# intpol2_iq_fifo

**intpol2_iq_fifo: I/O pins on the die edge**

Pins as bars across the die edge, other pins in gray.
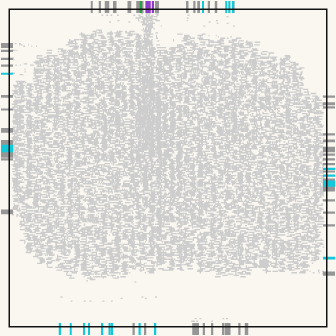
**intpol2_iq_fifo: metal layers overlaid**

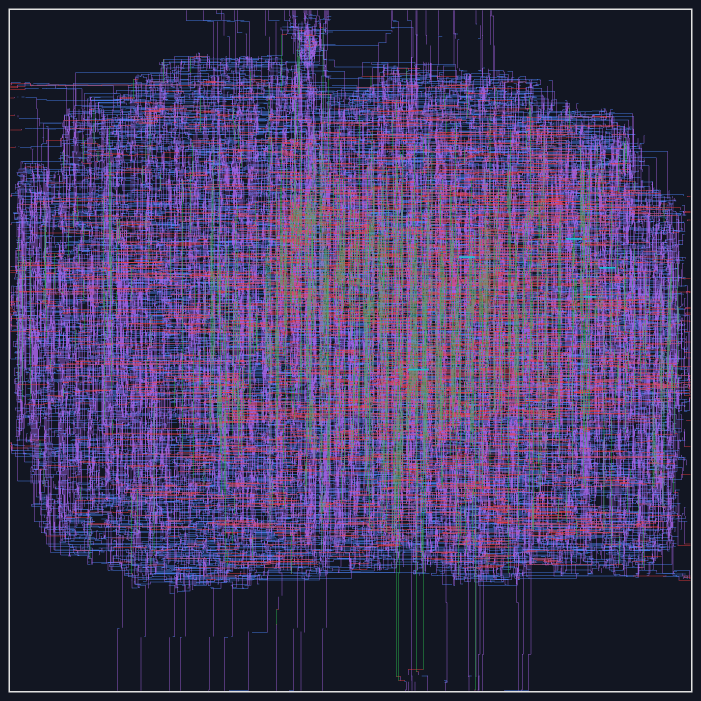
--- src/rtl/intpol2_pkg.sv ---
// Shared definitions for the interpolator: FIFO sizing helpers, default sample
// width and the status register bit positions used by the core.
package intpol2_pkg;

    localparam int unsigned DEFAULT_DATA_WIDTH = 32;

    // Status register bit indices
    localparam int unsigned STAT_DONE       = 0;
    localparam int unsigned STAT_BUSY       = 1;
    localparam int unsigned STAT_STOP_EMPTY = 2;
    localparam int unsigned STAT_STOP_AFULL = 3;
    localparam int unsigned STAT_BYPASS     = 5;

    function automatic int unsigned fifo_depth(input int unsigned addr_width);
        return 32'(1) << addr_width;
    endfunction

    function automatic int unsigned afull_level(input int unsigned depth,
                                                input int unsigned margin);
        return depth - margin;
    endfunction

endpackage

--- src/rtl/intpol2_iq_fifo_mem.sv ---
// Simple dual-port storage for the I/Q FIFO: synchronous write, registered read.
module intpol2_iq_fifo_mem #(
    parameter int unsigned WORD_WIDTH = 64,
    parameter int unsigned ADDR_WIDTH = 6
) (
    input  logic                  clk,
    input  logic                  rstn,
    input  logic                  wr_en_i,
    input  logic [ADDR_WIDTH-1:0] wr_addr_i,
    input  logic [WORD_WIDTH-1:0] wr_data_i,
    input  logic                  rd_en_i,
    input  logic [ADDR_WIDTH-1:0] rd_addr_i,
    output logic [WORD_WIDTH-1:0] rd_data_o
);

    localparam int unsigned DEPTH = 32'(1) << ADDR_WIDTH;

    logic [WORD_WIDTH-1:0] mem_q [DEPTH];
    logic [WORD_WIDTH-1:0] rd_data_q;

    // Array is not reset; contents are don't-care until written
    always_ff @(posedge clk) begin
        if (wr_en_i) begin
            mem_q[wr_addr_i] <= wr_data_i;
        end
    end

    // Output register holds its value between reads
    always_ff @(posedge clk or negedge rstn) begin
        if (!rstn) begin
            rd_data_q <= '0;
        end else if (rd_en_i) begin
            rd_data_q <= mem_q[rd_addr_i];
        end
    end

    assign rd_data_o = rd_data_q;

endmodule

--- src/rtl/intpol2_iq_fifo.sv ---
// Dual-lane I/Q synchronous FIFO with count-based flags and sticky
// overflow/underflow status for the interpolator core.
module intpol2_iq_fifo
    import intpol2_pkg::*;
#(
    parameter int unsigned DATA_WIDTH   = DEFAULT_DATA_WIDTH,
    parameter int unsigned ADDR_WIDTH   = 6,
    parameter int unsigned AFULL_MARGIN = 4
) (
    input  logic                  clk,
    input  logic                  rstn,
    input  logic                  clear,
    input  logic                  wr_en,
    input  logic [DATA_WIDTH-1:0] wr_data_I,
    input  logic [DATA_WIDTH-1:0] wr_data_Q,
    input  logic                  rd_en,
    output logic [DATA_WIDTH-1:0] rd_data_I,
    output logic [DATA_WIDTH-1:0] rd_data_Q,
    output logic                  empty,
    output logic                  full,
    output logic                  afull,
    output logic [ADDR_WIDTH:0]   count,
    output logic                  overflow,
    output logic                  underflow
);

    localparam int unsigned DEPTH     = fifo_depth(ADDR_WIDTH);
    localparam int unsigned CW        = ADDR_WIDTH + 1;
    localparam int unsigned AFULL_LVL = afull_level(DEPTH, AFULL_MARGIN);
    localparam int unsigned MW        = 2 * DATA_WIDTH;

    logic [ADDR_WIDTH-1:0] wr_ptr_q, wr_ptr_d;
    logic [ADDR_WIDTH-1:0] rd_ptr_q, rd_ptr_d;
    logic [CW-1:0]         count_q, count_d;
    logic                  empty_q, empty_d;
    logic                  full_q, full_d;
    logic                  afull_q, afull_d;
    logic                  ovf_q, ovf_d;
    logic                  udf_q, udf_d;
    logic                  push_ok_c, pop_ok_c;
    logic [MW-1:0]         rd_word;

    // Acceptance and next state; flags follow next-state count so they stay coherent
    always_comb begin
        push_ok_c = wr_en && !full_q && !clear;
        pop_ok_c  = rd_en && !empty_q && !clear;
        wr_ptr_d  = wr_ptr_q;
        rd_ptr_d  = rd_ptr_q;
        count_d   = count_q;
        ovf_d     = ovf_q | (wr_en && full_q);
        udf_d     = udf_q | (rd_en && empty_q);

        if (clear) begin
            wr_ptr_d = '0;
            rd_ptr_d = '0;
            count_d  = '0;
            ovf_d    = 1'b0;
            udf_d    = 1'b0;
        end else begin
            if (push_ok_c) wr_ptr_d = wr_ptr_q + ADDR_WIDTH'(1);
            if (pop_ok_c)  rd_ptr_d = rd_ptr_q + ADDR_WIDTH'(1);
            if (push_ok_c && !pop_ok_c)      count_d = count_q + CW'(1);
            else if (pop_ok_c && !push_ok_c) count_d = count_q - CW'(1);
        end

        empty_d = (count_d == '0);
        full_d  = (count_d == CW'(DEPTH));
        afull_d = (count_d >= CW'(AFULL_LVL));
    end

    always_ff @(posedge clk or negedge rstn) begin
        if (!rstn) begin
            wr_ptr_q <= '0;
            rd_ptr_q <= '0;
            count_q  <= '0;
            empty_q  <= 1'b1;
            full_q   <= 1'b0;
            afull_q  <= 1'b0;
            ovf_q    <= 1'b0;
            udf_q    <= 1'b0;
        end else begin
            wr_ptr_q <= wr_ptr_d;
            rd_ptr_q <= rd_ptr_d;
            count_q  <= count_d;
            empty_q  <= empty_d;
            full_q   <= full_d;
            afull_q  <= afull_d;
            ovf_q    <= ovf_d;
            udf_q    <= udf_d;
        end
    end

    intpol2_iq_fifo_mem #(
        .WORD_WIDTH (MW),
        .ADDR_WIDTH (ADDR_WIDTH)
    ) u_mem (
        .clk       (clk),
        .rstn      (rstn),
        .wr_en_i   (push_ok_c),
        .wr_addr_i (wr_ptr_q),
        .wr_data_i ({wr_data_I, wr_data_Q}),
        .rd_en_i   (pop_ok_c),
        .rd_addr_i (rd_ptr_q),
        .rd_data_o (rd_word)
    );

    assign rd_data_I = rd_word[MW-1:DATA_WIDTH];
    assign rd_data_Q = rd_word[DATA_WIDTH-1:0];
    assign empty     = empty_q;
    assign full      = full_q;
    assign afull     = afull_q;
    assign count     = count_q;
    assign overflow  = ovf_q;
    assign underflow = udf_q;

endmodule

--- config.mk ---
export PLATFORM = sky130hd
export DESIGN_NAME = intpol2_iq_fifo
export DESIGN_NICKNAME = d
export VERILOG_FILES = /design/src/rtl/intpol2_pkg.sv /design/src/rtl/intpol2_iq_fifo_mem.sv /design/src/rtl/intpol2_iq_fifo.sv
export SDC_FILE = /design/constraint.sdc
export NUM_CORES = 2
export LEC_CHECK = 0
export CAP_MARGIN = 10
export CORE_MARGIN = 3
export CORE_UTILIZATION = 40
export CTS_BUF_LIST = sky130_fd_sc_hd__clkbuf_4
export CTS_CLUSTER_SIZE = 10
export DETAILED_ROUTE_END_ITERATION = 10
export GPL_TIMING_DRIVEN = 0
export PLACE_DENSITY = 0.59
export SKIP_CTS_REPAIR_TIMING = 1
export SLEW_MARGIN = 20
export SYNTH_ARGS = -nofsm -noshare
export SYNTH_HDL_FRONTEND = slang
export SYNTH_SLANG_ARGS = --single-unit
--- constraint.sdc ---
create_clock -name clk -period 7.35 [get_ports clk]
set_clock_uncertainty 0.05 [all_clocks]
set_input_delay 0.735 -clock clk [delete_from_list [all_inputs] [get_ports clk]]
set_output_delay 0.735 -clock clk [all_outputs]
set_load 0.005 [all_outputs]
==> run_results.csv <==
group,metric,value,unit
logic_synthesis,yosys_warnings,0,
power,power.group.top,"registers",
power,power_density,284,mW/mm2
power,seq-power,26800,uW
placed_design,hpwlAfterDp,405000,um
final_layout,drive_gt1_frac,0.359,
setup_path,critPathMaxStageDelay,1.07,ns
clocking,cts_sinks,4184,
logic_synthesis,avgSynthCellArea,22.0,um2
clocking,clockRootBuffer,"clkbuf_4",
placed_design,dp_cells,13061,
routing,top_layer,"met5",
floorplanning,fp_util,0.402,
final_layout,fin_nets,9102,
power,switching_share,0.264,
placed_design,port_buffers,144,
final_layout,antennaDiodeCount,45,
logic_synthesis,edf_count,4096,
floorplanning,io-pin-count,145,
power,clkPwrFrac,0.360,
floorplanning,die_w,638,um
sta,worstMarginPinSlew,1.31,ns
routing,dr_total_vias,93864,
final_layout,layout_top_cells,"edfxtp_1 (4096), clkbuf_4 (1578), mux4_2 (935)",
setup_path,crit_path_start,"rd_ptr_q[3]$_DFFE_PN0P_",
routing,final_antenna_net_count,0,
grt,gr-total-overflow,0,
logic_synthesis,synth-main-ff-cell,"edfxtp_1",
sta,finalSetupViolations,0,
floorplanning,chipArea,0.407,mm2
floorplanning,die_h,638,um
setup_path,crit_fanout,10,
grt,antenna_found_initial,51,
floorplanning,core_area,0.397,mm2
logic_synthesis,synth_chip_area,0.160,mm2
logic_synthesis,common_cells,"edfxtp_1 (4096), mux4_2 (935), nor2_1 (261)",
clocking,cts_buffers,1116,
power,power,54100,uW
logic_synthesis,fp_nets,7340,
final_layout,largest-register,"u_mem.mem_q",
final_layout,combGateArea,0.0327,mm2
sta,rsz0062_at_grt,"false",
grt,grt_use_met3,0.0869,
power,combPwrFrac,0.145,
final_layout,final.clkbuf_count,1578,
power,pg_comb,7850,uW
final_layout,finalInstanceArea,0.191,mm2
final_layout,signal_buffers,1056,
clocking,clk_latency,1.65,ns
grt,grt_busiest_layer,"met2",
sta,whs,0.0464,ns
setup_path,start_kind,"flip-flop",
sta,fin_crit,5.26,ns
setup_path,critPathKind,"flip-flop to flip-flop",
worst_hold_path,min_delay_path_depth,3,
outcome,status,"finished, final reports clean",
setup_path,cp.arrival,6.79,ns
grt,grt_usage,0.287,
final_layout,buf_share,0.0699,
setup_path,r2r_start,"rd_ptr_q[3]$_DFFE_PN0P_",
logic_synthesis,synth-async-reset-ratio,0.0210,
power,power_switching,14300,uW
final_layout,non_clock_inverter_count,6,
## Picture notes: 'I/O pins on the die edge' of intpol2_iq_fifo
count -> purple  # pins 7, direction output, edge top
wr_data_Q -> cyan  # pins 32, direction input, edge 10 right, 9 bottom, 9 left, 4 top
wr_en -> green  # pins 1, direction input, edge top

## Picture notes: 'metal layers overlaid' of intpol2_iq_fifo
M4 -> green  # wire length 39.5 mm
M3 -> red  # wire length 78.1 mm
M5 -> cyan  # wire length 69.9 um
M2 -> purple  # wire length 264 mm
M1 -> blue  # wire length 207 mm

## kinds of logic after synthesis
family,after synthesis,synth area share
flops,4184,0.785
mux,1211,0.150
simple gates,724,0.0210
compound gates,714,0.0297
buf+inv,418,0.0142
xor+xnor,12,0.000659
fa+ha+maj,4,0.000314
## critical path: cells and delay by family (launching register included)
kind | cells | cell delay, ns
AND-OR/OR-AND | 3 | 1.45
buffers and inverters | 4 | 2.25
flip-flops | 1 | 0.48
AND/OR/NAND/NOR | 1 | 0.95

# dec_scan_seq

**dec_scan_seq: I/O pins on the die edge**

Pins as bars across the die edge, other pins in gray.
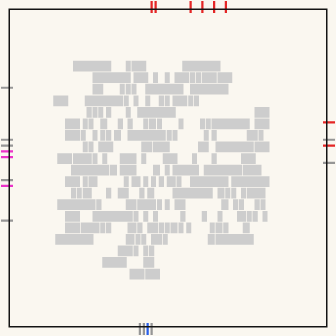
**dec_scan_seq: metal layers overlaid**

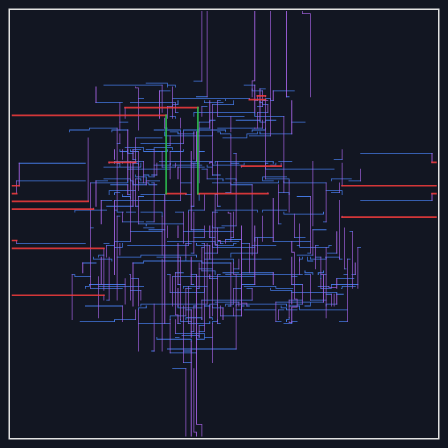
**dec_scan_seq: the clock network**

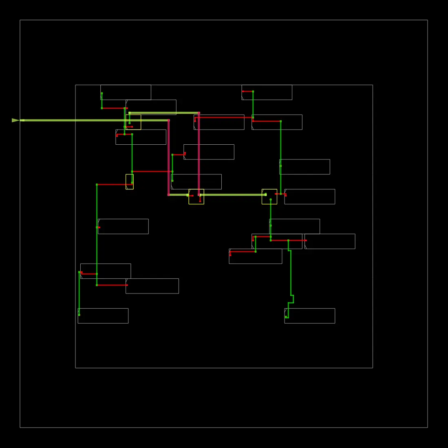
## config.mk

```make
export PLATFORM = sky130hd
export DESIGN_NAME = dec_scan_seq
export DESIGN_NICKNAME = d
export VERILOG_FILES = /design/src/rtl/dec_pkg.sv /design/src/rtl/dec_onehot.sv /design/src/rtl/dec_scan_seq.sv
export SDC_FILE = /design/constraint.sdc
export NUM_CORES = 1
export LEC_CHECK = 0
export ABC_AREA = 1
export CAP_MARGIN = 5
export CELL_PAD_IN_SITES_DETAIL_PLACEMENT = 0
export CELL_PAD_IN_SITES_GLOBAL_PLACEMENT = 1
export CORE_MARGIN = 10
export CORE_UTILIZATION = 36
export DETAILED_ROUTE_END_ITERATION = 6
export GPL_ROUTABILITY_DRIVEN = 0
export GPL_TIMING_DRIVEN = 1
export PLACE_DENSITY = 0.86
export SYNTH_ARGS = -nofsm -noshare
export SYNTH_HDL_FRONTEND = slang
export SYNTH_SLANG_ARGS = --single-unit
```

## constraint.sdc

```tcl
create_clock -name clk -period 1.8 [get_ports clk]
set_input_delay 0.18 -clock clk [delete_from_list [all_inputs] [get_ports clk]]
set_output_delay 0.18 -clock clk [all_outputs]
set_load 0.01 [all_outputs]
```

## src/rtl/dec_pkg.sv

```systemverilog
// =============================================================================
// Module  : dec_pkg
// Brief   : Shared state encoding and one-hot helper for the scan decoder.
// Revision: 1.0 - initial release
// =============================================================================
`default_nettype none

package dec_pkg;

    typedef enum logic [1:0] {
        IDLE       = 2'd0,
        DIRECT     = 2'd1,
        SCAN_ON    = 2'd2,
        SCAN_BLANK = 2'd3
    } dec_state_e;

    localparam int unsigned c_MAX_AW = 8;

    // Reference one-hot for any width up to c_MAX_AW; caller truncates to its NO.
    function automatic logic [(1 << c_MAX_AW)-1:0] onehot(input logic [c_MAX_AW-1:0] idx,
                                                          input int unsigned aw);
        onehot = '0;
        if ((aw <= c_MAX_AW) && (32'(idx) < (32'd1 << aw))) begin
            onehot[idx] = 1'b1;
        end
    endfunction

endpackage

`default_nettype wire

```

## src/rtl/dec_onehot.sv

```systemverilog
// =============================================================================
// Module  : dec_onehot
// Brief   : Combinational AW-to-2**AW one-hot decoder with enable.
// Revision: 1.0 - initial release
// =============================================================================
`default_nettype none

module dec_onehot
    import dec_pkg::*;
#(
    parameter int AW = 3
) (
    input  logic                 en,
    input  logic [AW-1:0]        a,
    output logic [(2**AW)-1:0]   y
);

    localparam int NO = 2 ** AW;

    assign y = en ? (NO'(1) << a) : '0;

endmodule

`default_nettype wire

```

## src/rtl/dec_scan_seq.sv

```systemverilog
// =============================================================================
// Module  : dec_scan_seq
// Brief   : Registered one-hot decoder with handshaked direct mode and a
//           dwell/blanking scan sequencer.
// Revision: 1.0 - initial release
// =============================================================================
`default_nettype none

module dec_scan_seq
    import dec_pkg::*;
#(
    parameter int AW     = 3,
    parameter int DWELL  = 4,
    parameter int BLANK  = 1,
    parameter int ACT_LO = 0
) (
    input  logic                 clk,
    input  logic                 rst,
    input  logic                 en,
    input  logic                 mode,
    input  logic [AW-1:0]        a,
    input  logic                 a_valid,
    output logic                 a_ready,
    output logic [(2**AW)-1:0]   d,
    output logic                 d_valid,
    output logic [AW-1:0]        scan_idx,
    output logic                 wrap
);

    localparam int NO   = 2 ** AW;
    localparam int c_DW = $clog2(DWELL + 1);
    localparam int c_BW = (BLANK > 0) ? $clog2(BLANK + 1) : 1;

    localparam logic [NO-1:0]   c_POL        = (ACT_LO != 0) ? {NO{1'b1}} : {NO{1'b0}};
    localparam logic [c_DW-1:0] c_DWELL_LAST = c_DW'(DWELL);
    localparam logic [c_BW-1:0] c_BLANK_LAST = c_BW'(BLANK);
    localparam logic [AW-1:0]   c_IDX_LAST   = AW'(NO - 1);

    dec_state_e        r_state, w_state_nxt;
    logic [NO-1:0]     r_d;
    logic [NO-1:0]     w_dec;
    logic              r_d_valid, w_d_valid_nxt;
    logic [AW-1:0]     r_scan_idx, w_idx_nxt, w_idx_adv;
    logic              r_wrap, w_wrap_nxt;
    logic [c_DW-1:0]   r_dwell, w_dwell_nxt;
    logic [c_BW-1:0]   r_blank, w_blank_nxt;
    logic              w_load, w_sel_en, w_advance, w_go_idle;
    logic [AW-1:0]     w_sel_addr;

    // One shared decoder; its address is steered from a or the scan index.
    dec_onehot #(.AW(AW)) u_dec (
        .en (w_sel_en),
        .a  (w_sel_addr),
        .y  (w_dec)
    );

    always_comb begin
        w_state_nxt   = r_state;
        w_load        = 1'b0;
        w_sel_en      = 1'b0;
        w_sel_addr    = a;
        w_idx_nxt     = r_scan_idx;
        w_idx_adv     = r_scan_idx + AW'(1);
        w_dwell_nxt   = r_dwell;
        w_blank_nxt   = r_blank;
        w_wrap_nxt    = 1'b0;
        w_d_valid_nxt = r_d_valid;
        w_advance     = 1'b0;
        w_go_idle     = 1'b0;

        if (!en) begin
            w_go_idle = 1'b1;
        end else begin
            case (r_state)
                IDLE: begin
                    if (mode) begin
                        w_state_nxt   = SCAN_ON;
                        w_idx_nxt     = '0;
                        w_sel_addr    = '0;
                        w_sel_en      = 1'b1;
                        w_load        = 1'b1;
                        w_d_valid_nxt = 1'b1;
                        w_dwell_nxt   = c_DW'(1);
                    end else begin
                        w_state_nxt = DIRECT;
                    end
                end
                DIRECT: begin
                    if (mode) begin
                        w_go_idle = 1'b1;
                    end else if (a_valid) begin
                        w_load        = 1'b1;
                        w_sel_en      = 1'b1;
                        w_sel_addr    = a;
                        w_d_valid_nxt = 1'b1;
                    end
                end
                SCAN_ON: begin
                    if (!mode) begin
                        w_go_idle = 1'b1;
                    end else if (r_dwell == c_DWELL_LAST) begin
                        if (BLANK > 0) begin
                            w_state_nxt   = SCAN_BLANK;
                            w_load        = 1'b1;
                            w_d_valid_nxt = 1'b0;
                            w_dwell_nxt   = '0;
                            w_blank_nxt   = c_BW'(1);
                        end else begin
                            w_advance = 1'b1;
                        end
                    end else begin
                        w_dwell_nxt = r_dwell + c_DW'(1);
                    end
                end
                SCAN_BLANK: begin
                    if (!mode) begin
                        w_go_idle = 1'b1;
                    end else if (r_blank == c_BLANK_LAST) begin
                        w_advance = 1'b1;
                    end else begin
                        w_blank_nxt = r_blank + c_BW'(1);
                    end
                end
                default: w_go_idle = 1'b1;
            endcase
        end

        if (w_advance) begin
            w_state_nxt   = SCAN_ON;
            w_idx_nxt     = w_idx_adv;
            w_sel_addr    = w_idx_adv;
            w_sel_en      = 1'b1;
            w_load        = 1'b1;
            w_d_valid_nxt = 1'b1;
            w_dwell_nxt   = c_DW'(1);
            w_blank_nxt   = '0;
            w_wrap_nxt    = (r_scan_idx == c_IDX_LAST);
        end

        // Loading with the decoder disabled is how d is forced inactive.
        if (w_go_idle) begin
            w_state_nxt   = IDLE;
            w_load        = 1'b1;
            w_sel_en      = 1'b0;
            w_d_valid_nxt = 1'b0;
            w_dwell_nxt   = '0;
            w_blank_nxt   = '0;
            w_wrap_nxt    = 1'b0;
        end
    end

    always_ff @(posedge clk or posedge rst) begin
        if (rst) begin
            r_state    <= IDLE;
            r_d        <= c_POL;
            r_d_valid  <= 1'b0;
            r_scan_idx <= '0;
            r_wrap     <= 1'b0;
            r_dwell    <= '0;
            r_blank    <= '0;
        end else begin
            r_state    <= w_state_nxt;
            r_d_valid  <= w_d_valid_nxt;
            r_scan_idx <= w_idx_nxt;
            r_wrap     <= w_wrap_nxt;
            r_dwell    <= w_dwell_nxt;
            r_blank    <= w_blank_nxt;
            if (w_load) begin
                r_d <= w_dec ^ c_POL;
            end
        end
    end

    assign a_ready  = (r_state == DIRECT) & en & ~mode;
    assign d        = r_d;
    assign d_valid  = r_d_valid;
    assign scan_idx = r_scan_idx;
    assign wrap     = r_wrap;

endmodule

`default_nettype wire
```

==> run_results.csv <==
group,metric,value,unit
sta,fin_crit,1.48,ns
outcome,status,"finished, final reports clean",
logic_synthesis,synth_chip_area,0.00107,mm2
setup_path,crit_path_end,"scan_idx[0]",
logic_synthesis,ys_sh_aoi,0.0599,
sta,hold_viol,0,
logic_synthesis,yosys_warnings,0,
final_layout,multi_input_comb_cells,102,
power,seq-power,461,uW
grt,met1_usage,0.102,
clocking,cts_max_level,1,
logic_synthesis,ys_sh_xor,0,
final_layout,antennaDiodeCount,0,
routing,dr_total_vias,959,
sta,fin_skew,0.00170,ns
routing,first_iter_violations,40,
setup_path,cp_slowest_cell,"clkdlybuf4s50_1",
power,leakage,0.000745,uW
floorplanning,io-pin-count,22,
clocking,cts_setup_buffers,1,
flow_run,drv_cap,0,
power,p_clk,215,uW
clocking,ctsHoldBuffers,0,
final_layout,num-fill-cells,289,
power,pg_comb,171,uW
final_layout,flop_area,478,um2
setup_path,crit_fanout,5,
placed_design,dp_slack,0.0311,ns
final_layout,comb_area_frac,0.375,
final_layout,fin_nets,183,
logic_synthesis,synth_top_cell_by_count,"nand2_1",
logic_synthesis,synth-async-reset-ratio,1.00,
setup_path,required,1.62,ns
final_layout,final.clkbuf_count,4,
routing,final_antenna_net_count,0,
logic_synthesis,edf_count,0,
logic_synthesis,top_cells_by_area,"dfrtp_1 (45%), nand2_1 (21%), ha_1 (4.7%)",
setup_path,start_kind,"flip-flop",
routing,m1WireLength,1070,um
sta,fmax,674,MHz
logic_synthesis,synth_seq_share,0.446,
clocking,clockRootBuffer,"clkbuf_4",
logic_synthesis,common_cells,"nand2_1 (60), dfrtp_1 (19), inv_1 (11)",
floorplanning,core_area,0.00281,mm2
power,power,846,uW
Notes on 'I/O pins on the die edge' of dec_scan_seq above:
scan_idx -> magenta  # pins 3, direction output, edge left
mode -> blue  # pins 1, direction input, edge bottom
d -> red  # pins 8, direction output, edge 6 top, 2 right

Notes on 'metal layers overlaid' of dec_scan_seq above:
M3 -> red  # wire length 166 um
M1 -> blue  # wire length 1070 um
M4 -> green  # wire length 28.6 um
M2 -> purple  # wire length 1190 um

Notes on 'the clock network' of dec_scan_seq above:
clock sinks: 19
worst skew pair latency: 0.30 ns
flop count: 19
CTS Buf Count: 3

[placed cells by master, fill, tap and decap left out, types with 3 or more instances in the layout]
master and instances:
nand2_2 4, nand2_1 60, inv_2 8, nand3_1 3
clkdlybuf4s50_1 20, o21ai_1 3, dfrtp_1 17, buf_4 5
nor2_1 10, inv_1 11, clkbuf_4 3, a21oi_1 4
ha_1 4
[sequential cells by signal, indices dropped and copies added, names as in the netlist]
name      count
d             8
r_dwell       3
scan_idx      3
r_state       2
d_valid       1
r_blank       1
wrap          1

# shadow_snap_fifo

[src/rtl/shadow_snap_fifo.sv]
// shadow_snap_fifo: multi-entry shadow capture buffer.
// Snapshots din into a DEPTH-deep FIFO; dumps oldest as CHUNK-bit beats.
//
// Ports:
//   clk        system clock, all logic on posedge
//   rst        asynchronous active-high reset
//   c_en, din  capture enable and WIDTH-bit host data
//   dump_req   start dumping the oldest snapshot
//   dout, dout_valid, dout_last, dout_ready  beat stream (valid/ready)
//   q_ready    count != 0
//   full       count == DEPTH
//   count      held snapshots
//   ovf        sticky overflow, cleared by clr_ovf
//
// Optional: define SHADOW_TAG_EN to store a CHUNK-bit cycle tag per
// snapshot, emitted as beat 0 ahead of the data beats.
module shadow_snap_fifo #(
  parameter int WIDTH = 32,
  parameter int DEPTH = 4,
  parameter int CHUNK = 8,
  localparam int CW = $clog2(DEPTH+1)
) (
  input  logic             clk,
  input  logic             rst,
  input  logic             c_en,
  input  logic [WIDTH-1:0] din,
  input  logic             dump_req,
  output logic [CHUNK-1:0] dout,
  output logic             dout_valid,
  input  logic             dout_ready,
  output logic             dout_last,
  output logic             q_ready,
  output logic             full,
  output logic [CW-1:0]    count,
  output logic             ovf,
  input  logic             clr_ovf
);

  localparam int BEATS = WIDTH / CHUNK;
`ifdef SHADOW_TAG_EN
  localparam int BEATS_EFF = BEATS + 1;
`else
  localparam int BEATS_EFF = BEATS;
`endif
  localparam int PW = $clog2(DEPTH);
  localparam int BW = (BEATS_EFF > 1) ? $clog2(BEATS_EFF) : 1;
  localparam int IW = (BEATS > 1) ? $clog2(BEATS) : 1;

  typedef enum logic {IDLE, DUMP} state_t;

  state_t state_q, state_d;

  logic [BEATS-1:0][CHUNK-1:0] mem [DEPTH];
  logic [PW-1:0] wr_ptr, rd_ptr;
  logic [BW-1:0] beat;
  logic [IW-1:0] di;

  logic dumping, accept, last, retire;
  logic cap, ovf_set;

  assign q_ready = (count != '0);
  assign full    = (count == CW'(DEPTH));

  assign dumping = (state_q == DUMP);
  assign accept  = dumping & dout_ready;
  assign last    = dumping && (beat == BW'(BEATS_EFF-1));
  assign retire  = accept & last;

  // full is judged before any same-cycle retire: that slot is not free yet
  assign cap     = c_en & ~full;
  assign ovf_set = c_en & full;

  assign dout_valid = dumping;
  assign dout_last  = last;

`ifdef SHADOW_TAG_EN
  logic [CHUNK-1:0] cyc;
  logic [CHUNK-1:0] tag_mem [DEPTH];

  always_ff @(posedge clk or posedge rst) begin
    if (rst) cyc <= '0;
    else     cyc <= cyc + CHUNK'(1);
  end

  always_ff @(posedge clk) begin
    if (cap) tag_mem[wr_ptr] <= cyc;
  end

  assign di = IW'(beat - BW'(1));

  always_comb begin
    dout = '0;
    if (dumping) begin
      if (beat == '0) dout = tag_mem[rd_ptr];
      else            dout = mem[rd_ptr][di];
    end
  end
`else
  assign di = IW'(beat);

  always_comb begin
    dout = '0;
    if (dumping) dout = mem[rd_ptr][di];
  end
`endif

  always_ff @(posedge clk) begin
    if (cap) mem[wr_ptr] <= din;
  end

  always_comb begin
    state_d = state_q;
    unique case (state_q)
      IDLE: if (dump_req && q_ready) state_d = DUMP;
      DUMP: if (retire) state_d = IDLE;
    endcase
  end

  always_ff @(posedge clk or posedge rst) begin
    if (rst) state_q <= IDLE;
    else     state_q <= state_d;
  end

  always_ff @(posedge clk or posedge rst) begin
    if (rst) begin
      beat <= '0;
    end else if (accept) begin
      if (last) beat <= '0;
      else      beat <= beat + BW'(1);
    end
  end

  always_ff @(posedge clk or posedge rst) begin
    if (rst) begin
      wr_ptr <= '0;
      rd_ptr <= '0;
    end else begin
      if (cap) begin
        if (wr_ptr == PW'(DEPTH-1)) wr_ptr <= '0;
        else                        wr_ptr <= wr_ptr + PW'(1);
      end
      if (retire) begin
        if (rd_ptr == PW'(DEPTH-1)) rd_ptr <= '0;
        else                        rd_ptr <= rd_ptr + PW'(1);
      end
    end
  end

  always_ff @(posedge clk or posedge rst) begin
    if (rst) begin
      count <= '0;
    end else begin
      unique case (1'b1)
        cap & ~retire: count <= count + CW'(1);
        ~cap & retire: count <= count - CW'(1);
        default:       count <= count;
      endcase
    end
  end

  // a simultaneous overflow beats a clear
  always_ff @(posedge clk or posedge rst) begin
    if (rst)          ovf <= 1'b0;
    else if (ovf_set) ovf <= 1'b1;
    else if (clr_ovf) ovf <= 1'b0;
  end

endmodule

[config.mk]
export PLATFORM = sky130hd
export DESIGN_NAME = shadow_snap_fifo
export DESIGN_NICKNAME = d
export VERILOG_FILES = /design/src/rtl/shadow_snap_fifo.sv
export SDC_FILE = /design/constraint.sdc
export NUM_CORES = 1
export LEC_CHECK = 0
export CAP_MARGIN = 20
export CORE_ASPECT_RATIO = 1.5
export CORE_MARGIN = 2
export CORE_UTILIZATION = 44
export CTS_CLUSTER_DIAMETER = 120
export DETAILED_ROUTE_END_ITERATION = 10
export PLACE_DENSITY = 0.65
export SLEW_MARGIN = 30
export SYNTH_ARGS = -nofsm -noshare
export SYNTH_HDL_FRONTEND = slang
export SYNTH_SLANG_ARGS = --single-unit
[constraint.sdc]
create_clock -name clk -period 3 [get_ports clk]
set_input_delay 0.75 -clock clk [delete_from_list [all_inputs] [get_ports clk]]
set_output_delay 0.75 -clock clk [all_outputs]
set_load 0.02 [all_outputs]
**shadow_snap_fifo: metal layers overlaid**

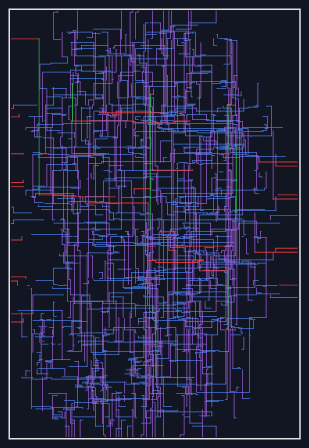
M3 -> red  # wire length 387 um
M4 -> green  # wire length 217 um
M1 -> blue  # wire length 3920 um
M2 -> purple  # wire length 5600 um

==> run_results.csv <==
group,metric,value,unit
outcome,status,"finished, final reports clean",
sta,hold_viol,0,
final_layout,finalInstanceArea,0.00697,mm2
sta,layout_worst_path_cycle_share,0.965,
sta,finalSetupViolations,0,
power,power_density,1030,mW/mm2
routing,top_layer,"met4",
worst_hold_path,hold-path-endpoint,"ovf$_DFFE_PP0P_",
final_layout,flop_area,0.00412,mm2
setup_path,start_kind,"flip-flop",
logic_synthesis,top_area_cell,"edfxtp_1",
logic_synthesis,synth_top_cell_by_count,"edfxtp_1",
setup_path,critPathTopFamily,"multiplexers",
logic_synthesis,yosys_warnings,0,
final_layout,sh_seq_area,0.592,
clocking,cts.repair.resized,21,
clocking,cts_sinks,139,
final_layout,n_sequential_cell,139,
placed_design,port_buffers,53,
routing,wl_met3,386,um
placed_design,hpwlAfterDp,6320,um
grt,met1_usage,0.183,
grt,gr-total-overflow,0,
grt,grt_max_degree,33,
where the power goes:
part	switching, uW	internal [uW]	leakage (uW)
sequential	156	2580	0.00130
clock	773	1300	0.000285
combinational	1310	1090	0.000878
cell families after synthesis:
logic type,after synthesis,synth area share
fa+ha+maj,8,0.0193
compound gates,28,0.0343
simple gates,26,0.0236
xor+xnor,3,0.00472
buf+inv,22,0.0267
mux,57,0.152
flops,139,0.739
state kept, by name (all words and copies together), names as in the netlist:
signal      flops
rd_ptr          2
count           3
mem           128
wr_ptr          2
beat            2
ovf             1
dout_valid      1

# program_loader_flat

**program_loader_flat: metal layers overlaid**

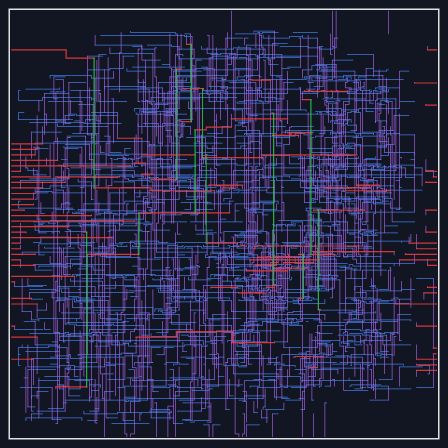
**program_loader_flat: sequential cells grouped by signal name**

Other sequential cells in the stronger gray, the rest of the logic in the fainter gray.
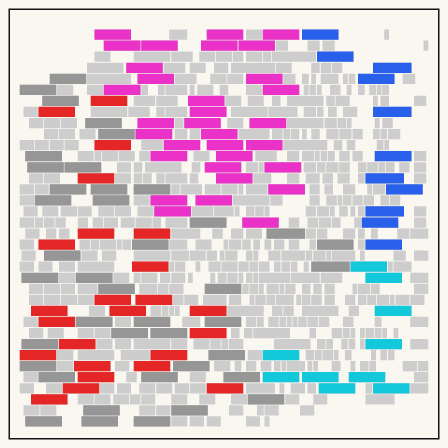
[src/rtl/program_loader_if.sv]
// program_loader_if
//   Groups the loader's two data paths into one bundle:
//     - byte stream from the UART receiver (valid/ready handshake)
//     - instruction-memory write port
//   Signals:
//     in_data          8-bit received byte
//     in_valid         in_data is valid
//     in_ready         loader accepts a byte this cycle
//     imem_wren        instruction memory write strobe, one cycle per word
//     imem_address     byte address of the word being written (multiple of 4)
//     imem_write_data  assembled little-endian 32-bit word
//   Modports:
//     slave  - the loader (consumes bytes, drives the memory port)
//     master - the environment (produces bytes, observes the memory port)
interface program_loader_if #(
  parameter int ADDR_WIDTH = 12
);
  logic [7:0]            in_data;
  logic                  in_valid;
  logic                  in_ready;
  logic                  imem_wren;
  logic [ADDR_WIDTH-1:0] imem_address;
  logic [31:0]           imem_write_data;

  modport slave (
    input  in_data,
    input  in_valid,
    output in_ready,
    output imem_wren,
    output imem_address,
    output imem_write_data
  );

  modport master (
    output in_data,
    output in_valid,
    input  in_ready,
    input  imem_wren,
    input  imem_address,
    input  imem_write_data
  );
endinterface

[src/rtl/program_loader.sv]
// program_loader
//   Writer side of the instruction-memory fetch path. Consumes a framed byte
//   stream (4-byte little-endian word count N, then N little-endian words),
//   writes the words to instruction memory at consecutive word addresses
//   starting at 0, and holds the CPU in reset until the program is loaded.
//   Ports:
//     clk            system clock
//     reset_n        asynchronous active-low reset
//     start          single-cycle pulse, restarts loading from DONE or ERROR
//     bus            program_loader_if.slave: byte stream in, memory port out
//     cpu_reset_n    active-low CPU reset, high only once the load is done
//     done           load finished successfully
//     error          word count exceeded memory capacity
//     words_written  number of words written in the current load
module program_loader #(
  parameter int ADDR_WIDTH = 12
) (
  input  logic                  clk,
  input  logic                  reset_n,
  input  logic                  start,
  program_loader_if.slave       bus,
  output logic                  cpu_reset_n,
  output logic                  done,
  output logic                  error,
  output logic [ADDR_WIDTH-2:0] words_written
);

  localparam int WW = ADDR_WIDTH - 1;
  // Capacity in words; one bit wider than the length field so the compare
  // never overflows.
  localparam logic [32:0] CAPACITY = 33'd1 << (ADDR_WIDTH - 2);

  typedef enum logic [2:0] {
    ST_LEN,
    ST_DATA,
    ST_WRITE,
    ST_DONE,
    ST_ERROR
  } state_t;

  state_t                r_state;
  logic [1:0]            r_byte_idx;
  logic [31:0]           r_len;
  logic [23:0]           r_word;
  logic                  r_in_ready;
  logic                  r_imem_wren;
  logic [ADDR_WIDTH-1:0] r_imem_address;
  logic [31:0]           r_imem_write_data;
  logic                  r_cpu_reset_n;
  logic                  r_done;
  logic                  r_error;
  logic [WW-1:0]         r_words_written;

  logic                  w_accept;
  logic [3:0]            w_lane_sel;
  logic [31:0]           w_len_full;
  logic                  w_oversize;
  logic [WW-1:0]         w_words_inc;
  logic                  w_last;

  // in_ready is registered and is only ever high in LEN/DATA, so a transfer
  // can never be taken in WRITE, DONE or ERROR.
  assign w_accept = bus.in_valid && r_in_ready;

  // One-hot byte-lane decode of the current byte position.
  genvar gi;
  generate
    for (gi = 0; gi < 4; gi++) begin : g_lane
      assign w_lane_sel[gi] = (r_byte_idx == 2'(gi));
    end
  endgenerate

  // Length as it will be once the 4th byte lands.
  assign w_len_full  = {bus.in_data, r_len[23:0]};
  assign w_oversize  = ({1'b0, w_len_full} > CAPACITY);
  assign w_words_inc = r_words_written + WW'(1);
  assign w_last      = (32'(w_words_inc) == r_len);

  always_ff @(posedge clk or negedge reset_n) begin
    if (!reset_n) begin
      r_state           <= ST_LEN;
      r_byte_idx        <= 2'd0;
      r_len             <= 32'd0;
      r_word            <= 24'd0;
      r_in_ready        <= 1'b1;
      r_imem_wren       <= 1'b0;
      r_imem_address    <= '0;
      r_imem_write_data <= 32'd0;
      r_cpu_reset_n     <= 1'b0;
      r_done            <= 1'b0;
      r_error           <= 1'b0;
      r_words_written   <= '0;
    end else begin
      case (r_state)
        ST_LEN: begin
          if (w_accept) begin
            for (int k = 0; k < 4; k++) begin
              if (w_lane_sel[k]) r_len[8*k +: 8] <= bus.in_data;
            end
            r_byte_idx <= r_byte_idx + 2'd1;
            if (w_lane_sel[3]) begin
              if (w_len_full == 32'd0) begin
                r_state       <= ST_DONE;
                r_in_ready    <= 1'b0;
                r_done        <= 1'b1;
                r_cpu_reset_n <= 1'b1;
              end else if (w_oversize) begin
                r_state    <= ST_ERROR;
                r_in_ready <= 1'b0;
                r_error    <= 1'b1;
              end else begin
                r_state        <= ST_DATA;
                r_imem_address <= '0;
              end
            end
          end
        end

        ST_DATA: begin
          if (w_accept) begin
            for (int k = 0; k < 3; k++) begin
              if (w_lane_sel[k]) r_word[8*k +: 8] <= bus.in_data;
            end
            r_byte_idx <= r_byte_idx + 2'd1;
            // The 4th byte goes straight into the output word so the write
            // strobe can fire on the very next cycle.
            if (w_lane_sel[3]) begin
              r_state           <= ST_WRITE;
              r_imem_write_data <= {bus.in_data, r_word};
              r_imem_wren       <= 1'b1;
              r_in_ready        <= 1'b0;
            end
          end
        end

        ST_WRITE: begin
          r_imem_wren     <= 1'b0;
          r_imem_address  <= r_imem_address + ADDR_WIDTH'(4);
          r_words_written <= w_words_inc;
          if (w_last) begin
            r_state       <= ST_DONE;
            r_done        <= 1'b1;
            r_cpu_reset_n <= 1'b1;
          end else begin
            r_state    <= ST_DATA;
            r_in_ready <= 1'b1;
          end
        end

        ST_DONE, ST_ERROR: begin
          if (start) begin
            r_state         <= ST_LEN;
            r_byte_idx      <= 2'd0;
            r_len           <= 32'd0;
            r_in_ready      <= 1'b1;
            r_imem_address  <= '0;
            r_cpu_reset_n   <= 1'b0;
            r_done          <= 1'b0;
            r_error         <= 1'b0;
            r_words_written <= '0;
          end
        end

        default: begin
          r_state <= ST_LEN;
        end
      endcase
    end
  end

  assign bus.in_ready        = r_in_ready;
  assign bus.imem_wren       = r_imem_wren;
  assign bus.imem_address    = r_imem_address;
  assign bus.imem_write_data = r_imem_write_data;
  assign cpu_reset_n         = r_cpu_reset_n;
  assign done                = r_done;
  assign error               = r_error;
  assign words_written       = r_words_written;

endmodule
[src/flat_wrapper.sv]
// flat-port wrapper written by rule: the top's interface ports become plain ports
module program_loader_flat 
#(
  parameter int ADDR_WIDTH = 12
)
  (clk, reset_n, start, cpu_reset_n, done, error, words_written, bus_in_data, bus_in_valid, bus_in_ready, bus_imem_wren, bus_imem_address, bus_imem_write_data);
  program_loader_if #(.ADDR_WIDTH(ADDR_WIDTH)) bus_i ();
  input  logic clk;
  input  logic reset_n;
  input  logic start;
  output logic cpu_reset_n;
  output logic done;
  output logic error;
  output logic [ADDR_WIDTH-2:0] words_written;
  input wire logic [$bits(bus_i.in_data)-1:0] bus_in_data;
  input wire logic [$bits(bus_i.in_valid)-1:0] bus_in_valid;
  output wire logic [$bits(bus_i.in_ready)-1:0] bus_in_ready;
  output wire logic [$bits(bus_i.imem_wren)-1:0] bus_imem_wren;
  output wire logic [$bits(bus_i.imem_address)-1:0] bus_imem_address;
  output wire logic [$bits(bus_i.imem_write_data)-1:0] bus_imem_write_data;
  assign bus_i.in_data = bus_in_data;
  assign bus_i.in_valid = bus_in_valid;
  assign bus_in_ready = bus_i.in_ready;
  assign bus_imem_wren = bus_i.imem_wren;
  assign bus_imem_address = bus_i.imem_address;
  assign bus_imem_write_data = bus_i.imem_write_data;
  program_loader #(.ADDR_WIDTH(ADDR_WIDTH)) u_core (.clk(clk), .reset_n(reset_n), .start(start), .bus(bus_i), .cpu_reset_n(cpu_reset_n), .done(done), .error(error), .words_written(words_written));
endmodule
[config.mk]
export PLATFORM = sky130hd
export DESIGN_NAME = program_loader_flat
export DESIGN_NICKNAME = d
export VERILOG_FILES = /design/src/rtl/program_loader_if.sv /design/src/rtl/program_loader.sv /design/src/flat_wrapper.sv
export SDC_FILE = /design/constraint.sdc
export NUM_CORES = 1
export LEC_CHECK = 0
export CAP_MARGIN = 10
export CORE_MARGIN = 2
export CORE_UTILIZATION = 56
export CTS_CLUSTER_SIZE = 16
export DETAILED_ROUTE_END_ITERATION = 10
export PLACE_DENSITY = 0.8
export SYNTH_ARGS = -nofsm -noshare
export SYNTH_HDL_FRONTEND = slang
export SYNTH_SLANG_ARGS = --single-unit
[constraint.sdc]
create_clock -name clk -period 1.99 [get_ports clk]
set_input_delay 0.398 -clock clk [delete_from_list [all_inputs] [get_ports clk]]
set_output_delay 0.398 -clock clk [all_outputs]
set_load 0.02 [all_outputs]
==> run_results.csv <==
group,metric,value,unit
clocking,clk_path_buf_depth,2,
clocking,cts_max_level,4,
sta,fin_crit,1.93,ns
sta,rsz0062_at_grt,"false",
setup_path,critPathKind,"flip-flop to output port",
sta,layout_worst_path_cycle_share,0.968,
logic_synthesis,mux_area_frac,0.187,
setup_path,cp_slowest_cell,"clkdlybuf4s50_1",
routing,dr_total_vias,4219,
sta,setup_ws,0.0646,ns
setup_path,crit_fanout,4,
routing,wirelength,13400,um
clocking,clockRootBuffer,"clkbuf_8",
logic_synthesis,top_area_frac,0.509,
logic_synthesis,synthDistinctLibCells,64,
sta,slew_violations,0,
final_layout,flop_area,0.00296,mm2
sta,whs,0.378,ns
routing,top_layer,"met4",
outcome,status,"finished, final reports clean",
final_layout,antennaDiodeCount,0,
routing,m1WireLength,5770,um
clocking,clk_latency,0.51,ns
floorplanning,taps,133,
logic_synthesis,ys_sh_adder,0.0131,
worst_hold_path,hp-class,"input port to async pin",
setup_path,r2r_start,"u_core.r_state[2]$_DFFE_PN0P_",
logic_synthesis,synthCells,478,
logic_synthesis,yosys_warnings,0,
floorplanning,core_area,0.00986,mm2
routing,wl_per_cell,18.4,um
logic_synthesis,common_cells,"dfrtp_1 (117), mux2_2 (73), nand2_1 (24)",
final_layout,combGateArea,0.00261,mm2
Notes on 'metal layers overlaid' of program_loader_flat above:
M1 -> blue  # wire length 5770 um
M2 -> purple  # wire length 6530 um
M3 -> red  # wire length 831 um
M4 -> green  # wire length 301 um

Notes on 'sequential cells grouped by signal name' of program_loader_flat above:
u_core.bus.imem_address -> cyan  # sequential cells 10, where bottom right
u_core.r_word -> red  # sequential cells 24
u_core.words_written -> blue  # sequential cells 11
u_core.r_len -> magenta  # sequential cells 32
not colored = 41

placed cells by master (no fill, tap or decap), types with 5 or more instances in the layout:
cell and instances:
dfrtp_2 5, and3_1 7, xnor2_1 10, mux2_4 15
nor4_1 6, nand3_1 8, nor3_1 8, and2_1 12
dfrtp_1 112, mux2_2 73, o211ai_1 7, nor2_1 15
dlymetal6s2s_1 6, o21ai_0 14, clkbuf_16 16, buf_4 34
clkdlybuf4s50_1 51, dlygate4sd2_1 11, inv_1 17, buf_12 6
o21ai_1 12, a31oi_1 6, nand4_1 11, a21oi_1 7
nand2_1 24, ha_1 6

# mem_arbiter_flat

### config.mk
export PLATFORM = sky130hd
export DESIGN_NAME = mem_arbiter_flat
export DESIGN_NICKNAME = d
export VERILOG_FILES = /design/src/rtl/mem_arb_pkg.sv /design/src/rtl/mem_arbiter_if.sv /design/src/rtl/rr_arb2.sv /design/src/rtl/mem_arbiter.sv /design/src/flat_wrapper.sv
export SDC_FILE = /design/constraint.sdc
export NUM_CORES = 1
export LEC_CHECK = 0
export CORE_AREA = 2 2 107 109
export DETAILED_ROUTE_END_ITERATION = 10
export DIE_AREA = 0 0 109 111
export PLACE_DENSITY = 0.71
export SYNTH_ARGS = -nofsm -noshare
export SYNTH_HDL_FRONTEND = slang
export SYNTH_SLANG_ARGS = --single-unit
### constraint.sdc
create_clock -name clk -period 2.3 [get_ports clk]
set_input_delay 0.575 -clock clk [delete_from_list [all_inputs] [get_ports clk]]
set_output_delay 0.575 -clock clk [all_outputs]
set_load 0.02 [all_outputs]
### src/rtl/mem_arb_pkg.sv
// mem_arb_pkg: shared constants for the two-port memory arbiter.
//   - FSM state encodings (IDLE/CMD/RD/WR/DONE) as plain localparams
//   - requester port indices (ARB_INSTR, ARB_DATA)
//   - beat_cnt_w(): width of the beat counter for a given burst length (min 1)
package mem_arb_pkg;

  typedef logic [2:0] arb_state_t;

  localparam arb_state_t IDLE = 3'd0;
  localparam arb_state_t CMD  = 3'd1;
  localparam arb_state_t RD   = 3'd2;
  localparam arb_state_t WR   = 3'd3;
  localparam arb_state_t DONE = 3'd4;

  localparam int unsigned ARB_INSTR = 0;
  localparam int unsigned ARB_DATA  = 1;

  // A one-beat burst still needs a 1-bit counter so beat_idx has a legal width.
  function automatic int unsigned beat_cnt_w(input int unsigned burst_len);
    return (burst_len <= 2) ? 1 : $clog2(burst_len);
  endfunction

endpackage

### src/rtl/mem_arbiter_if.sv
// mem_arbiter_if: burst bus between the arbiter and main memory.
//   master (arbiter): mem_req_valid/addr/we, mem_wvalid/mem_wdata out;
//                     mem_req_ready, mem_wready, mem_rvalid/mem_rdata in.
//   slave (memory):   the mirror image.
interface mem_arbiter_if #(
  parameter int unsigned ADDR_W = 32,
  parameter int unsigned DATA_W = 32
) ();

  logic              mem_req_valid;
  logic              mem_req_ready;
  logic [ADDR_W-1:0] mem_req_addr;
  logic              mem_req_we;
  logic [DATA_W-1:0] mem_wdata;
  logic              mem_wvalid;
  logic              mem_wready;
  logic              mem_rvalid;
  logic [DATA_W-1:0] mem_rdata;

  modport master (
    output mem_req_valid, mem_req_addr, mem_req_we, mem_wdata, mem_wvalid,
    input  mem_req_ready, mem_wready, mem_rvalid, mem_rdata
  );

  modport slave (
    input  mem_req_valid, mem_req_addr, mem_req_we, mem_wdata, mem_wvalid,
    output mem_req_ready, mem_wready, mem_rvalid, mem_rdata
  );

endinterface

### src/rtl/rr_arb2.sv
// rr_arb2: combinational 2-way round-robin pick.
//   req      in  2  request bits (bit0 = instr, bit1 = data)
//   last_gnt in  1  index of the port granted most recently
//   win      out 2  one-hot winner, 0 when nobody requests
module rr_arb2
  import mem_arb_pkg::*;
(
  input  logic [1:0] req,
  input  logic       last_gnt,
  output logic [1:0] win
);

  always_comb begin
    win = 2'b00;
    case (req)
      2'b01:   win = 2'b01;
      2'b10:   win = 2'b10;
      // Under contention the port that did not go last wins.
      2'b11:   win = (last_gnt == 1'(ARB_DATA)) ? 2'b01 : 2'b10;
      default: win = 2'b00;
    endcase
  end

endmodule

### src/rtl/mem_arbiter.sv
// mem_arbiter: shares one burst memory port between the instruction side
// (port 0) and the data side (port 1) with round-robin arbitration.
// Ports:
//   clk, rst                      clock, synchronous active-high reset
//   req_valid/req_we [1:0]        per-requester request and direction
//   req_addr0/1, req_wdata0/1     per-requester line address and write beat
//   gnt, done, rsp_valid [1:0]    one-hot grant, end-of-burst pulse, read valid
//   beat_idx, rsp_data            current beat number, read data pass-through
//   mem                           mem_arbiter_if.master burst bus to memory
// Optional (macro MEM_ARB_STATS_EN): stat_gnt0, stat_gnt1, stat_wait, 32-bit
// saturating counters of completed bursts per port and of waiting cycles.
module mem_arbiter
  import mem_arb_pkg::*;
#(
  parameter int unsigned ADDR_W    = 32,
  parameter int unsigned DATA_W    = 32,
  parameter int unsigned BURST_LEN = 16
) (
  input  logic                               clk,
  input  logic                               rst,
  input  logic [1:0]                         req_valid,
  input  logic [1:0]                         req_we,
  input  logic [ADDR_W-1:0]                  req_addr0,
  input  logic [ADDR_W-1:0]                  req_addr1,
  input  logic [DATA_W-1:0]                  req_wdata0,
  input  logic [DATA_W-1:0]                  req_wdata1,
  output logic [1:0]                         gnt,
  output logic [beat_cnt_w(BURST_LEN)-1:0]   beat_idx,
  output logic [1:0]                         rsp_valid,
  output logic [DATA_W-1:0]                  rsp_data,
  output logic [1:0]                         done,
`ifdef MEM_ARB_STATS_EN
  output logic [31:0]                        stat_gnt0,
  output logic [31:0]                        stat_gnt1,
  output logic [31:0]                        stat_wait,
`endif
  mem_arbiter_if.master                      mem
);

  localparam int unsigned CntW = beat_cnt_w(BURST_LEN);
  localparam int unsigned OffW = $clog2(BURST_LEN * DATA_W / 8);
  localparam logic [ADDR_W-1:0] AddrMask = ~((ADDR_W'(1) << OffW) - ADDR_W'(1));
  localparam logic [CntW-1:0]   LastBeat = CntW'(BURST_LEN - 1);

  arb_state_t        state_q, state_d;
  logic              sel_q, sel_d;           // index of the port owning the burst
  logic              last_gnt_q, last_gnt_d;
  logic [ADDR_W-1:0] addr_q, addr_d;
  logic              we_q, we_d;
  logic [CntW-1:0]   cnt_q, cnt_d;
  logic [CntW-1:0]   cnt_inc;
  logic [1:0]        win;
  logic [1:0]        sel_oh;
  logic              busy;

  rr_arb2 u_rr_arb2 (
    .req      (req_valid),
    .last_gnt (last_gnt_q),
    .win      (win)
  );

  assign sel_oh[ARB_INSTR] = (sel_q == 1'(ARB_INSTR));
  assign sel_oh[ARB_DATA]  = (sel_q == 1'(ARB_DATA));
  // Explicit wrap keeps BURST_LEN = 1 pinned at 0.
  assign cnt_inc = (cnt_q == LastBeat) ? '0 : cnt_q + CntW'(1);
  assign busy    = (state_q == CMD) || (state_q == RD) || (state_q == WR);

  always_comb begin
    state_d    = state_q;
    sel_d      = sel_q;
    last_gnt_d = last_gnt_q;
    addr_d     = addr_q;
    we_d       = we_q;
    cnt_d      = cnt_q;
    case (state_q)
      IDLE: begin
        if (|win) begin
          sel_d      = win[ARB_DATA];
          last_gnt_d = win[ARB_DATA];
          addr_d     = (win[ARB_DATA] ? req_addr1 : req_addr0) & AddrMask;
          we_d       = win[ARB_DATA] ? req_we[ARB_DATA] : req_we[ARB_INSTR];
          cnt_d      = '0;
          state_d    = CMD;
        end
      end
      CMD: begin
        if (mem.mem_req_ready) state_d = we_q ? WR : RD;
      end
      RD: begin
        if (mem.mem_rvalid) begin
          cnt_d = cnt_inc;
          if (cnt_q == LastBeat) state_d = DONE;
        end
      end
      WR: begin
        if (mem.mem_wready) begin
          cnt_d = cnt_inc;
          if (cnt_q == LastBeat) state_d = DONE;
        end
      end
      DONE:    state_d = IDLE;
      default: state_d = IDLE;
    endcase
  end

  always_ff @(posedge clk) begin
    if (rst) begin
      state_q    <= IDLE;
      sel_q      <= 1'b0;
      last_gnt_q <= 1'(ARB_DATA);
      addr_q     <= '0;
      we_q       <= 1'b0;
      cnt_q      <= '0;
    end else begin
      state_q    <= state_d;
      sel_q      <= sel_d;
      last_gnt_q <= last_gnt_d;
      addr_q     <= addr_d;
      we_q       <= we_d;
      cnt_q      <= cnt_d;
    end
  end

  // Every output is decoded from registered state so reset forces all to 0.
  assign gnt       = busy ? sel_oh : 2'b00;
  assign done      = (state_q == DONE) ? sel_oh : 2'b00;
  assign beat_idx  = cnt_q;
  assign rsp_valid = ((state_q == RD) && mem.mem_rvalid) ? sel_oh : 2'b00;
  assign rsp_data  = ((state_q == RD) && mem.mem_rvalid) ? mem.mem_rdata : '0;

  assign mem.mem_req_valid = (state_q == CMD);
  assign mem.mem_req_addr  = (state_q == CMD) ? addr_q : '0;
  assign mem.mem_req_we    = (state_q == CMD) ? we_q : 1'b0;
  assign mem.mem_wvalid    = (state_q == WR);
  assign mem.mem_wdata     = (state_q == WR) ? (sel_q ? req_wdata1 : req_wdata0) : '0;

`ifdef MEM_ARB_STATS_EN
  always_ff @(posedge clk) begin
    if (rst) begin
      stat_gnt0 <= '0;
      stat_gnt1 <= '0;
      stat_wait <= '0;
    end else begin
      if ((state_q == DONE) && (sel_q == 1'(ARB_INSTR)) && (stat_gnt0 != '1)) begin
        stat_gnt0 <= stat_gnt0 + 32'd1;
      end
      if ((state_q == DONE) && (sel_q == 1'(ARB_DATA)) && (stat_gnt1 != '1)) begin
        stat_gnt1 <= stat_gnt1 + 32'd1;
      end
      if ((|(req_valid & ~gnt)) && (stat_wait != '1)) begin
        stat_wait <= stat_wait + 32'd1;
      end
    end
  end
`endif

endmodule

### src/flat_wrapper.sv
// flat-port wrapper written by rule: the top's interface ports become plain ports
module mem_arbiter_flat import mem_arb_pkg::*;
#(
  parameter int unsigned ADDR_W    = 32,
  parameter int unsigned DATA_W    = 32,
  parameter int unsigned BURST_LEN = 16
)
  (clk, rst, req_valid, req_we, req_addr0, req_addr1, req_wdata0, req_wdata1, gnt, beat_idx, rsp_valid, rsp_data, done, mem_mem_req_valid, mem_mem_req_addr, mem_mem_req_we, mem_mem_wdata, mem_mem_wvalid, mem_mem_req_ready, mem_mem_wready, mem_mem_rvalid, mem_mem_rdata);
  mem_arbiter_if #(.ADDR_W(ADDR_W), .DATA_W(DATA_W)) mem_i ();
  input  logic clk;
  input  logic rst;
  input  logic [1:0] req_valid;
  input  logic [1:0] req_we;
  input  logic [ADDR_W-1:0] req_addr0;
  input  logic [ADDR_W-1:0] req_addr1;
  input  logic [DATA_W-1:0] req_wdata0;
  input  logic [DATA_W-1:0] req_wdata1;
  output logic [1:0] gnt;
  output logic [beat_cnt_w(BURST_LEN)-1:0] beat_idx;
  output logic [1:0] rsp_valid;
  output logic [DATA_W-1:0] rsp_data;
  output logic [1:0] done;
  output wire logic [$bits(mem_i.mem_req_valid)-1:0] mem_mem_req_valid;
  output wire logic [$bits(mem_i.mem_req_addr)-1:0] mem_mem_req_addr;
  output wire logic [$bits(mem_i.mem_req_we)-1:0] mem_mem_req_we;
  output wire logic [$bits(mem_i.mem_wdata)-1:0] mem_mem_wdata;
  output wire logic [$bits(mem_i.mem_wvalid)-1:0] mem_mem_wvalid;
  input wire logic [$bits(mem_i.mem_req_ready)-1:0] mem_mem_req_ready;
  input wire logic [$bits(mem_i.mem_wready)-1:0] mem_mem_wready;
  input wire logic [$bits(mem_i.mem_rvalid)-1:0] mem_mem_rvalid;
  input wire logic [$bits(mem_i.mem_rdata)-1:0] mem_mem_rdata;
  assign mem_mem_req_valid = mem_i.mem_req_valid;
  assign mem_mem_req_addr = mem_i.mem_req_addr;
  assign mem_mem_req_we = mem_i.mem_req_we;
  assign mem_mem_wdata = mem_i.mem_wdata;
  assign mem_mem_wvalid = mem_i.mem_wvalid;
  assign mem_i.mem_req_ready = mem_mem_req_ready;
  assign mem_i.mem_wready = mem_mem_wready;
  assign mem_i.mem_rvalid = mem_mem_rvalid;
  assign mem_i.mem_rdata = mem_mem_rdata;
  mem_arbiter #(.ADDR_W(ADDR_W), .DATA_W(DATA_W), .BURST_LEN(BURST_LEN)) u_core (.clk(clk), .rst(rst), .req_valid(req_valid), .req_we(req_we), .req_addr0(req_addr0), .req_addr1(req_addr1), .req_wdata0(req_wdata0), .req_wdata1(req_wdata1), .gnt(gnt), .beat_idx(beat_idx), .rsp_valid(rsp_valid), .rsp_data(rsp_data), .done(done), .mem(mem_i));
endmodule
**mem_arbiter_flat: I/O pins on the die edge**

Pins as bars across the die edge, other pins in gray.
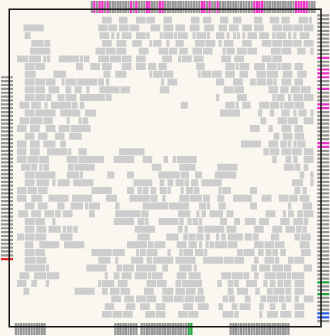
beat_idx -> green  # pins 4, direction output, edge 2 right, 2 bottom
clk -> red  # pins 1, direction input, edge left
gnt -> blue  # pins 2, direction output, edge right
req_wdata0 -> magenta  # pins 32, direction input, edge 23 top, 9 right

**mem_arbiter_flat: sequential cells grouped by signal name**

Other sequential cells in the stronger gray, the rest of the logic in the fainter gray.
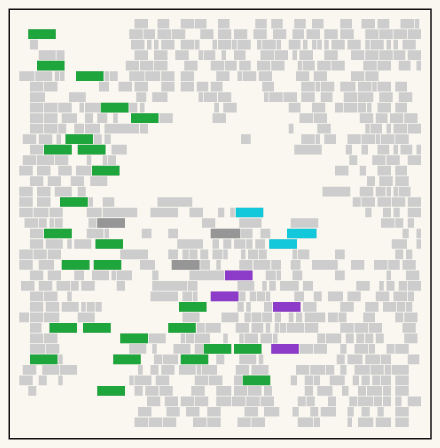
u_core.beat_idx -> purple  # sequential cells 4
u_core.state_q -> cyan  # sequential cells 3
u_core.addr_q -> green  # sequential cells 26
not colored = 3

==> layer usage <==
metal  vias to the layer above  routed length, um  GRT usage
li1                       1675                  -          -
met1                      1529               4370      0.201
met2                       150               5850      0.345
met3                        14               1080     0.0506
met4                         0                203     0.0487
met5                         -                  0          0
==> repair_timing <==
item                       CTS  global route
gates resized              210            24
pin swaps                    1             0
setup endpoints to repair   98            57
buffers inserted             6             0
hold endpoints to repair     0             0
gates cloned                 3             0
==> run_results.csv <==
group,metric,value,unit
outcome,status,"finished, final reports clean",
final_layout,multi_input_comb_cells,269,
final_layout,largest_register_ff_count,26,
flow_run,warning_count,40,
final_layout,non_clock_inverter_count,1,
floorplanning,core_area,0.0111,mm2
grt,grt_usage,0.185,
grt,grt_max_degree,37,
setup_path,cp_slowest_cell,"dfxtp_2",
sta,whs,0.495,ns
setup_path,worst-r2r-cell-count,7,
logic_synthesis,synth.logic.top_family,"simple AND/OR/NAND/NOR gates",
final_layout,comb_area_frac,0.334,
final_layout,largest-register,"u_core.addr_q",
floorplanning,fp_util,0.257,
routing,first_iter_violations,141,
placed_design,dp_cells,731,
logic_synthesis,top_cells_by_area,"dfxtp_1 (25%), mux2i_1 (21%), and2_1 (13%)",
routing,dr_total_vias,3368,
final_layout,layoutNonFillerInstCount,748,
clocking,clk_path_buf_depth,2,
logic_synthesis,synthDistinctLibCells,38,
sta,hold_viol,0,
placed_design,hpwlAfterDp,9220,um
routing,firstDrtPassIters,4,
floorplanning,die_w,109,um
logic_synthesis,ys_sh_xor,0,
logic_synthesis,top_area_cell,"dfxtp_1",
logic_synthesis,ys_sh_adder,0.00440,
logic_synthesis,edf_count,0,
power,clkPwrFrac,0.190,
clocking,cts_buffers,5,
final_layout,flop_area,723,um2
flow_run,drv_cap,0,

# if_stage_flat

**src/rtl/core_pkg.sv**
```systemverilog
// Shared core definitions for the 5-stage RV32I pipeline.
// Holds fetch constants, decoder encodings and the IF/ID payload type.
package core_pkg;

    localparam int          XLEN             = 32;
    localparam logic [31:0] PC_INC           = 32'd4;
    localparam logic [31:0] NOP_INSTR        = 32'h0000_0013;  // ADDI x0,x0,0
    localparam logic [31:0] RESET_PC_DEFAULT = 32'h0000_0000;

    typedef enum logic [6:0] {
        OPC_LUI    = 7'b0110111,
        OPC_AUIPC  = 7'b0010111,
        OPC_JAL    = 7'b1101111,
        OPC_JALR   = 7'b1100111,
        OPC_BRANCH = 7'b1100011,
        OPC_LOAD   = 7'b0000011,
        OPC_STORE  = 7'b0100011,
        OPC_OP_IMM = 7'b0010011,
        OPC_OP     = 7'b0110011
    } opcode_e;

    typedef enum logic [3:0] {
        ALU_ADD, ALU_SUB, ALU_SLL, ALU_SLT, ALU_SLTU, ALU_XOR,
        ALU_SRL, ALU_SRA, ALU_OR, ALU_AND, ALU_PASS_B
    } alu_op_e;

    typedef enum logic [1:0] {
        WB_ALU, WB_MEM, WB_PC4
    } wb_sel_e;

    typedef struct packed {
        logic [XLEN-1:0] pc;
        logic [XLEN-1:0] pc4;
        logic [XLEN-1:0] instr;
        logic            vld;
    } if_id_t;

endpackage

```
**src/rtl/if_stage_if.sv**
```systemverilog
// Fetch-stage bundle: hazard/redirect controls, instruction-memory port, IF/ID outputs.
interface if_stage_if;

    logic                       i_stall;
    logic                       i_redirect;
    logic [core_pkg::XLEN-1:0]  i_redirect_pc;
    logic [core_pkg::XLEN-1:0]  o_imem_addr;
    logic [core_pkg::XLEN-1:0]  i_imem_rdata;
    logic [core_pkg::XLEN-1:0]  o_id_pc;
    logic [core_pkg::XLEN-1:0]  o_id_pc4;
    logic [core_pkg::XLEN-1:0]  o_id_instr;
    logic                       o_id_vld;

    modport master (
        input  i_stall, i_redirect, i_redirect_pc, i_imem_rdata,
        output o_imem_addr, o_id_pc, o_id_pc4, o_id_instr, o_id_vld
    );

    modport slave (
        output i_stall, i_redirect, i_redirect_pc, i_imem_rdata,
        input  o_imem_addr, o_id_pc, o_id_pc4, o_id_instr, o_id_vld
    );

endinterface

```
**src/rtl/if_stage_id_reg.sv**
```systemverilog
// IF/ID pipeline register: flush beats load; neither means hold.
// A flush keeps pc/pc4 so only the instruction slot turns into a bubble.
module if_id_reg #(
    parameter logic [31:0] BUBBLE_INSTR = core_pkg::NOP_INSTR
) (
    input  logic             clk,
    input  logic             rst_n,
    input  logic             load,
    input  logic             flush,
    input  logic [31:0]      pc,
    input  logic [31:0]      instr,
    output core_pkg::if_id_t q
);
    import core_pkg::*;

    always_ff @(posedge clk) begin
        if (!rst_n) begin
            q <= '{pc: '0, pc4: PC_INC, instr: BUBBLE_INSTR, vld: 1'b0};
        end else if (flush) begin
            q.instr <= BUBBLE_INSTR;
            q.vld   <= 1'b0;
        end else if (load) begin
            q <= '{pc: pc, pc4: pc + PC_INC, instr: instr, vld: 1'b1};
        end
    end

endmodule

```
**src/rtl/if_stage.sv**
```systemverilog
// Instruction fetch: owns the PC, drives imem, and fills IF/ID.
// Edge priority: reset > redirect > stall > advance.
module if_stage #(
    parameter logic [31:0] RESET_PC  = core_pkg::RESET_PC_DEFAULT,
    parameter logic [31:0] NOP_INSTR = core_pkg::NOP_INSTR
) (
    input  logic       i_clk,
    input  logic       i_reset,
    if_stage_if.master bus
);
    import core_pkg::*;

    logic [XLEN-1:0] pc_q;
    logic [XLEN-1:0] pc_d;
    logic            advance;
    if_id_t          id_q;

    assign advance = !bus.i_redirect && !bus.i_stall;

    // Redirect targets are word-aligned by dropping the low bits.
    always_comb begin
        pc_d = pc_q;
        if (bus.i_redirect)
            pc_d = {bus.i_redirect_pc[XLEN-1:2], 2'b00};
        else if (!bus.i_stall)
            pc_d = pc_q + PC_INC;
    end

    always_ff @(posedge i_clk) begin
        if (!i_reset)
            pc_q <= RESET_PC;
        else
            pc_q <= pc_d;
    end

    if_id_reg #(
        .BUBBLE_INSTR (NOP_INSTR)
    ) u_if_id (
        .clk   (i_clk),
        .rst_n (i_reset),
        .load  (advance),
        .flush (bus.i_redirect),
        .pc    (pc_q),
        .instr (bus.i_imem_rdata),
        .q     (id_q)
    );

    assign bus.o_imem_addr = pc_q;
    assign bus.o_id_pc     = id_q.pc;
    assign bus.o_id_pc4    = id_q.pc4;
    assign bus.o_id_instr  = id_q.instr;
    assign bus.o_id_vld    = id_q.vld;

endmodule
```
**src/flat_wrapper.sv**
```systemverilog
// flat-port wrapper written by rule: the top's interface ports become plain ports
module if_stage_flat import core_pkg::*;
#(
    parameter logic [31:0] RESET_PC  = core_pkg::RESET_PC_DEFAULT,
    parameter logic [31:0] NOP_INSTR = core_pkg::NOP_INSTR
)
  (i_clk, i_reset, bus_i_stall, bus_i_redirect, bus_i_redirect_pc, bus_i_imem_rdata, bus_o_imem_addr, bus_o_id_pc, bus_o_id_pc4, bus_o_id_instr, bus_o_id_vld);
  if_stage_if bus_i ();
  input  logic i_clk;
  input  logic i_reset;
  input wire logic [$bits(bus_i.i_stall)-1:0] bus_i_stall;
  input wire logic [$bits(bus_i.i_redirect)-1:0] bus_i_redirect;
  input wire logic [$bits(bus_i.i_redirect_pc)-1:0] bus_i_redirect_pc;
  input wire logic [$bits(bus_i.i_imem_rdata)-1:0] bus_i_imem_rdata;
  output wire logic [$bits(bus_i.o_imem_addr)-1:0] bus_o_imem_addr;
  output wire logic [$bits(bus_i.o_id_pc)-1:0] bus_o_id_pc;
  output wire logic [$bits(bus_i.o_id_pc4)-1:0] bus_o_id_pc4;
  output wire logic [$bits(bus_i.o_id_instr)-1:0] bus_o_id_instr;
  output wire logic [$bits(bus_i.o_id_vld)-1:0] bus_o_id_vld;
  assign bus_i.i_stall = bus_i_stall;
  assign bus_i.i_redirect = bus_i_redirect;
  assign bus_i.i_redirect_pc = bus_i_redirect_pc;
  assign bus_i.i_imem_rdata = bus_i_imem_rdata;
  assign bus_o_imem_addr = bus_i.o_imem_addr;
  assign bus_o_id_pc = bus_i.o_id_pc;
  assign bus_o_id_pc4 = bus_i.o_id_pc4;
  assign bus_o_id_instr = bus_i.o_id_instr;
  assign bus_o_id_vld = bus_i.o_id_vld;
  if_stage #(.RESET_PC(RESET_PC), .NOP_INSTR(NOP_INSTR)) u_core (.i_clk(i_clk), .i_reset(i_reset), .bus(bus_i));
endmodule
```
**config.mk**
```make
export PLATFORM = sky130hd
export DESIGN_NAME = if_stage_flat
export DESIGN_NICKNAME = d
export VERILOG_FILES = /design/src/rtl/core_pkg.sv /design/src/rtl/if_stage_if.sv /design/src/rtl/if_stage_id_reg.sv /design/src/rtl/if_stage.sv /design/src/flat_wrapper.sv
export SDC_FILE = /design/constraint.sdc
export NUM_CORES = 1
export LEC_CHECK = 0
export CORE_MARGIN = 3
export CORE_UTILIZATION = 34
export CTS_BUF_LIST = sky130_fd_sc_hd__clkbuf_16
export CTS_CLUSTER_DIAMETER = 100
export DETAILED_ROUTE_END_ITERATION = 7
export GPL_ROUTABILITY_DRIVEN = 0
export HOLD_SLACK_MARGIN = 0.05
export PLACE_DENSITY_LB_ADDON = 0.15
export SLEW_MARGIN = 20
export SYNTH_ARGS = -nofsm -noshare
export SYNTH_HDL_FRONTEND = slang
export SYNTH_SLANG_ARGS = --single-unit
```
**constraint.sdc**
```tcl
create_clock -name i_clk -period 3.95 [get_ports i_clk]
set_clock_uncertainty 0.1 [all_clocks]
set_input_delay 0.395 -clock i_clk [delete_from_list [all_inputs] [get_ports i_clk]]
set_output_delay 0.395 -clock i_clk [all_outputs]
set_load 0.05 [all_outputs]
```
**if_stage_flat: sequential cells grouped by signal name**

Other cells in gray.
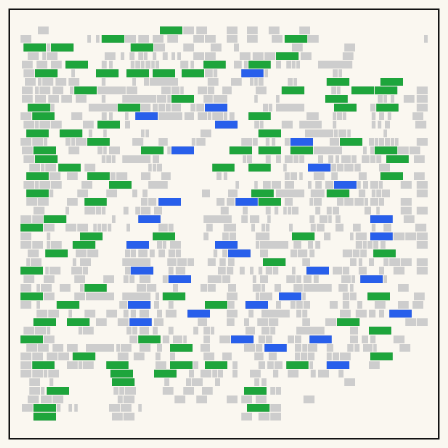
u_core.u_if_id.q -> green  # sequential cells 93, where all over the die
u_core.bus.o_imem_addr -> blue  # sequential cells 30

**if_stage_flat: I/O pins on the die edge**

Pins as bars across the die edge, other pins in gray.
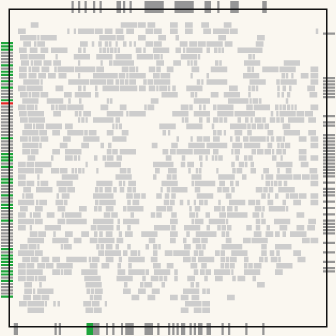
bus_i_imem_rdata -> green  # pins 32, direction input, edge 29 left, 3 bottom
bus_o_id_vld -> red  # pins 1, direction output, edge left
all pins by edge = 81 left, 42 right, 37 bottom, 37 top

==> run_results.csv <==
group,metric,value,unit
outcome,status,"finished, final reports clean",
final_layout,n_sequential_cell,123,
power,seq-power,1380,uW
clocking,cts.repair.resized,0,
power,p_clk,1480,uW
sta,setup_ws,1.38,ns
power,pg_comb,609,uW
setup_path,cp_slowest_cell,"or4_1",
sta,worstMarginPinSlew,0.967,ns
logic_synthesis,yosys_warnings,0,
routing,final_antenna_net_count,0,
final_layout,fin_nets,884,
clocking,clk_latency,0.41,ns
power,leakage,0.00277,uW
final_layout,final_util,0.499,
setup_path,cp.buffers_inverters,0,
routing,firstDrtPassIters,5,
clocking,clk_path_buf_depth,2,
setup_path,r2r_slack,1.38,ns
worst_hold_path,hold-path-endpoint,"u_core.u_if_id.q[0]$_SDFFE_PP0P_",
routing,wl_per_cell,18.0,um
floorplanning,fp_util,0.353,
final_layout,signal_buffers,199,
setup_path,crit_path_end_kind,"flip-flop",
routing,top_layer,"met4",
logic_synthesis,synth_seq_share,0.431,
placed_design,dp_slack,1.39,ns
setup_path,worst-r2r-cell-count,4,
logic_synthesis,synth_chip_area,0.00571,mm2
final_layout,flop_area,0.00246,mm2
floorplanning,core_area,0.0162,mm2
grt,grt_busiest_layer,"met2",
final_layout,comb_area_frac,0.346,
setup_path,r2r_start,"u_core.bus.o_imem_addr[4]$_SDFFE_PN0P_",
setup_path,r2r_end,"u_core.u_if_id.q[58]$_SDFFE_PN0P_",
clocking,cts_max_level,4,
sta,layout_worst_path_cycle_share,0.650,
logic_synthesis,avgSynthCellArea,8.61,um2
logic_synthesis,synthDistinctLibCells,60,
grt,globalRouteMet2Util,0.336,
clocking,cts_buffers,17,
grt,grt_use_met3,0.0684,
sta,whs,0.345,ns
final_layout,layout_top_cells,"clkdlybuf4s50_1 (187), dfxtp_1 (123), nand2_1 (79)",
routing,dr_total_vias,5473,
**if_stage_flat: metal layers overlaid**

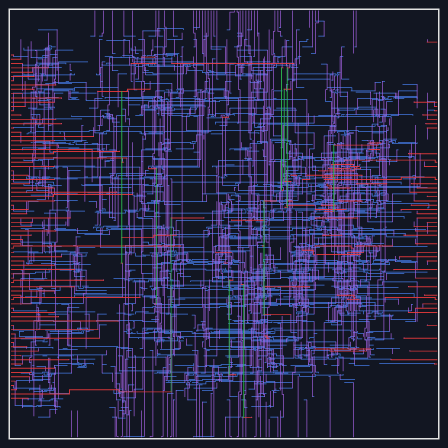
M4 -> green  # wire length 394 um
M1 -> blue  # wire length 7760 um
M3 -> red  # wire length 1700 um
M2 -> purple  # wire length 8940 um

-- worst min-delay path, cell delays in order (launching register included) --
cell,delay [ns]
dfxtp_1,0.31
inv_1,0.05
a21oi_1,0.05
-- cell families after synthesis --
| kind of cell | count (synthesis) | synth area share |
|---|---|---|
| AOI/OAI and AO/OA | 150 | 0.158 |
| DFF | 123 | 0.431 |
| xor gates and xnor gates | 23 | 0.0353 |
| and+or+nand+nor | 255 | 0.228 |
| buffers and inverters | 76 | 0.0845 |
| other | 1 | 0.000656 |
| muxes | 35 | 0.0613 |
| adders and majority gates | 1 | 0.00219 |

# found_frame_arbiter

**found_frame_arbiter: gate families picked out**

Bar = 100 um.
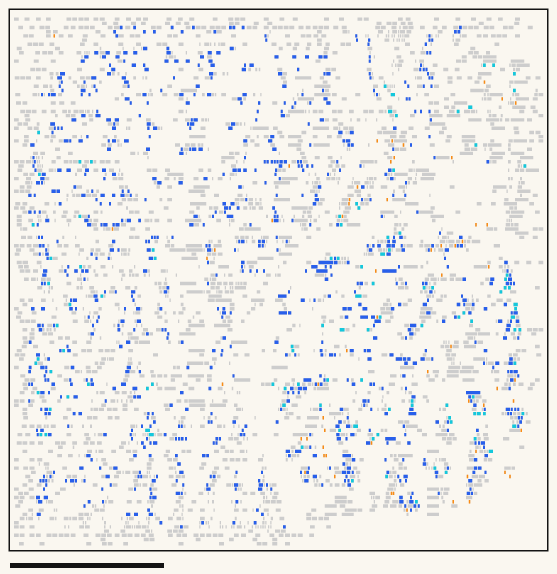
**found_frame_arbiter: sequential cells grouped by signal name**

Other sequential cells in the stronger gray, the rest of the logic in the fainter gray.
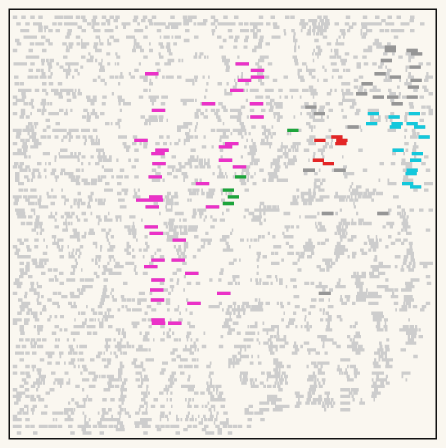
$ cat config.mk
export PLATFORM = sky130hd
export DESIGN_NAME = found_frame_arbiter
export DESIGN_NICKNAME = d
export VERILOG_FILES = /design/src/rtl/found_frame_arbiter.sv
export SDC_FILE = /design/constraint.sdc
export NUM_CORES = 1
export LEC_CHECK = 0
export CORE_AREA = 2 2 346 348
export DETAILED_ROUTE_END_ITERATION = 10
export DIE_AREA = 0 0 348 350
export PLACE_DENSITY_LB_ADDON = 0.05
export REMOVE_ABC_BUFFERS = 1
export SYNTH_ARGS = -nofsm -noshare
export SYNTH_HDL_FRONTEND = slang
export SYNTH_SLANG_ARGS = --single-unit
$ cat constraint.sdc
create_clock -name clk -period 15.9 [get_ports clk]
set_input_delay 1.59 -clock clk [delete_from_list [all_inputs] [get_ports clk]]
set_output_delay 1.59 -clock clk [all_outputs]
set_load 0.05 [all_outputs]
$ cat src/rtl/found_frame_arbiter.sv
// Round-robin arbiter that serialises one module's tap buffer at a time as a
// framed byte stream (header, optional index, taps, optional XOR checksum).
module found_frame_arbiter #(
  parameter int         NUM_OF_TAPS    = 5,
  parameter int         NUM_OF_MODULES = 20,
  parameter logic [7:0] HEADER         = 8'hFF,
  parameter bit         SEND_INDEX     = 1'b1,
  parameter bit         SEND_CHECKSUM  = 1'b1
) (
  input  logic                                    clk,
  input  logic                                    rst_n,
  input  logic [NUM_OF_MODULES*NUM_OF_TAPS*8-1:0] co_buf,
  input  logic [NUM_OF_MODULES-1:0]               found,
  output logic [NUM_OF_MODULES-1:0]               ack,
  output logic [7:0]                              tx_data,
  output logic                                    tx_valid,
  input  logic                                    tx_ready,
  output logic                                    busy,
  output logic [15:0]                             frames_sent,
  output logic [15:0]                             frames_dropped
);

  localparam int TW        = NUM_OF_TAPS * 8;
  localparam int SEL_W     = (NUM_OF_MODULES > 1) ? $clog2(NUM_OF_MODULES) : 1;
  localparam int FRAME_LEN = 1 + int'(SEND_INDEX) + NUM_OF_TAPS + int'(SEND_CHECKSUM);
  localparam int CNT_W     = 6;

  typedef enum logic [1:0] {IDLE, CHECK, SEND, ACK} state_e;

  state_e            state_q, state_d;
  logic [SEL_W-1:0]  sel_q, sel_d, rr_ptr_q, rr_ptr_d, pick, cand;
  logic              pick_vld;
  int                idx;
  logic [CNT_W-1:0]  cnt_q, cnt_d;
  logic              dropped_q, dropped_d;
  logic [15:0]       sent_q, sent_d, drop_cnt_q, drop_cnt_d;
  logic [TW-1:0]     snap_q, snap_d;
  logic [7:0]        idx_byte, csum, frame_byte;
  int                tap_pos;

  // Scan downwards so the candidate closest after rr_ptr is the last to win.
  always_comb begin
    pick     = '0;
    pick_vld = 1'b0;
    idx      = 0;
    cand     = '0;
    for (int i = NUM_OF_MODULES; i >= 1; i--) begin
      idx = int'(rr_ptr_q) + i;
      if (idx >= NUM_OF_MODULES) idx = idx - NUM_OF_MODULES;
      cand = SEL_W'(idx);
      if (found[cand]) begin
        pick     = cand;
        pick_vld = 1'b1;
      end
    end
  end

  always_comb begin
    snap_d = snap_q;
    if (state_q == IDLE && pick_vld) begin
      for (int m = 0; m < NUM_OF_MODULES; m++) begin
        if (pick == SEL_W'(m)) snap_d = co_buf[m*TW +: TW];
      end
    end
  end

  always_comb begin
    idx_byte = 8'(sel_q);
    csum     = SEND_INDEX ? idx_byte : 8'h00;
    for (int k = 0; k < NUM_OF_TAPS; k++) csum = csum ^ snap_q[k*8 +: 8];
  end

  // Frame position cnt maps to header, index, tap k, then checksum.
  always_comb begin
    tap_pos    = int'(cnt_q) - 1 - int'(SEND_INDEX);
    frame_byte = csum;
    if (cnt_q == '0) begin
      frame_byte = HEADER;
    end else if (SEND_INDEX && cnt_q == CNT_W'(1)) begin
      frame_byte = idx_byte;
    end else begin
      for (int k = 0; k < NUM_OF_TAPS; k++) begin
        if (tap_pos == k) frame_byte = snap_q[k*8 +: 8];
      end
    end
  end

  always_comb begin
    state_d    = state_q;
    sel_d      = sel_q;
    rr_ptr_d   = rr_ptr_q;
    cnt_d      = cnt_q;
    dropped_d  = dropped_q;
    sent_d     = sent_q;
    drop_cnt_d = drop_cnt_q;
    case (state_q)
      IDLE: begin
        if (pick_vld) begin
          sel_d   = pick;
          state_d = CHECK;
        end
      end
      CHECK: begin
        cnt_d = '0;
        if (snap_q[7:0] == 8'h00) begin
          dropped_d = 1'b1;
          state_d   = ACK;
        end else begin
          dropped_d = 1'b0;
          state_d   = SEND;
        end
      end
      SEND: begin
        if (tx_ready) begin
          if (int'(cnt_q) == FRAME_LEN - 1) state_d = ACK;
          else cnt_d = cnt_q + CNT_W'(1);
        end
      end
      ACK: begin
        rr_ptr_d = sel_q;
        state_d  = IDLE;
        if (dropped_q) drop_cnt_d = (drop_cnt_q == 16'hFFFF) ? drop_cnt_q : drop_cnt_q + 16'd1;
        else           sent_d     = (sent_q == 16'hFFFF) ? sent_q : sent_q + 16'd1;
      end
      default: state_d = IDLE;
    endcase
  end

  always_ff @(posedge clk or negedge rst_n) begin
    if (!rst_n) begin
      state_q    <= IDLE;
      sel_q      <= '0;
      rr_ptr_q   <= SEL_W'(NUM_OF_MODULES - 1);
      cnt_q      <= '0;
      dropped_q  <= 1'b0;
      sent_q     <= '0;
      drop_cnt_q <= '0;
    end else begin
      state_q    <= state_d;
      sel_q      <= sel_d;
      rr_ptr_q   <= rr_ptr_d;
      cnt_q      <= cnt_d;
      dropped_q  <= dropped_d;
      sent_q     <= sent_d;
      drop_cnt_q <= drop_cnt_d;
    end
  end

  always_ff @(posedge clk) begin
    snap_q <= snap_d;
  end

  always_comb begin
    ack = '0;
    if (state_q == ACK) ack[sel_q] = 1'b1;
  end

  assign tx_valid       = (state_q == SEND);
  assign tx_data        = (state_q == SEND) ? frame_byte : 8'h00;
  assign busy           = (state_q != IDLE);
  assign frames_sent    = sent_q;
  assign frames_dropped = drop_cnt_q;

endmodule

==> run_results.csv <==
group,metric,value,unit
outcome,status,"finished, final reports clean",
sta,layout_worst_path_cycle_share,0.629,
final_layout,num-fill-cells,12907,
flow_run,warning_count,67,
final_layout,non_clock_inverter_count,60,
final_layout,antennaDiodeCount,18,
setup_path,worst-r2r-cell-count,22,
routing,final_antenna_net_count,0,
setup_path,critPathMaxStageDelay,0.99,ns
grt,gr-total-overflow,0,
routing,m1WireLength,77400,um
grt,grt_usage,0.291,
floorplanning,die_w,348,um
clocking,clk_pin_slew,0.08,ns
logic_synthesis,synth_chip_area,0.0191,mm2
sta,setup_ws,5.90,ns
final_layout,areaGrowthSynthToFinish,56.5,%
final_layout,combGateArea,0.0154,mm2
floorplanning,die_h,350,um
final_layout,final.clkbuf_count,11,
logic_synthesis,synthDistinctLibCells,113,
clocking,clockRootBuffer,"clkbuf_16",
sta,worstMarginPinSlew,1.29,ns
clocking,cts_tree,"done",
final_layout,fin_nets,4311,
setup_path,r2r_end,"snap_q[2]$_DFFE_PP_",
routing,dr_wl_met2,94300,um
grt,grt_pass1_wl,243000,um
placed_design,placed_area,0.0295,mm2
routing,wl_met3,11100,um
grt,grt_max_degree,114,
routing,dr_total_vias,26743,
clocking,clk_path_buf_depth,2,
sta,setup-tns-final,0,ns
clocking,clk_latency,0.39,ns
grt,grt_pass1_vias,26332,
floorplanning,taps,1536,
sta,fin_skew,0.0112,ns
final_layout,layout_top_cells,"clkdlybuf4s50_1 (883), nand2_1 (303), nor2_1 (265)",
routing,viasPerCell,5.36,
setup_path,critical_path.most_common_cell,"nor3_1",
setup_path,cp.depth,22,
worst_hold_path,min_delay_path_depth,1,
flow_run,drv_cap,0,
setup_path,critPathKind,"flip-flop to flip-flop",
## Picture notes: 'gate families picked out' of found_frame_arbiter
aoi and oai cells -> blue  # cells 846, where all over the die
inv cells -> orange  # cells 60, most used inv_1
and/or cells -> cyan  # cells 108, most used and3_1

## Picture notes: 'sequential cells grouped by signal name' of found_frame_arbiter
cnt_q -> red  # sequential cells 6
snap_q -> magenta  # sequential cells 40
frames_dropped -> cyan  # sequential cells 16
sel_q -> green  # sequential cells 5, where middle

-- kinds of logic after synthesis --
| logic type | synth area share |
|---|---|
| flip-flops | 0.130 |
| buffers and inverters | 0.0660 |
| multiplexers | 0.0909 |
| AND-OR/OR-AND | 0.369 |
| AND/OR/NAND/NOR | 0.252 |
| adder cells (fa/ha/maj) | 0.0398 |
| XOR/XNOR | 0.0524 |
-- state kept, by name, summed over array words and instances (netlist names) --
| signal | flops |
|---|---|
| snap_q | 40 |
| frames_dropped | 16 |
| frames_sent | 16 |
| cnt_q | 6 |
| rr_ptr_q | 5 |
| sel_q | 5 |
| state_q | 2 |
| dropped_q | 1 |

# branch_resolve_queue_flat

### src/rtl/branch_resolve_queue_if.sv
// Fetch/EX-facing bundle for the branch resolve queue: prediction enqueue,
// EX resolution, external flush, and the redirect/statistics returned to fetch.
`ifndef ADDR_WIDTH
`define ADDR_WIDTH 32
`endif

interface branch_resolve_queue_if #(
   parameter int AW        = `ADDR_WIDTH,
   parameter int CNT_WIDTH = 32
);
   logic                 fetch_branch_valid;
   logic [AW-1:0]        fetch_pc;
   logic [1:0]           predictor;
   logic [AW-1:0]        fetch_pred_target;
   logic                 branch_ex;
   logic [AW-1:0]        branch_pc_ex;
   logic                 branch_taken_ex;
   logic [AW-1:0]        branch_target_ex;
   logic                 flush_ext;
   logic                 fetch_stall;
   logic                 mispredict;
   logic [AW-1:0]        redirect_pc;
   logic [CNT_WIDTH-1:0] branch_cnt;
   logic [CNT_WIDTH-1:0] mispredict_cnt;

   modport master (
      output fetch_branch_valid, fetch_pc, predictor, fetch_pred_target,
      output branch_ex, branch_pc_ex, branch_taken_ex, branch_target_ex, flush_ext,
      input  fetch_stall, mispredict, redirect_pc, branch_cnt, mispredict_cnt
   );

   modport slave (
      input  fetch_branch_valid, fetch_pc, predictor, fetch_pred_target,
      input  branch_ex, branch_pc_ex, branch_taken_ex, branch_target_ex, flush_ext,
      output fetch_stall, mispredict, redirect_pc, branch_cnt, mispredict_cnt
   );
endinterface

### src/rtl/branch_resolve_queue.sv
// In-order queue of fetch-time branch predictions; checks each against the EX
// outcome, issues a registered one-cycle redirect on mismatch, and counts both.
`ifndef ADDR_WIDTH
`define ADDR_WIDTH 32
`endif

module branch_resolve_queue #(
   parameter int DEPTH     = 4,
   parameter int PTR_WIDTH = $clog2(DEPTH),
   parameter int CNT_WIDTH = 32
) (
   input logic                   cpu_clk,
   input logic                   cpu_rstn,
   branch_resolve_queue_if.slave bus
);
   localparam int AW = `ADDR_WIDTH;
   localparam logic [PTR_WIDTH-1:0] PTR_ONE  = PTR_WIDTH'(1);
   localparam logic [PTR_WIDTH-1:0] PTR_ZERO = PTR_WIDTH'(0);
   localparam logic [PTR_WIDTH:0]   OCC_ONE  = (PTR_WIDTH+1)'(1);
   localparam logic [PTR_WIDTH:0]   OCC_ZERO = (PTR_WIDTH+1)'(0);
   localparam logic [PTR_WIDTH:0]   OCC_FULL = (PTR_WIDTH+1)'(DEPTH);
   localparam logic [CNT_WIDTH-1:0] CNT_ONE  = CNT_WIDTH'(1);
   localparam logic [CNT_WIDTH-1:0] CNT_ZERO = CNT_WIDTH'(0);
   localparam logic [AW-1:0]        PC_STEP  = AW'(4);
   localparam logic [AW-1:0]        PC_ZERO  = AW'(0);

   logic [AW-1:0]        pc_mem_r    [DEPTH];
   logic                 taken_mem_r [DEPTH];
   logic [AW-1:0]        tgt_mem_r   [DEPTH];
   logic [PTR_WIDTH-1:0] rd_ptr_r;
   logic [PTR_WIDTH-1:0] wr_ptr_r;
   logic [PTR_WIDTH:0]   occ_r;
   logic                 mispredict_r;
   logic [AW-1:0]        redirect_pc_r;
   logic [CNT_WIDTH-1:0] branch_cnt_r;
   logic [CNT_WIDTH-1:0] mispredict_cnt_r;

   logic full_s, empty_s, resolve_s, mismatch_s, flush_now_s, enq_s, pop_s;
   logic [AW-1:0] head_pc_s, head_tgt_s;
   logic          head_taken_s;
   logic          unused_pred_s;

   // Only the direction bit of the predictor counter matters here.
   assign unused_pred_s = bus.predictor[0];

   // Queue status, head decode, and resolve/mismatch/enqueue qualification.
   always_comb begin
      full_s       = (occ_r == OCC_FULL);
      empty_s      = (occ_r == OCC_ZERO);
      head_pc_s    = pc_mem_r[rd_ptr_r];
      head_taken_s = taken_mem_r[rd_ptr_r];
      head_tgt_s   = tgt_mem_r[rd_ptr_r];
      // A resolve in the redirect cycle belongs to the wrong path.
      resolve_s    = bus.branch_ex && !mispredict_r;
      mismatch_s   = 1'b0;
      if (resolve_s) begin
         mismatch_s = empty_s
                   || (head_pc_s != bus.branch_pc_ex)
                   || (head_taken_s != bus.branch_taken_ex)
                   || (head_taken_s && bus.branch_taken_ex && (head_tgt_s != bus.branch_target_ex));
      end else begin
         mismatch_s = 1'b0;
      end
      flush_now_s = mismatch_s || bus.flush_ext;
      enq_s       = bus.fetch_branch_valid && !full_s && !flush_now_s;
      pop_s       = resolve_s && !empty_s;
   end

   // Entry storage; contents are don't-care until written, so no reset.
   always_ff @(posedge cpu_clk) begin
      if (enq_s) begin
         pc_mem_r[wr_ptr_r]    <= bus.fetch_pc;
         taken_mem_r[wr_ptr_r] <= bus.predictor[1];
         tgt_mem_r[wr_ptr_r]   <= bus.fetch_pred_target;
      end
   end

   // Pointers and occupancy; any flush wins over same-cycle enqueue/pop.
   always_ff @(posedge cpu_clk or negedge cpu_rstn) begin
      if (!cpu_rstn) begin
         rd_ptr_r <= PTR_ZERO;
         wr_ptr_r <= PTR_ZERO;
         occ_r    <= OCC_ZERO;
      end else if (flush_now_s) begin
         rd_ptr_r <= PTR_ZERO;
         wr_ptr_r <= PTR_ZERO;
         occ_r    <= OCC_ZERO;
      end else begin
         if (enq_s) wr_ptr_r <= wr_ptr_r + PTR_ONE;
         if (pop_s) rd_ptr_r <= rd_ptr_r + PTR_ONE;
         case ({enq_s, pop_s})
            2'b10:   occ_r <= occ_r + OCC_ONE;
            2'b01:   occ_r <= occ_r - OCC_ONE;
            default: occ_r <= occ_r;
         endcase
      end
   end

   // Registered redirect pulse and statistics.
   always_ff @(posedge cpu_clk or negedge cpu_rstn) begin
      if (!cpu_rstn) begin
         mispredict_r     <= 1'b0;
         redirect_pc_r    <= PC_ZERO;
         branch_cnt_r     <= CNT_ZERO;
         mispredict_cnt_r <= CNT_ZERO;
      end else begin
         mispredict_r <= mismatch_s;
         if (mismatch_s) begin
            redirect_pc_r    <= bus.branch_taken_ex ? bus.branch_target_ex : (bus.branch_pc_ex + PC_STEP);
            mispredict_cnt_r <= mispredict_cnt_r + CNT_ONE;
         end
         if (resolve_s) branch_cnt_r <= branch_cnt_r + CNT_ONE;
      end
   end

   assign bus.fetch_stall    = full_s;
   assign bus.mispredict     = mispredict_r;
   assign bus.redirect_pc    = redirect_pc_r;
   assign bus.branch_cnt     = branch_cnt_r;
   assign bus.mispredict_cnt = mispredict_cnt_r;
endmodule

### src/flat_wrapper.sv
// flat-port wrapper written by rule: the top's interface ports become plain ports
module branch_resolve_queue_flat 
#(
   parameter int DEPTH     = 4,
   parameter int PTR_WIDTH = $clog2(DEPTH),
   parameter int CNT_WIDTH = 32
)
  (cpu_clk, cpu_rstn, bus_fetch_branch_valid, bus_fetch_pc, bus_predictor, bus_fetch_pred_target, bus_branch_ex, bus_branch_pc_ex, bus_branch_taken_ex, bus_branch_target_ex, bus_flush_ext, bus_fetch_stall, bus_mispredict, bus_redirect_pc, bus_branch_cnt, bus_mispredict_cnt);
  branch_resolve_queue_if #(.CNT_WIDTH(CNT_WIDTH)) bus_i ();
  input logic cpu_clk;
  input logic cpu_rstn;
  input wire logic [$bits(bus_i.fetch_branch_valid)-1:0] bus_fetch_branch_valid;
  input wire logic [$bits(bus_i.fetch_pc)-1:0] bus_fetch_pc;
  input wire logic [$bits(bus_i.predictor)-1:0] bus_predictor;
  input wire logic [$bits(bus_i.fetch_pred_target)-1:0] bus_fetch_pred_target;
  input wire logic [$bits(bus_i.branch_ex)-1:0] bus_branch_ex;
  input wire logic [$bits(bus_i.branch_pc_ex)-1:0] bus_branch_pc_ex;
  input wire logic [$bits(bus_i.branch_taken_ex)-1:0] bus_branch_taken_ex;
  input wire logic [$bits(bus_i.branch_target_ex)-1:0] bus_branch_target_ex;
  input wire logic [$bits(bus_i.flush_ext)-1:0] bus_flush_ext;
  output wire logic [$bits(bus_i.fetch_stall)-1:0] bus_fetch_stall;
  output wire logic [$bits(bus_i.mispredict)-1:0] bus_mispredict;
  output wire logic [$bits(bus_i.redirect_pc)-1:0] bus_redirect_pc;
  output wire logic [$bits(bus_i.branch_cnt)-1:0] bus_branch_cnt;
  output wire logic [$bits(bus_i.mispredict_cnt)-1:0] bus_mispredict_cnt;
  assign bus_i.fetch_branch_valid = bus_fetch_branch_valid;
  assign bus_i.fetch_pc = bus_fetch_pc;
  assign bus_i.predictor = bus_predictor;
  assign bus_i.fetch_pred_target = bus_fetch_pred_target;
  assign bus_i.branch_ex = bus_branch_ex;
  assign bus_i.branch_pc_ex = bus_branch_pc_ex;
  assign bus_i.branch_taken_ex = bus_branch_taken_ex;
  assign bus_i.branch_target_ex = bus_branch_target_ex;
  assign bus_i.flush_ext = bus_flush_ext;
  assign bus_fetch_stall = bus_i.fetch_stall;
  assign bus_mispredict = bus_i.mispredict;
  assign bus_redirect_pc = bus_i.redirect_pc;
  assign bus_branch_cnt = bus_i.branch_cnt;
  assign bus_mispredict_cnt = bus_i.mispredict_cnt;
  branch_resolve_queue #(.DEPTH(DEPTH), .PTR_WIDTH(PTR_WIDTH), .CNT_WIDTH(CNT_WIDTH)) u_core (.cpu_clk(cpu_clk), .cpu_rstn(cpu_rstn), .bus(bus_i));
endmodule
### config.mk
export PLATFORM = sky130hd
export DESIGN_NAME = branch_resolve_queue_flat
export DESIGN_NICKNAME = d
export VERILOG_FILES = /design/src/rtl/branch_resolve_queue_if.sv /design/src/rtl/branch_resolve_queue.sv /design/src/flat_wrapper.sv
export SDC_FILE = /design/constraint.sdc
export NUM_CORES = 1
export LEC_CHECK = 0
export ABC_AREA = 1
export CAP_MARGIN = 20
export CORE_ASPECT_RATIO = 0.8
export CORE_MARGIN = 2
export CORE_UTILIZATION = 56
export DETAILED_ROUTE_END_ITERATION = 8
export GPL_TIMING_DRIVEN = 0
export PLACE_DENSITY = 0.78
export SLEW_MARGIN = 20
export SYNTH_ARGS = -nofsm -noshare
export SYNTH_HDL_FRONTEND = slang
export SYNTH_SLANG_ARGS = --single-unit
### constraint.sdc
create_clock -name cpu_clk -period 15.9 [get_ports cpu_clk]
set_clock_uncertainty 0.1 [all_clocks]
set_input_delay 3.975 -clock cpu_clk [delete_from_list [all_inputs] [get_ports cpu_clk]]
set_output_delay 3.975 -clock cpu_clk [all_outputs]
set_load 0.005 [all_outputs]
**branch_resolve_queue_flat: the clock network**

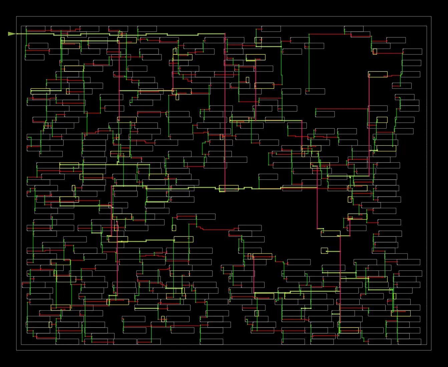
CTS Buf Count: 37
worst skew pair latency: 0.53 ns

==> layout by cell type (no fill, tap or decap), drive strengths merged <==
cell / count
nand2: 727
edfxtp: 260
clkdlybuf4s50: 230
nand3: 215
inv: 116
dfrtp: 104
nor2: 95
o21ai: 66
buf: 62
clkbuf: 59
xor2: 42
xnor2: 34
nor3: 27
clkinv: 19
nand4: 17
nor4: 10
ha: 9
a21oi: 9
nand3b: 6
diode: 2
or2: 2
a31oi: 2
o22ai: 1
a21boi: 1
a22oi: 1
fa: 1
bufinv: 1
==> run_results.csv <==
group,metric,value,unit
logic_synthesis,ys_sh_xor,0.0393,
grt,grt_busiest_layer,"met2",
logic_synthesis,mux_area_frac,0,
placed_design,hpwlAfterDp,39300,um
clocking,cts_sinks,364,
logic_synthesis,ys_sh_adder,0.00782,
outcome,status,"finished, final reports clean",
logic_synthesis,simple_gate_area_frac,0.269,
sta,maxSlewHeadroom,0.386,
setup_path,cp_slowest_cell,"clkdlybuf4s50_1",
routing,viasPerCell,5.69,
logic_synthesis,synthDistinctLibCells,35,
placed_design,place_congestion,0.934,
routing,wirelength,52400,um
final_layout,sh_seq_area,0.490,
final_layout,final_util,0.718,
power,power,2180,uW
placed_design,dp_slack,8.30,ns
power,combPwrFrac,0.129,
sta,slew_violations,0,
final_layout,reg.largest.list,"u_core.pc_mem_r x128, u_core.tgt_mem_r x128",
placed_design,dp_cells,2457,

# sevenseg_scan_decoder

**sevenseg_scan_decoder: gate families picked out**

Bar = 20 um.
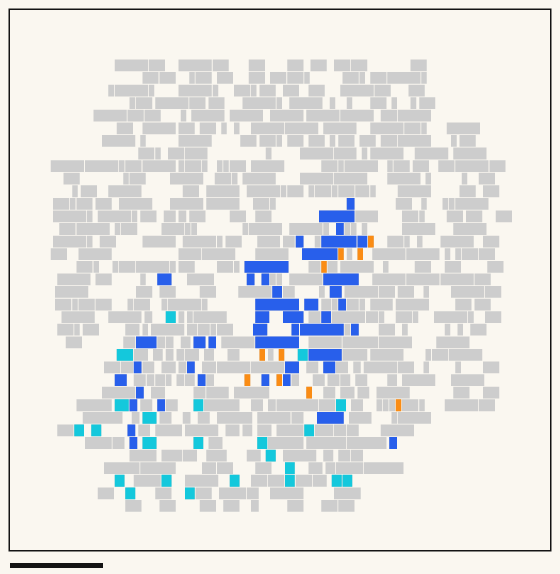
===== src/rtl/sevenseg_scan_decoder.sv =====
// sevenseg_scan_decoder
// Readback monitor for a multiplexed, active-low 7-segment display bus.
// The scanned bus is registered and debounced, and each stable digit strobe
// is decoded back to a hex nibble. A complete word is published once every
// digit has been captured.
//
// Ports:
//   clk          system clock
//   reset        synchronous, active-high reset
//   digitselect  active-low one-hot digit strobe (NDIGITS wide)
//   segments     active-low segments, bit7..bit1 = a..g, bit0 = dp
//   value        last complete decoded word, digit i in value[4i+3:4i]
//   value_valid  one-cycle pulse when value updates
//   digit_err    per-digit "pattern did not decode" flags for the last frame
//   select_err   one-cycle pulse when a multi-hot strobe is accepted
//   dp_mask      (SEVENSEG_DP_CAPTURE_EN only) per-digit decimal point state
//
// Build option: define SEVENSEG_DP_CAPTURE_EN to add the dp_mask output.
module sevenseg_scan_decoder #(
    parameter int NDIGITS       = 8,
    parameter int STABLE_CYCLES = 4
) (
    input  logic                   clk,
    input  logic                   reset,
    input  logic [NDIGITS-1:0]     digitselect,
    input  logic [7:0]             segments,
    output logic [4*NDIGITS-1:0]   value,
    output logic                   value_valid,
    output logic [NDIGITS-1:0]     digit_err,
    output logic                   select_err
`ifdef SEVENSEG_DP_CAPTURE_EN
    ,
    output logic [NDIGITS-1:0]     dp_mask
`endif
);

    localparam int CW = $clog2(STABLE_CYCLES);
    localparam logic [CW-1:0] CNT_MAX = CW'(STABLE_CYCLES - 1);

    logic [NDIGITS-1:0]   sel_q;
    logic [7:0]           seg_q;
    logic [CW-1:0]        stable_cnt, cnt_nxt;
    logic                 held;
    logic [NDIGITS-1:0]   captured, cap_nxt;
    logic [4*NDIGITS-1:0] shadow, shadow_nxt;
    logic [NDIGITS-1:0]   shadow_err, err_nxt;
    logic [NDIGITS-1:0]   shadow_dp, dp_nxt;
    logic                 frame_done, done_nxt;

    logic                 bus_same, accept, one_hot, multi_hot;
    logic [NDIGITS-1:0]   active;
    logic [4:0]           dec;

    // Returns {err, nibble}; active-high a..g pattern in, dp never enters.
    function automatic logic [4:0] decode_seg(input logic [6:0] p);
        case (p)
            7'b1111110: decode_seg = 5'h00;
            7'b0110000: decode_seg = 5'h01;
            7'b1101101: decode_seg = 5'h02;
            7'b1111001: decode_seg = 5'h03;
            7'b0110011: decode_seg = 5'h04;
            7'b1011011: decode_seg = 5'h05;
            7'b1011111: decode_seg = 5'h06;
            7'b1110000: decode_seg = 5'h07;
            7'b1111111: decode_seg = 5'h08;
            7'b1111011: decode_seg = 5'h09;
            7'b1110111: decode_seg = 5'h0A;
            7'b0011111: decode_seg = 5'h0B;
            7'b1001110: decode_seg = 5'h0C;
            7'b0111101: decode_seg = 5'h0D;
            7'b1001111: decode_seg = 5'h0E;
            7'b1000111: decode_seg = 5'h0F;
            default:    decode_seg = 5'h10;
        endcase
    endfunction

    always_comb begin
        // Compare the pair about to be registered with the registered pair,
        // so a pattern first sampled at edge k is accepted at edge k+STABLE-1.
        bus_same = (digitselect == sel_q) && (segments == seg_q);

        cnt_nxt = '0;
        if (bus_same) begin
            cnt_nxt = (stable_cnt == CNT_MAX) ? stable_cnt : stable_cnt + 1'b1;
        end
        accept = bus_same && !held && (cnt_nxt == CNT_MAX);

        active    = ~sel_q;
        one_hot   = (active != '0) && ((active & (active - 1'b1)) == '0);
        multi_hot = (active != '0) && !one_hot;
        dec       = decode_seg(~seg_q[7:1]);

        // The completing frame's mask is cleared on the publishing edge.
        cap_nxt    = frame_done ? '0 : captured;
        shadow_nxt = shadow;
        err_nxt    = shadow_err;
        dp_nxt     = shadow_dp;
        if (accept && one_hot) begin
            cap_nxt = cap_nxt | active;
            for (int i = 0; i < NDIGITS; i++) begin
                if (active[i]) begin
                    shadow_nxt[4*i +: 4] = dec[3:0];
                    err_nxt[i]           = dec[4];
                    dp_nxt[i]            = ~seg_q[0];
                end
            end
        end
        done_nxt = accept && one_hot && (&cap_nxt);
    end

    always_ff @(posedge clk) begin
        if (reset) begin
            sel_q       <= '1;
            seg_q       <= '1;
            stable_cnt  <= '0;
            held        <= 1'b0;
            captured    <= '0;
            shadow      <= '0;
            shadow_err  <= '0;
            shadow_dp   <= '0;
            frame_done  <= 1'b0;
            value       <= '0;
            value_valid <= 1'b0;
            digit_err   <= '0;
            select_err  <= 1'b0;
`ifdef SEVENSEG_DP_CAPTURE_EN
            dp_mask     <= '0;
`endif
        end else begin
            sel_q       <= digitselect;
            seg_q       <= segments;
            stable_cnt  <= cnt_nxt;
            held        <= bus_same ? (held | accept) : 1'b0;
            captured    <= cap_nxt;
            shadow      <= shadow_nxt;
            shadow_err  <= err_nxt;
            shadow_dp   <= dp_nxt;
            frame_done  <= done_nxt;
            select_err  <= accept && multi_hot;
            value_valid <= frame_done;
            if (frame_done) begin
                value     <= shadow;
                digit_err <= shadow_err;
`ifdef SEVENSEG_DP_CAPTURE_EN
                dp_mask   <= shadow_dp;
`endif
            end
        end
    end

endmodule


===== config.mk =====
export PLATFORM = sky130hd
export DESIGN_NAME = sevenseg_scan_decoder
export DESIGN_NICKNAME = d
export VERILOG_FILES = /design/src/rtl/sevenseg_scan_decoder.sv
export SDC_FILE = /design/constraint.sdc
export NUM_CORES = 1
export LEC_CHECK = 0
export CORE_MARGIN = 8
export CORE_UTILIZATION = 45
export DETAILED_ROUTE_END_ITERATION = 6
export PLACE_DENSITY = 0.67
export SLEW_MARGIN = 20
export SYNTH_ARGS = -nofsm -noshare
export SYNTH_HDL_FRONTEND = slang
export SYNTH_SLANG_ARGS = --single-unit

===== constraint.sdc =====
create_clock -name clk -period 1.97 [get_ports clk]
set_input_delay 0.197 -clock clk [delete_from_list [all_inputs] [get_ports clk]]
set_output_delay 0.197 -clock clk [all_outputs]
set_load 0.02 [all_outputs]

==> run_results.csv <==
group,metric,value,unit
outcome,status,"finished, final reports clean",
setup_path,start_kind,"flip-flop",
logic_synthesis,synth.logic.top_family,"simple AND/OR/NAND/NOR gates",
setup_path,critPathKind,"flip-flop to flip-flop",
sta,whs,0.303,ns
clocking,cts_max_level,3,
logic_synthesis,mux_area_frac,0.176,
logic_synthesis,ys_sh_adder,0.00219,
sta,fin_skew,0.0137,ns
logic_synthesis,synth_chip_area,0.00456,mm2
final_layout,comb_area_frac,0.391,
grt,grt_usage,0.155,
power,power_density,662,mW/mm2
sta,hold_viol,0,
placed_design,dp_slack,-0.216,ns
final_layout,buf_share,0.162,
setup_path,crit_path_end_kind,"flip-flop",
final_layout,layoutNonFillerInstCount,672,
clocking,cts_sinks,110,
power,power.group.top,"registers",
final_layout,areaGrowthSynthToFinish,28.2,%
final_layout,finalInstanceArea,0.00585,mm2
sta,worstMarginPinSlew,0.468,ns
sta,layout_worst_path_cycle_share,0.962,
floorplanning,die_h,117,um
logic_synthesis,synth_area,0.00456,mm2
logic_synthesis,synth-main-ff-cell,"dfxtp_1",
final_layout,reg.largest.list,"shadow x32, value x32",
power,seq-power,2270,uW
About 'gate families picked out' of sevenseg_scan_decoder:
and/or cells -> cyan  # cells 23, most used or2_2
inv cells -> orange  # cells 10, most used inv_1
aoi and oai cells -> blue  # cells 44, most used a21oi_1

-- worst paths after layout --
check / startpoint / end / cells after the start
min reg2reg: stable_cnt[0]$_SDFF_PP0_ / stable_cnt[0]$_SDFF_PP0_ / 1
min: reset / value[14]$_SDFFE_PP0P_ / 3
max: seg_q[4]$_SDFF_PP1_ / shadow[6]$_SDFFE_PP0P_ / 9
max reg2reg: seg_q[4]$_SDFF_PP1_ / shadow[6]$_SDFFE_PP0P_ / 9
-- timing repair --
action | CTS | global route
gates resized | 3 | 26
endpoints found under the setup margin | 45 | 45
gates cloned | 0 | 2
pin swaps | 2 | 8
buffers inserted | 0 | 6

# mem_port_arbiter

[src/rtl/mem_port_arbiter.sv]
// Arbitrates one variable-latency memory port between instruction fetch and data access,
// sequencing each access IDLE -> ACCESS -> RESP and stalling the pipeline while requests wait.
`timescale 1ns/1ps
module mem_port_arbiter #(
  parameter int TIMEOUT_CYCLES = 255
) (
  input  logic        clk,
  input  logic        rst,
  input  logic        if_req,
  input  logic [31:0] if_addr,
  output logic [31:0] if_rdata,
  output logic        if_ack,
  input  logic        dm_read,
  input  logic        dm_write,
  input  logic        dm_byte,
  input  logic [31:0] dm_addr,
  input  logic [31:0] dm_wdata,
  output logic [31:0] dm_rdata,
  output logic        dm_ack,
  output logic        mem_req,
  output logic        mem_we,
  output logic [31:0] mem_addr,
  output logic [31:0] mem_wdata,
  input  logic [31:0] mem_rdata,
  input  logic        mem_ready,
  output logic        stall,
  output logic        err_timeout
);

  typedef enum logic [1:0] {IDLE, ACCESS, RESP} state_t;
  typedef enum logic {GRANT_DATA, GRANT_FETCH} grant_t;

  // Last counter value before the access is abandoned
  localparam logic [7:0] COUNT_LAST = 8'(TIMEOUT_CYCLES - 1);

  state_t      state;
  state_t      state_next;
  grant_t      grant;
  grant_t      grant_next;
  grant_t      last_grant;
  logic [7:0]  counter;
  logic [31:0] addr_q;
  logic [31:0] wdata_q;
  logic        we_q;
  logic        byte_q;
  logic        timeout_q;
  logic        dm_req;
  logic        take_grant;
  logic        timeout_hit;
  logic [7:0]  byte_sel;
  logic [31:0] load_data;

  assign dm_req = dm_read | dm_write;

  always_comb begin
    state_next  = state;
    grant_next  = grant;
    take_grant  = 1'b0;
    timeout_hit = 1'b0;
    mem_req     = 1'b0;
    if_ack      = 1'b0;
    dm_ack      = 1'b0;
    err_timeout = 1'b0;
    case (state)
      IDLE: begin
        if (if_req || dm_req) begin
          take_grant = 1'b1;
          state_next = ACCESS;
          // Under contention the side not served last time wins
          if (if_req && dm_req)
            grant_next = (last_grant == GRANT_DATA) ? GRANT_FETCH : GRANT_DATA;
          else if (if_req)
            grant_next = GRANT_FETCH;
          else
            grant_next = GRANT_DATA;
        end
      end
      ACCESS: begin
        mem_req = 1'b1;
        if (mem_ready) begin
          state_next = RESP;
        end else if (counter == COUNT_LAST) begin
          timeout_hit = 1'b1;
          state_next  = RESP;
        end
      end
      RESP: begin
        if_ack      = (grant == GRANT_FETCH);
        dm_ack      = (grant == GRANT_DATA);
        err_timeout = timeout_q;
        state_next  = IDLE;
      end
      default: state_next = IDLE;
    endcase
  end

  always_ff @(posedge clk or posedge rst) begin
    if (rst) state <= IDLE;
    else     state <= state_next;
  end

  always_comb begin
    case (addr_q[1:0])
      2'd0:    byte_sel = mem_rdata[7:0];
      2'd1:    byte_sel = mem_rdata[15:8];
      2'd2:    byte_sel = mem_rdata[23:16];
      default: byte_sel = mem_rdata[31:24];
    endcase
    load_data = byte_q ? {24'b0, byte_sel} : mem_rdata;
  end

  always_ff @(posedge clk or posedge rst) begin
    if (rst) begin
      grant      <= GRANT_DATA;
      last_grant <= GRANT_DATA;
      counter    <= 8'd0;
      addr_q     <= 32'd0;
      wdata_q    <= 32'd0;
      we_q       <= 1'b0;
      byte_q     <= 1'b0;
      timeout_q  <= 1'b0;
      if_rdata   <= 32'd0;
      dm_rdata   <= 32'd0;
    end else begin
      if (take_grant) begin
        grant      <= grant_next;
        last_grant <= grant_next;
        counter    <= 8'd0;
        timeout_q  <= 1'b0;
        if (grant_next == GRANT_FETCH) begin
          addr_q  <= if_addr;
          wdata_q <= 32'd0;
          we_q    <= 1'b0;
          byte_q  <= 1'b0;
        end else begin
          addr_q  <= dm_addr;
          wdata_q <= dm_wdata;
          we_q    <= dm_write;
          byte_q  <= dm_byte & ~dm_write;
        end
      end
      if (state == ACCESS) begin
        if (mem_ready) begin
          if (grant == GRANT_FETCH) if_rdata <= mem_rdata;
          else if (!we_q)           dm_rdata <= load_data;
        end else begin
          counter <= counter + 8'd1;
          // An abandoned access returns zero; stores leave load data untouched
          if (timeout_hit) begin
            timeout_q <= 1'b1;
            if (grant == GRANT_FETCH) if_rdata <= 32'd0;
            else if (!we_q)           dm_rdata <= 32'd0;
          end
        end
      end
    end
  end

  assign mem_we    = mem_req & we_q;
  assign mem_addr  = {addr_q[31:2], 2'b00};
  assign mem_wdata = wdata_q;
  assign stall     = ~rst & ((if_req & ~if_ack) | (dm_req & ~dm_ack));

endmodule
[config.mk]
export PLATFORM = sky130hd
export DESIGN_NAME = mem_port_arbiter
export DESIGN_NICKNAME = d
export VERILOG_FILES = /design/src/rtl/mem_port_arbiter.sv
export SDC_FILE = /design/constraint.sdc
export NUM_CORES = 1
export LEC_CHECK = 0
export CAP_MARGIN = 20
export CELL_PAD_IN_SITES_DETAIL_PLACEMENT = 2
export CELL_PAD_IN_SITES_GLOBAL_PLACEMENT = 2
export CORE_UTILIZATION = 28
export DETAILED_ROUTE_END_ITERATION = 6
export PLACE_DENSITY = 0.82
export SYNTH_ARGS = -nofsm -noshare
export SYNTH_HDL_FRONTEND = slang
export SYNTH_SLANG_ARGS = --single-unit
[constraint.sdc]
create_clock -name clk -period 8.03 [get_ports clk]
set_input_delay 0.803 -clock clk [delete_from_list [all_inputs] [get_ports clk]]
set_output_delay 0.803 -clock clk [all_outputs]
set_load 0.005 [all_outputs]
==> run_results.csv <==
group,metric,value,unit
sta,setup_ws,4.89,ns
setup_path,critical_path.most_common_cell,"nor2_1",
routing,firstDrtPassIters,4,
setup_path,r2r_start,"counter[0]$_DFF_PP0_",
logic_synthesis,synth_seq_share,0.539,
setup_path,crit_chain,"clkdlybuf4s50_1 -> nor2_1 -> nor2_1 -> a21oi_1 -> nor2_1 -> clkdlybuf4s50_1",
routing,drc,0,
setup_path,crit_fanout,4,
sta,rsz0062_at_grt,"false",
sta,setup-tns-final,0,ns
clocking,cts_max_level,4,
setup_path,critPathMaxStageDelay,0.49,ns
routing,wirelength,23000,um
logic_synthesis,avgSynthCellArea,10.8,um2
power,power_density,386,mW/mm2
grt,antenna_found_initial,0,
floorplanning,die_w,156,um
final_layout,layout_top_cells,"clkdlybuf4s50_1 (266), dfrtp_1 (142), a22o_1 (66)",
power,switching_share,0.343,
floorplanning,chipArea,0.0242,mm2
power,clkPwrFrac,0.221,
clocking,clk_path_buf_depth,2,
placed_design,hpwlAfterDp,16100,um
outcome,status,"finished, final reports clean",
routing,viasPerCell,4.86,
placed_design,dp_slack,4.90,ns
final_layout,final.clkbuf_count,19,
logic_synthesis,synthDistinctLibCells,48,
final_layout,areaGrowthSynthToFinish,49.1,%
final_layout,finalInstanceArea,0.00984,mm2
sta,slew_violations,0,
logic_synthesis,synthCells,611,
final_layout,num-fill-cells,2397,
setup_path,crit_path_end,"stall",
final_layout,flop_area,0.00355,mm2
grt,gr-total-overflow,0,
logic_synthesis,mux_area_frac,0.0535,
placed_design,place_congestion,0.771,
final_layout,final_util,0.431,
power,seq-power,1290,uW
worst_hold_path,hold-path-endpoint,"counter[7]$_DFF_PP0_",
grt,grt_max_degree,87,
power,power,3790,uW
setup_path,crit_path_start,"dm_write",
sta,layout_worst_path_cycle_share,0.391,
clocking,cts_tree,"done",
flow_run,warning_count,27,
logic_synthesis,simple_gate_area_frac,0.112,
clocking,clk_pin_slew,0.06,ns
final_layout,non_clock_inverter_count,34,
logic_synthesis,common_cells,"dfrtp_1 (142), a22o_1 (66), nor2_1 (41)",
placed_design,placed_area,0.00921,mm2
logic_synthesis,ys_sh_xor,0.00266,
setup_path,r2r_end,"dm_rdata[7]$_DFFE_PP0P_",
clocking,cts_sinks,142,
logic_synthesis,synth-main-ff-cell,"dfrtp_1",
grt,grt_pass1_vias,6172,
power,pg_comb,1670,uW
power,leakage,0.00414,uW
state kept, by name (all words and copies together) (netlist names):
register	flops
timeout_q	1
byte_q	1
if_rdata	32
mem_wdata	32
dm_rdata	32
state	2
counter	8
addr_q	32
last_grant	1
we_q	1
layer usage:
| layer | global-route usage | wire length (um) |
|---|---|---|
| met1 | 0.242 | 9920 |
| met2 | 0.336 | 11500 |
| met3 | 0.0457 | 1340 |
| met4 | 0.0523 | 319 |
| met5 | 0 | 0 |
worst max-delay path: cells and delay by family:
kind	cells	cell delay, ns
buffers and inverters	2	0.93
AND/OR/NAND/NOR	3	0.48
AND-OR/OR-AND	1	0.13
**mem_port_arbiter: the clock network**

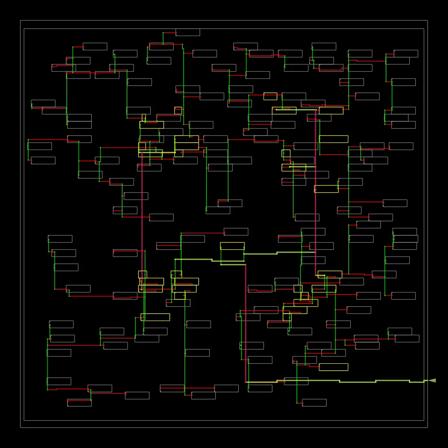
Clk power: 840 uW
flop count: 142
CTS Buf Count: 17
worst skew pair latency: 0.41 ns

**mem_port_arbiter: I/O pins on the die edge**

Pins as bars across the die edge, other pins in gray.
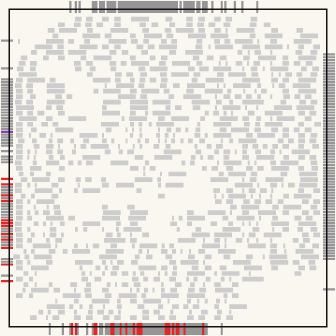
dm_addr -> red  # pins 32, direction input, edge 20 bottom, 12 left
err_timeout -> purple  # pins 1, direction output, edge left


# rr_lock_arbiter

File: src/rtl/rr_lock_arbiter_pkg.sv
// Shared definitions for the round-robin lock arbiters: state encoding and
// a constant-evaluable ceiling log2.
package rr_lock_arbiter_pkg;

    typedef enum logic {
        ST_IDLE  = 1'b0,
        ST_GRANT = 1'b1
    } arb_state_e;

    function automatic int unsigned clog2(input int unsigned value);
        int unsigned res;
        int unsigned rem;
        res = 0;
        rem = value - 1;
        while (rem > 0) begin
            res = res + 1;
            rem = rem >> 1;
        end
        return res;
    endfunction

endpackage

File: src/rtl/rr_pick.sv
// Combinational round-robin picker: first set request at or after ptr,
// wrapping, built as a priority encoder over a doubled request vector.
module rr_pick
    import rr_lock_arbiter_pkg::*;
#(
    parameter  int unsigned N_REQ = 4,
    localparam int unsigned ID_W  = clog2(N_REQ)
) (
    input  logic [N_REQ-1:0] req,
    input  logic [ID_W-1:0]  ptr,
    output logic             valid,
    output logic [ID_W-1:0]  idx
);

    localparam int unsigned DBL_W = 2 * N_REQ;
    localparam int unsigned SUM_W = ID_W + 1;

    logic [DBL_W-1:0] dbl;
    logic [N_REQ-1:0] rot;
    logic [ID_W-1:0]  off;
    logic [SUM_W-1:0] sum;

    always_comb begin
        dbl   = {req, req};
        rot   = N_REQ'(dbl >> ptr);
        valid = |req;
        off   = '0;
        // Descending scan so the lowest rotated position wins.
        for (int i = N_REQ - 1; i >= 0; i--) begin
            if (rot[i]) begin
                off = ID_W'(i);
            end
        end
        sum = SUM_W'(ptr) + SUM_W'(off);
        if (sum >= SUM_W'(N_REQ)) begin
            idx = ID_W'(sum - SUM_W'(N_REQ));
        end else begin
            idx = ID_W'(sum);
        end
    end

endmodule

File: src/rtl/rr_lock_arbiter.sv
// N-way round-robin arbiter with grant locking: the owner holds the resource
// until done, request drop, or the hold limit, with one dead cycle between owners.
module rr_lock_arbiter
    import rr_lock_arbiter_pkg::*;
#(
    parameter  int unsigned N_REQ    = 4,
    parameter  int unsigned HOLD_MAX = 16,
    localparam int unsigned ID_W     = clog2(N_REQ)
) (
    input  logic             clk,
    input  logic             reset,
    input  logic [N_REQ-1:0] req,
    input  logic [N_REQ-1:0] done,
    output logic [N_REQ-1:0] gnt,
    output logic [ID_W-1:0]  gnt_id,
    output logic             busy,
    output logic             timeout
);

    localparam int unsigned HC_W = clog2(HOLD_MAX + 1);

    arb_state_e       state_q, state_d;
    logic [ID_W-1:0]  ptr_q, ptr_d;
    logic [HC_W-1:0]  hold_cnt_q, hold_cnt_d;
    logic [N_REQ-1:0] gnt_q, gnt_d;
    logic [ID_W-1:0]  gnt_id_q, gnt_id_d;
    logic             busy_q, busy_d;
    logic             timeout_q, timeout_d;

    logic             pick_valid;
    logic [ID_W-1:0]  pick_idx;
    logic             rel_done, rel_drop, rel_hold;

    rr_pick #(
        .N_REQ (N_REQ)
    ) u_pick (
        .req   (req),
        .ptr   (ptr_q),
        .valid (pick_valid),
        .idx   (pick_idx)
    );

    always_ff @(posedge clk) begin
        if (reset) begin
            state_q    <= ST_IDLE;
            ptr_q      <= '0;
            hold_cnt_q <= '0;
            gnt_q      <= '0;
            gnt_id_q   <= '0;
            busy_q     <= 1'b0;
            timeout_q  <= 1'b0;
        end else begin
            state_q    <= state_d;
            ptr_q      <= ptr_d;
            hold_cnt_q <= hold_cnt_d;
            gnt_q      <= gnt_d;
            gnt_id_q   <= gnt_id_d;
            busy_q     <= busy_d;
            timeout_q  <= timeout_d;
        end
    end

    // Next-state and registered-output logic; gnt_id_q names the owner in GRANT.
    always_comb begin
        state_d    = state_q;
        ptr_d      = ptr_q;
        hold_cnt_d = hold_cnt_q;
        gnt_d      = gnt_q;
        gnt_id_d   = gnt_id_q;
        busy_d     = busy_q;
        timeout_d  = 1'b0;
        rel_done   = done[gnt_id_q];
        rel_drop   = ~req[gnt_id_q];
        rel_hold   = (hold_cnt_q == HC_W'(HOLD_MAX - 1));

        unique case (state_q)
            ST_IDLE: begin
                if (pick_valid) begin
                    gnt_d      = N_REQ'(1) << pick_idx;
                    gnt_id_d   = pick_idx;
                    busy_d     = 1'b1;
                    hold_cnt_d = '0;
                    state_d    = ST_GRANT;
                end
            end
            ST_GRANT: begin
                if (rel_done || rel_drop || rel_hold) begin
                    gnt_d     = '0;
                    busy_d    = 1'b0;
                    state_d   = ST_IDLE;
                    timeout_d = rel_hold && !rel_done && !rel_drop;
                    ptr_d     = (gnt_id_q == ID_W'(N_REQ - 1)) ? '0 : gnt_id_q + ID_W'(1);
                end else begin
                    hold_cnt_d = hold_cnt_q + HC_W'(1);
                end
            end
            default: state_d = ST_IDLE;
        endcase
    end

    assign gnt     = gnt_q;
    assign gnt_id  = gnt_id_q;
    assign busy    = busy_q;
    assign timeout = timeout_q;

endmodule
File: config.mk
export PLATFORM = sky130hd
export DESIGN_NAME = rr_lock_arbiter
export DESIGN_NICKNAME = d
export VERILOG_FILES = /design/src/rtl/rr_lock_arbiter_pkg.sv /design/src/rtl/rr_pick.sv /design/src/rtl/rr_lock_arbiter.sv
export SDC_FILE = /design/constraint.sdc
export NUM_CORES = 1
export LEC_CHECK = 0
export ABC_AREA = 0
export CORE_ASPECT_RATIO = 0.9
export CORE_UTILIZATION = 50
export CTS_BUF_LIST = sky130_fd_sc_hd__clkbuf_2
export DETAILED_ROUTE_END_ITERATION = 10
export GPL_TIMING_DRIVEN = 0
export HOLD_SLACK_MARGIN = 0.1
export PLACE_DENSITY = 0.86
export SETUP_SLACK_MARGIN = 0.05
export SYNTH_ARGS = -nofsm -noshare
export SYNTH_HDL_FRONTEND = slang
export SYNTH_HIERARCHICAL = 1
export SYNTH_SLANG_ARGS = --single-unit
File: constraint.sdc
create_clock -name clk -period 4.4 [get_ports clk]
set_input_delay 0.44 -clock clk [delete_from_list [all_inputs] [get_ports clk]]
set_output_delay 0.44 -clock clk [all_outputs]
set_load 0.01 [all_outputs]
**rr_lock_arbiter: I/O pins on the die edge**

Pins as bars across the die edge, other pins in gray.
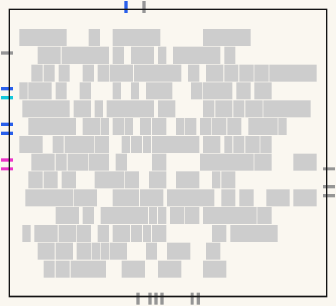
reset -> cyan  # pins 1, direction input, edge left
gnt -> blue  # pins 4, direction output, edge 3 left, 1 top
gnt_id -> magenta  # pins 2, direction output, edge left
all pins by edge = 7 left, 6 bottom, 3 right, 2 top

[worst min path at each step]
stage	startpoint	endpoint	slack [ns]	cells after the start
after global placement	state_q$_SDFF_PP0_	timeout$_SDFF_PP0_	0.48	2
after floorplan	state_q$_SDFF_PP0_	timeout$_SDFF_PP0_	0.46	2
after global routing	busy$_SDFFE_PP0P_	busy$_SDFFE_PP0P_	0.54	2
after CTS	state_q$_SDFF_PP0_	timeout$_SDFF_PP0_	0.52	2
final	busy$_SDFFE_PP0P_	busy$_SDFFE_PP0P_	0.51	2
after detailed placement	state_q$_SDFF_PP0_	timeout$_SDFF_PP0_	0.50	2
==> run_results.csv <==
group,metric,value,unit
final_layout,largest-register,"hold_cnt_q",
grt,grt_usage,0.229,
final_layout,antennaDiodeCount,0,
setup_path,crit_path_end_kind,"flip-flop",
grt,grt_pass1_vias,791,
setup_path,cp.buffers_inverters,1,
final_layout,largest_register_ff_count,5,
clocking,clk_pin_slew,0.17,ns
grt,gr-total-overflow,0,
setup_path,critPathTopFamily,"simple AND/OR/NAND/NOR gates",
routing,firstDrtPassIters,4,
power,combPwrFrac,0.330,
final_layout,non_clock_inverter_count,2,
routing,top_layer,"met4",
power,power_density,305,mW/mm2
logic_synthesis,synth_chip_area,963,um2
logic_synthesis,synth.logic.top_family,"simple AND/OR/NAND/NOR gates",
sta,hold_viol,0,
final_layout,buf_share,0.153,
routing,wl_met3,83,um
logic_synthesis,synth-async-reset-ratio,0,
clocking,clk_path_buf_depth,2,
final_layout,layoutNonFillerInstCount,158,
setup_path,r2r_start,"ptr_q[0]$_SDFFE_PP0P_",
outcome,status,"finished, final reports clean",
clocking,cts_setup_buffers,0,
setup_path,cp_slowest_cell,"clkdlybuf4s50_1",
power,power.group.top,"registers",
final_layout,finalInstanceArea,0.00117,mm2
clocking,cts_tree,"done",
power,power,358,uW
final_layout,num-fill-cells,142,
grt,grt_use_met3,0.0708,
final_layout,comb_area_frac,0.526,
logic_synthesis,synth_top_cell_by_count,"dfxtp_1",
logic_synthesis,synth_area,963,um2
floorplanning,rows,14,
routing,wl_per_cell,13.3,um
clocking,ctsHoldBuffers,0,
sta,finalSetupViolations,0,
grt,grt_pass1_wl,3420,um
clocking,cts_sinks,16,
routing,viasPerCell,5.65,
floorplanning,die_h,43.6,um
routing,wirelength,2100,um
power,clkPwrFrac,0.194,
power,sequentialPowerShare,0.476,
power,pg_comb,118,uW
floorplanning,die_w,48.3,um
setup_path,r2r_slack,2.24,ns
setup_path,critPathKind,"input port to flip-flop",
logic_synthesis,top_cells_by_area,"dfxtp_1 (33%), nand2b_1 (6.5%), a21oi_1 (6.2%)",
sta,whs,0.515,ns
setup_path,required,4.64,ns
logic_synthesis,synth-main-ff-cell,"dfxtp_1",
sta,worstMarginPinSlew,0.467,ns
grt,antenna_found_initial,0,
power,internal_power,235,uW
placed_design,dp_cells,154,
placed_design,hpwlAfterDp,1530,um
power,switching_share,0.342,
logic_synthesis,simple_gate_area_frac,0.329,
sta,layout_worst_path_cycle_share,0.556,
power,leakage,0.000417,uW
final_layout,n_sequential_cell,16,


==> notes/layouts.md <==
Pictures saved along the way, in no particular order.

Metal layers overlaid.
Plate I
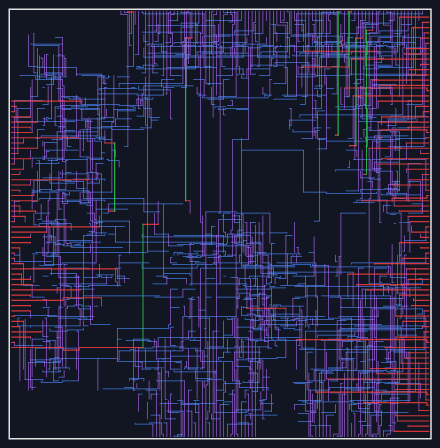
Plate II
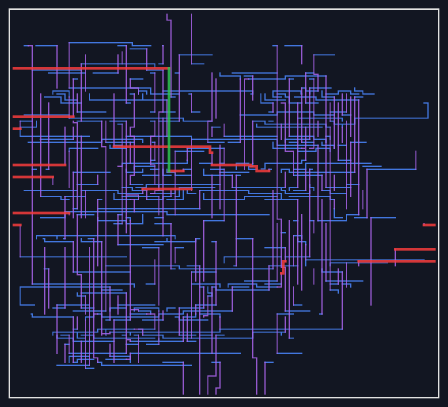
Plate III
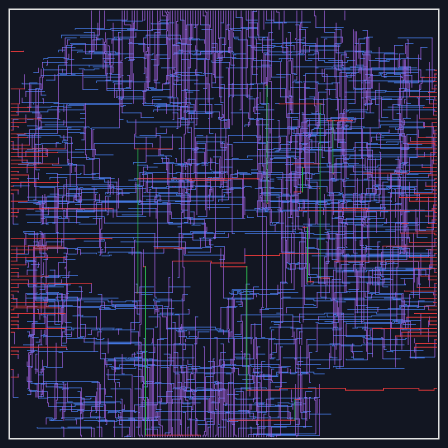
Plate IV
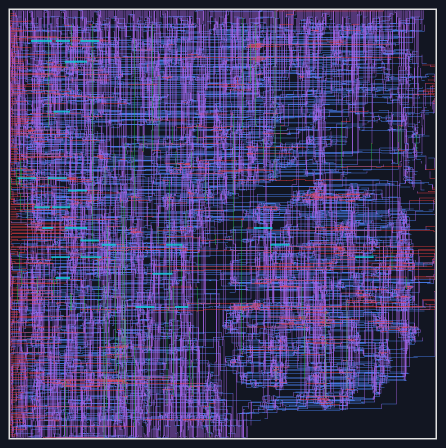
Plate V
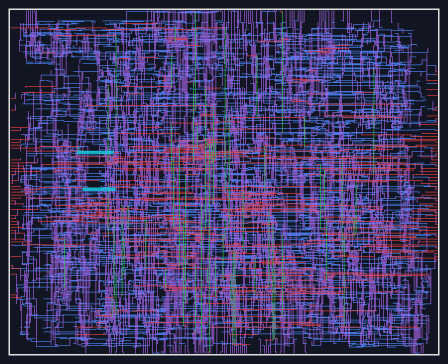
Plate VI
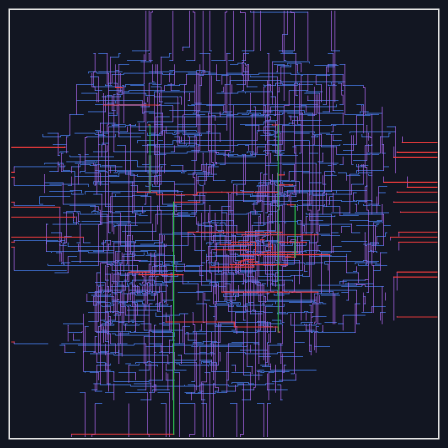
mem_port_arbiter: Plate III
rr_lock_arbiter: Plate II
mem_arbiter_flat: Plate I
sevenseg_scan_decoder: Plate VI
found_frame_arbiter: Plate IV
branch_resolve_queue_flat: Plate V

Key to Plate V:
M5 -> cyan  # wire length 29.4 um
M2 -> purple  # wire length 23.5 mm
M4 -> green  # wire length 1780 um
M1 -> blue  # wire length 21.3 mm
M3 -> red  # wire length 5790 um


==> screenshots <==
Gate families picked out.
(a)
Bar = 50 um.
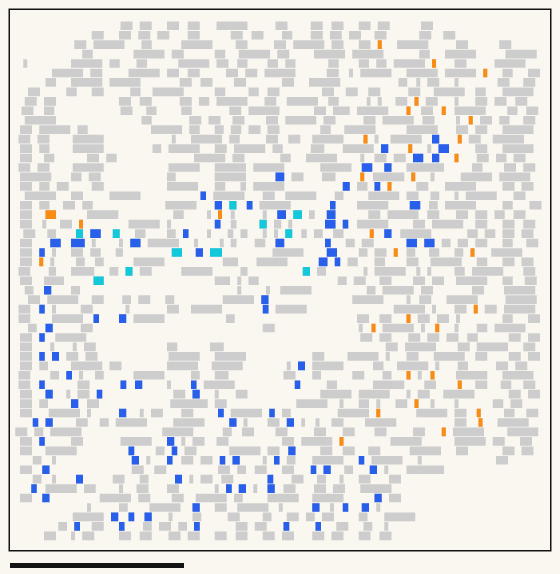
(b)
Bar = 20 um.
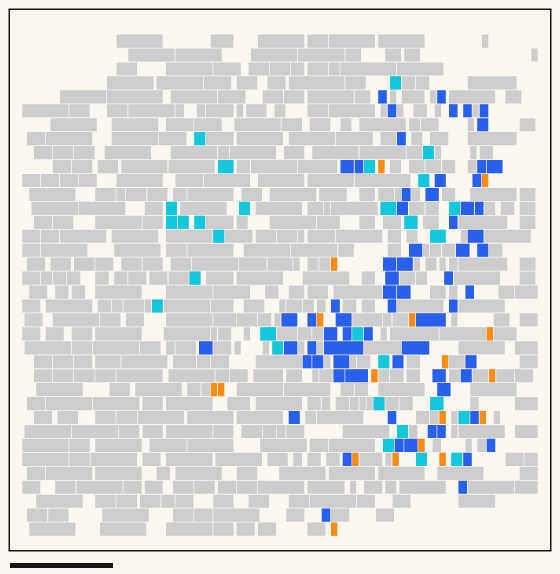
(c)
Bar = 20 um.
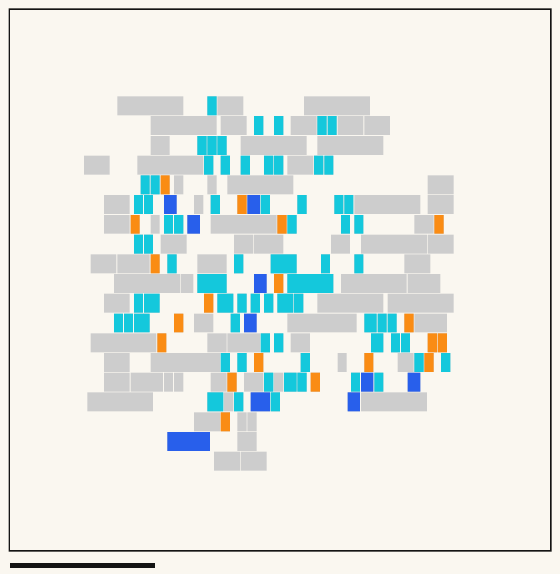
(d)
Bar = 50 um.
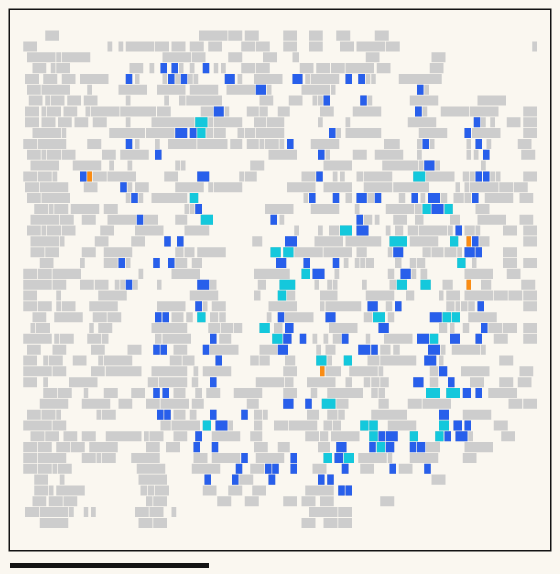
(e)
Bar = 20 um.
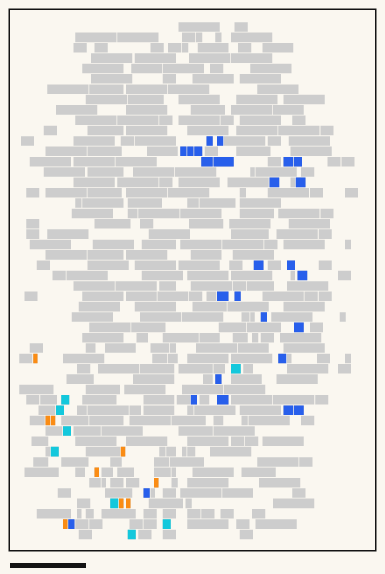
(f)
Bar = 10 um.
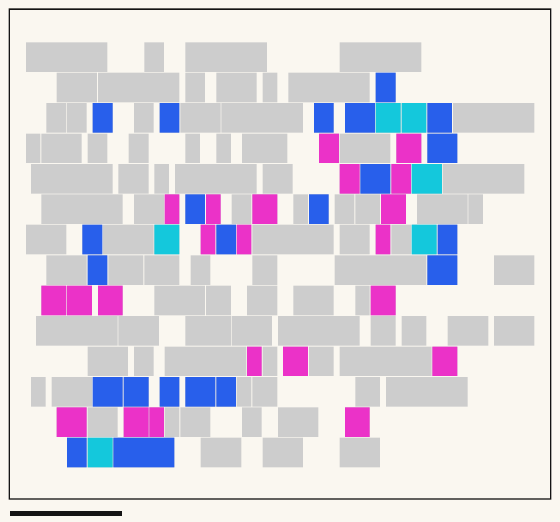
| picture | from |
|---|---|
| (f) | rr_lock_arbiter |
| (b) | program_loader_flat |
| (e) | shadow_snap_fifo |
| (a) | mem_port_arbiter |
| (c) | dec_scan_seq |
| (d) | if_stage_flat |
The one with the smallest die is (f).
The one with the largest die is (a).

Key to (e):
inv cells -> orange  # cells 9, most used inv_1, where bottom left
aoi and oai cells -> blue  # cells 26, most used a22oi_1
and/or cells -> cyan  # cells 8, most used and2_1, where bottom left

Power and IR drop assume default switching activity.
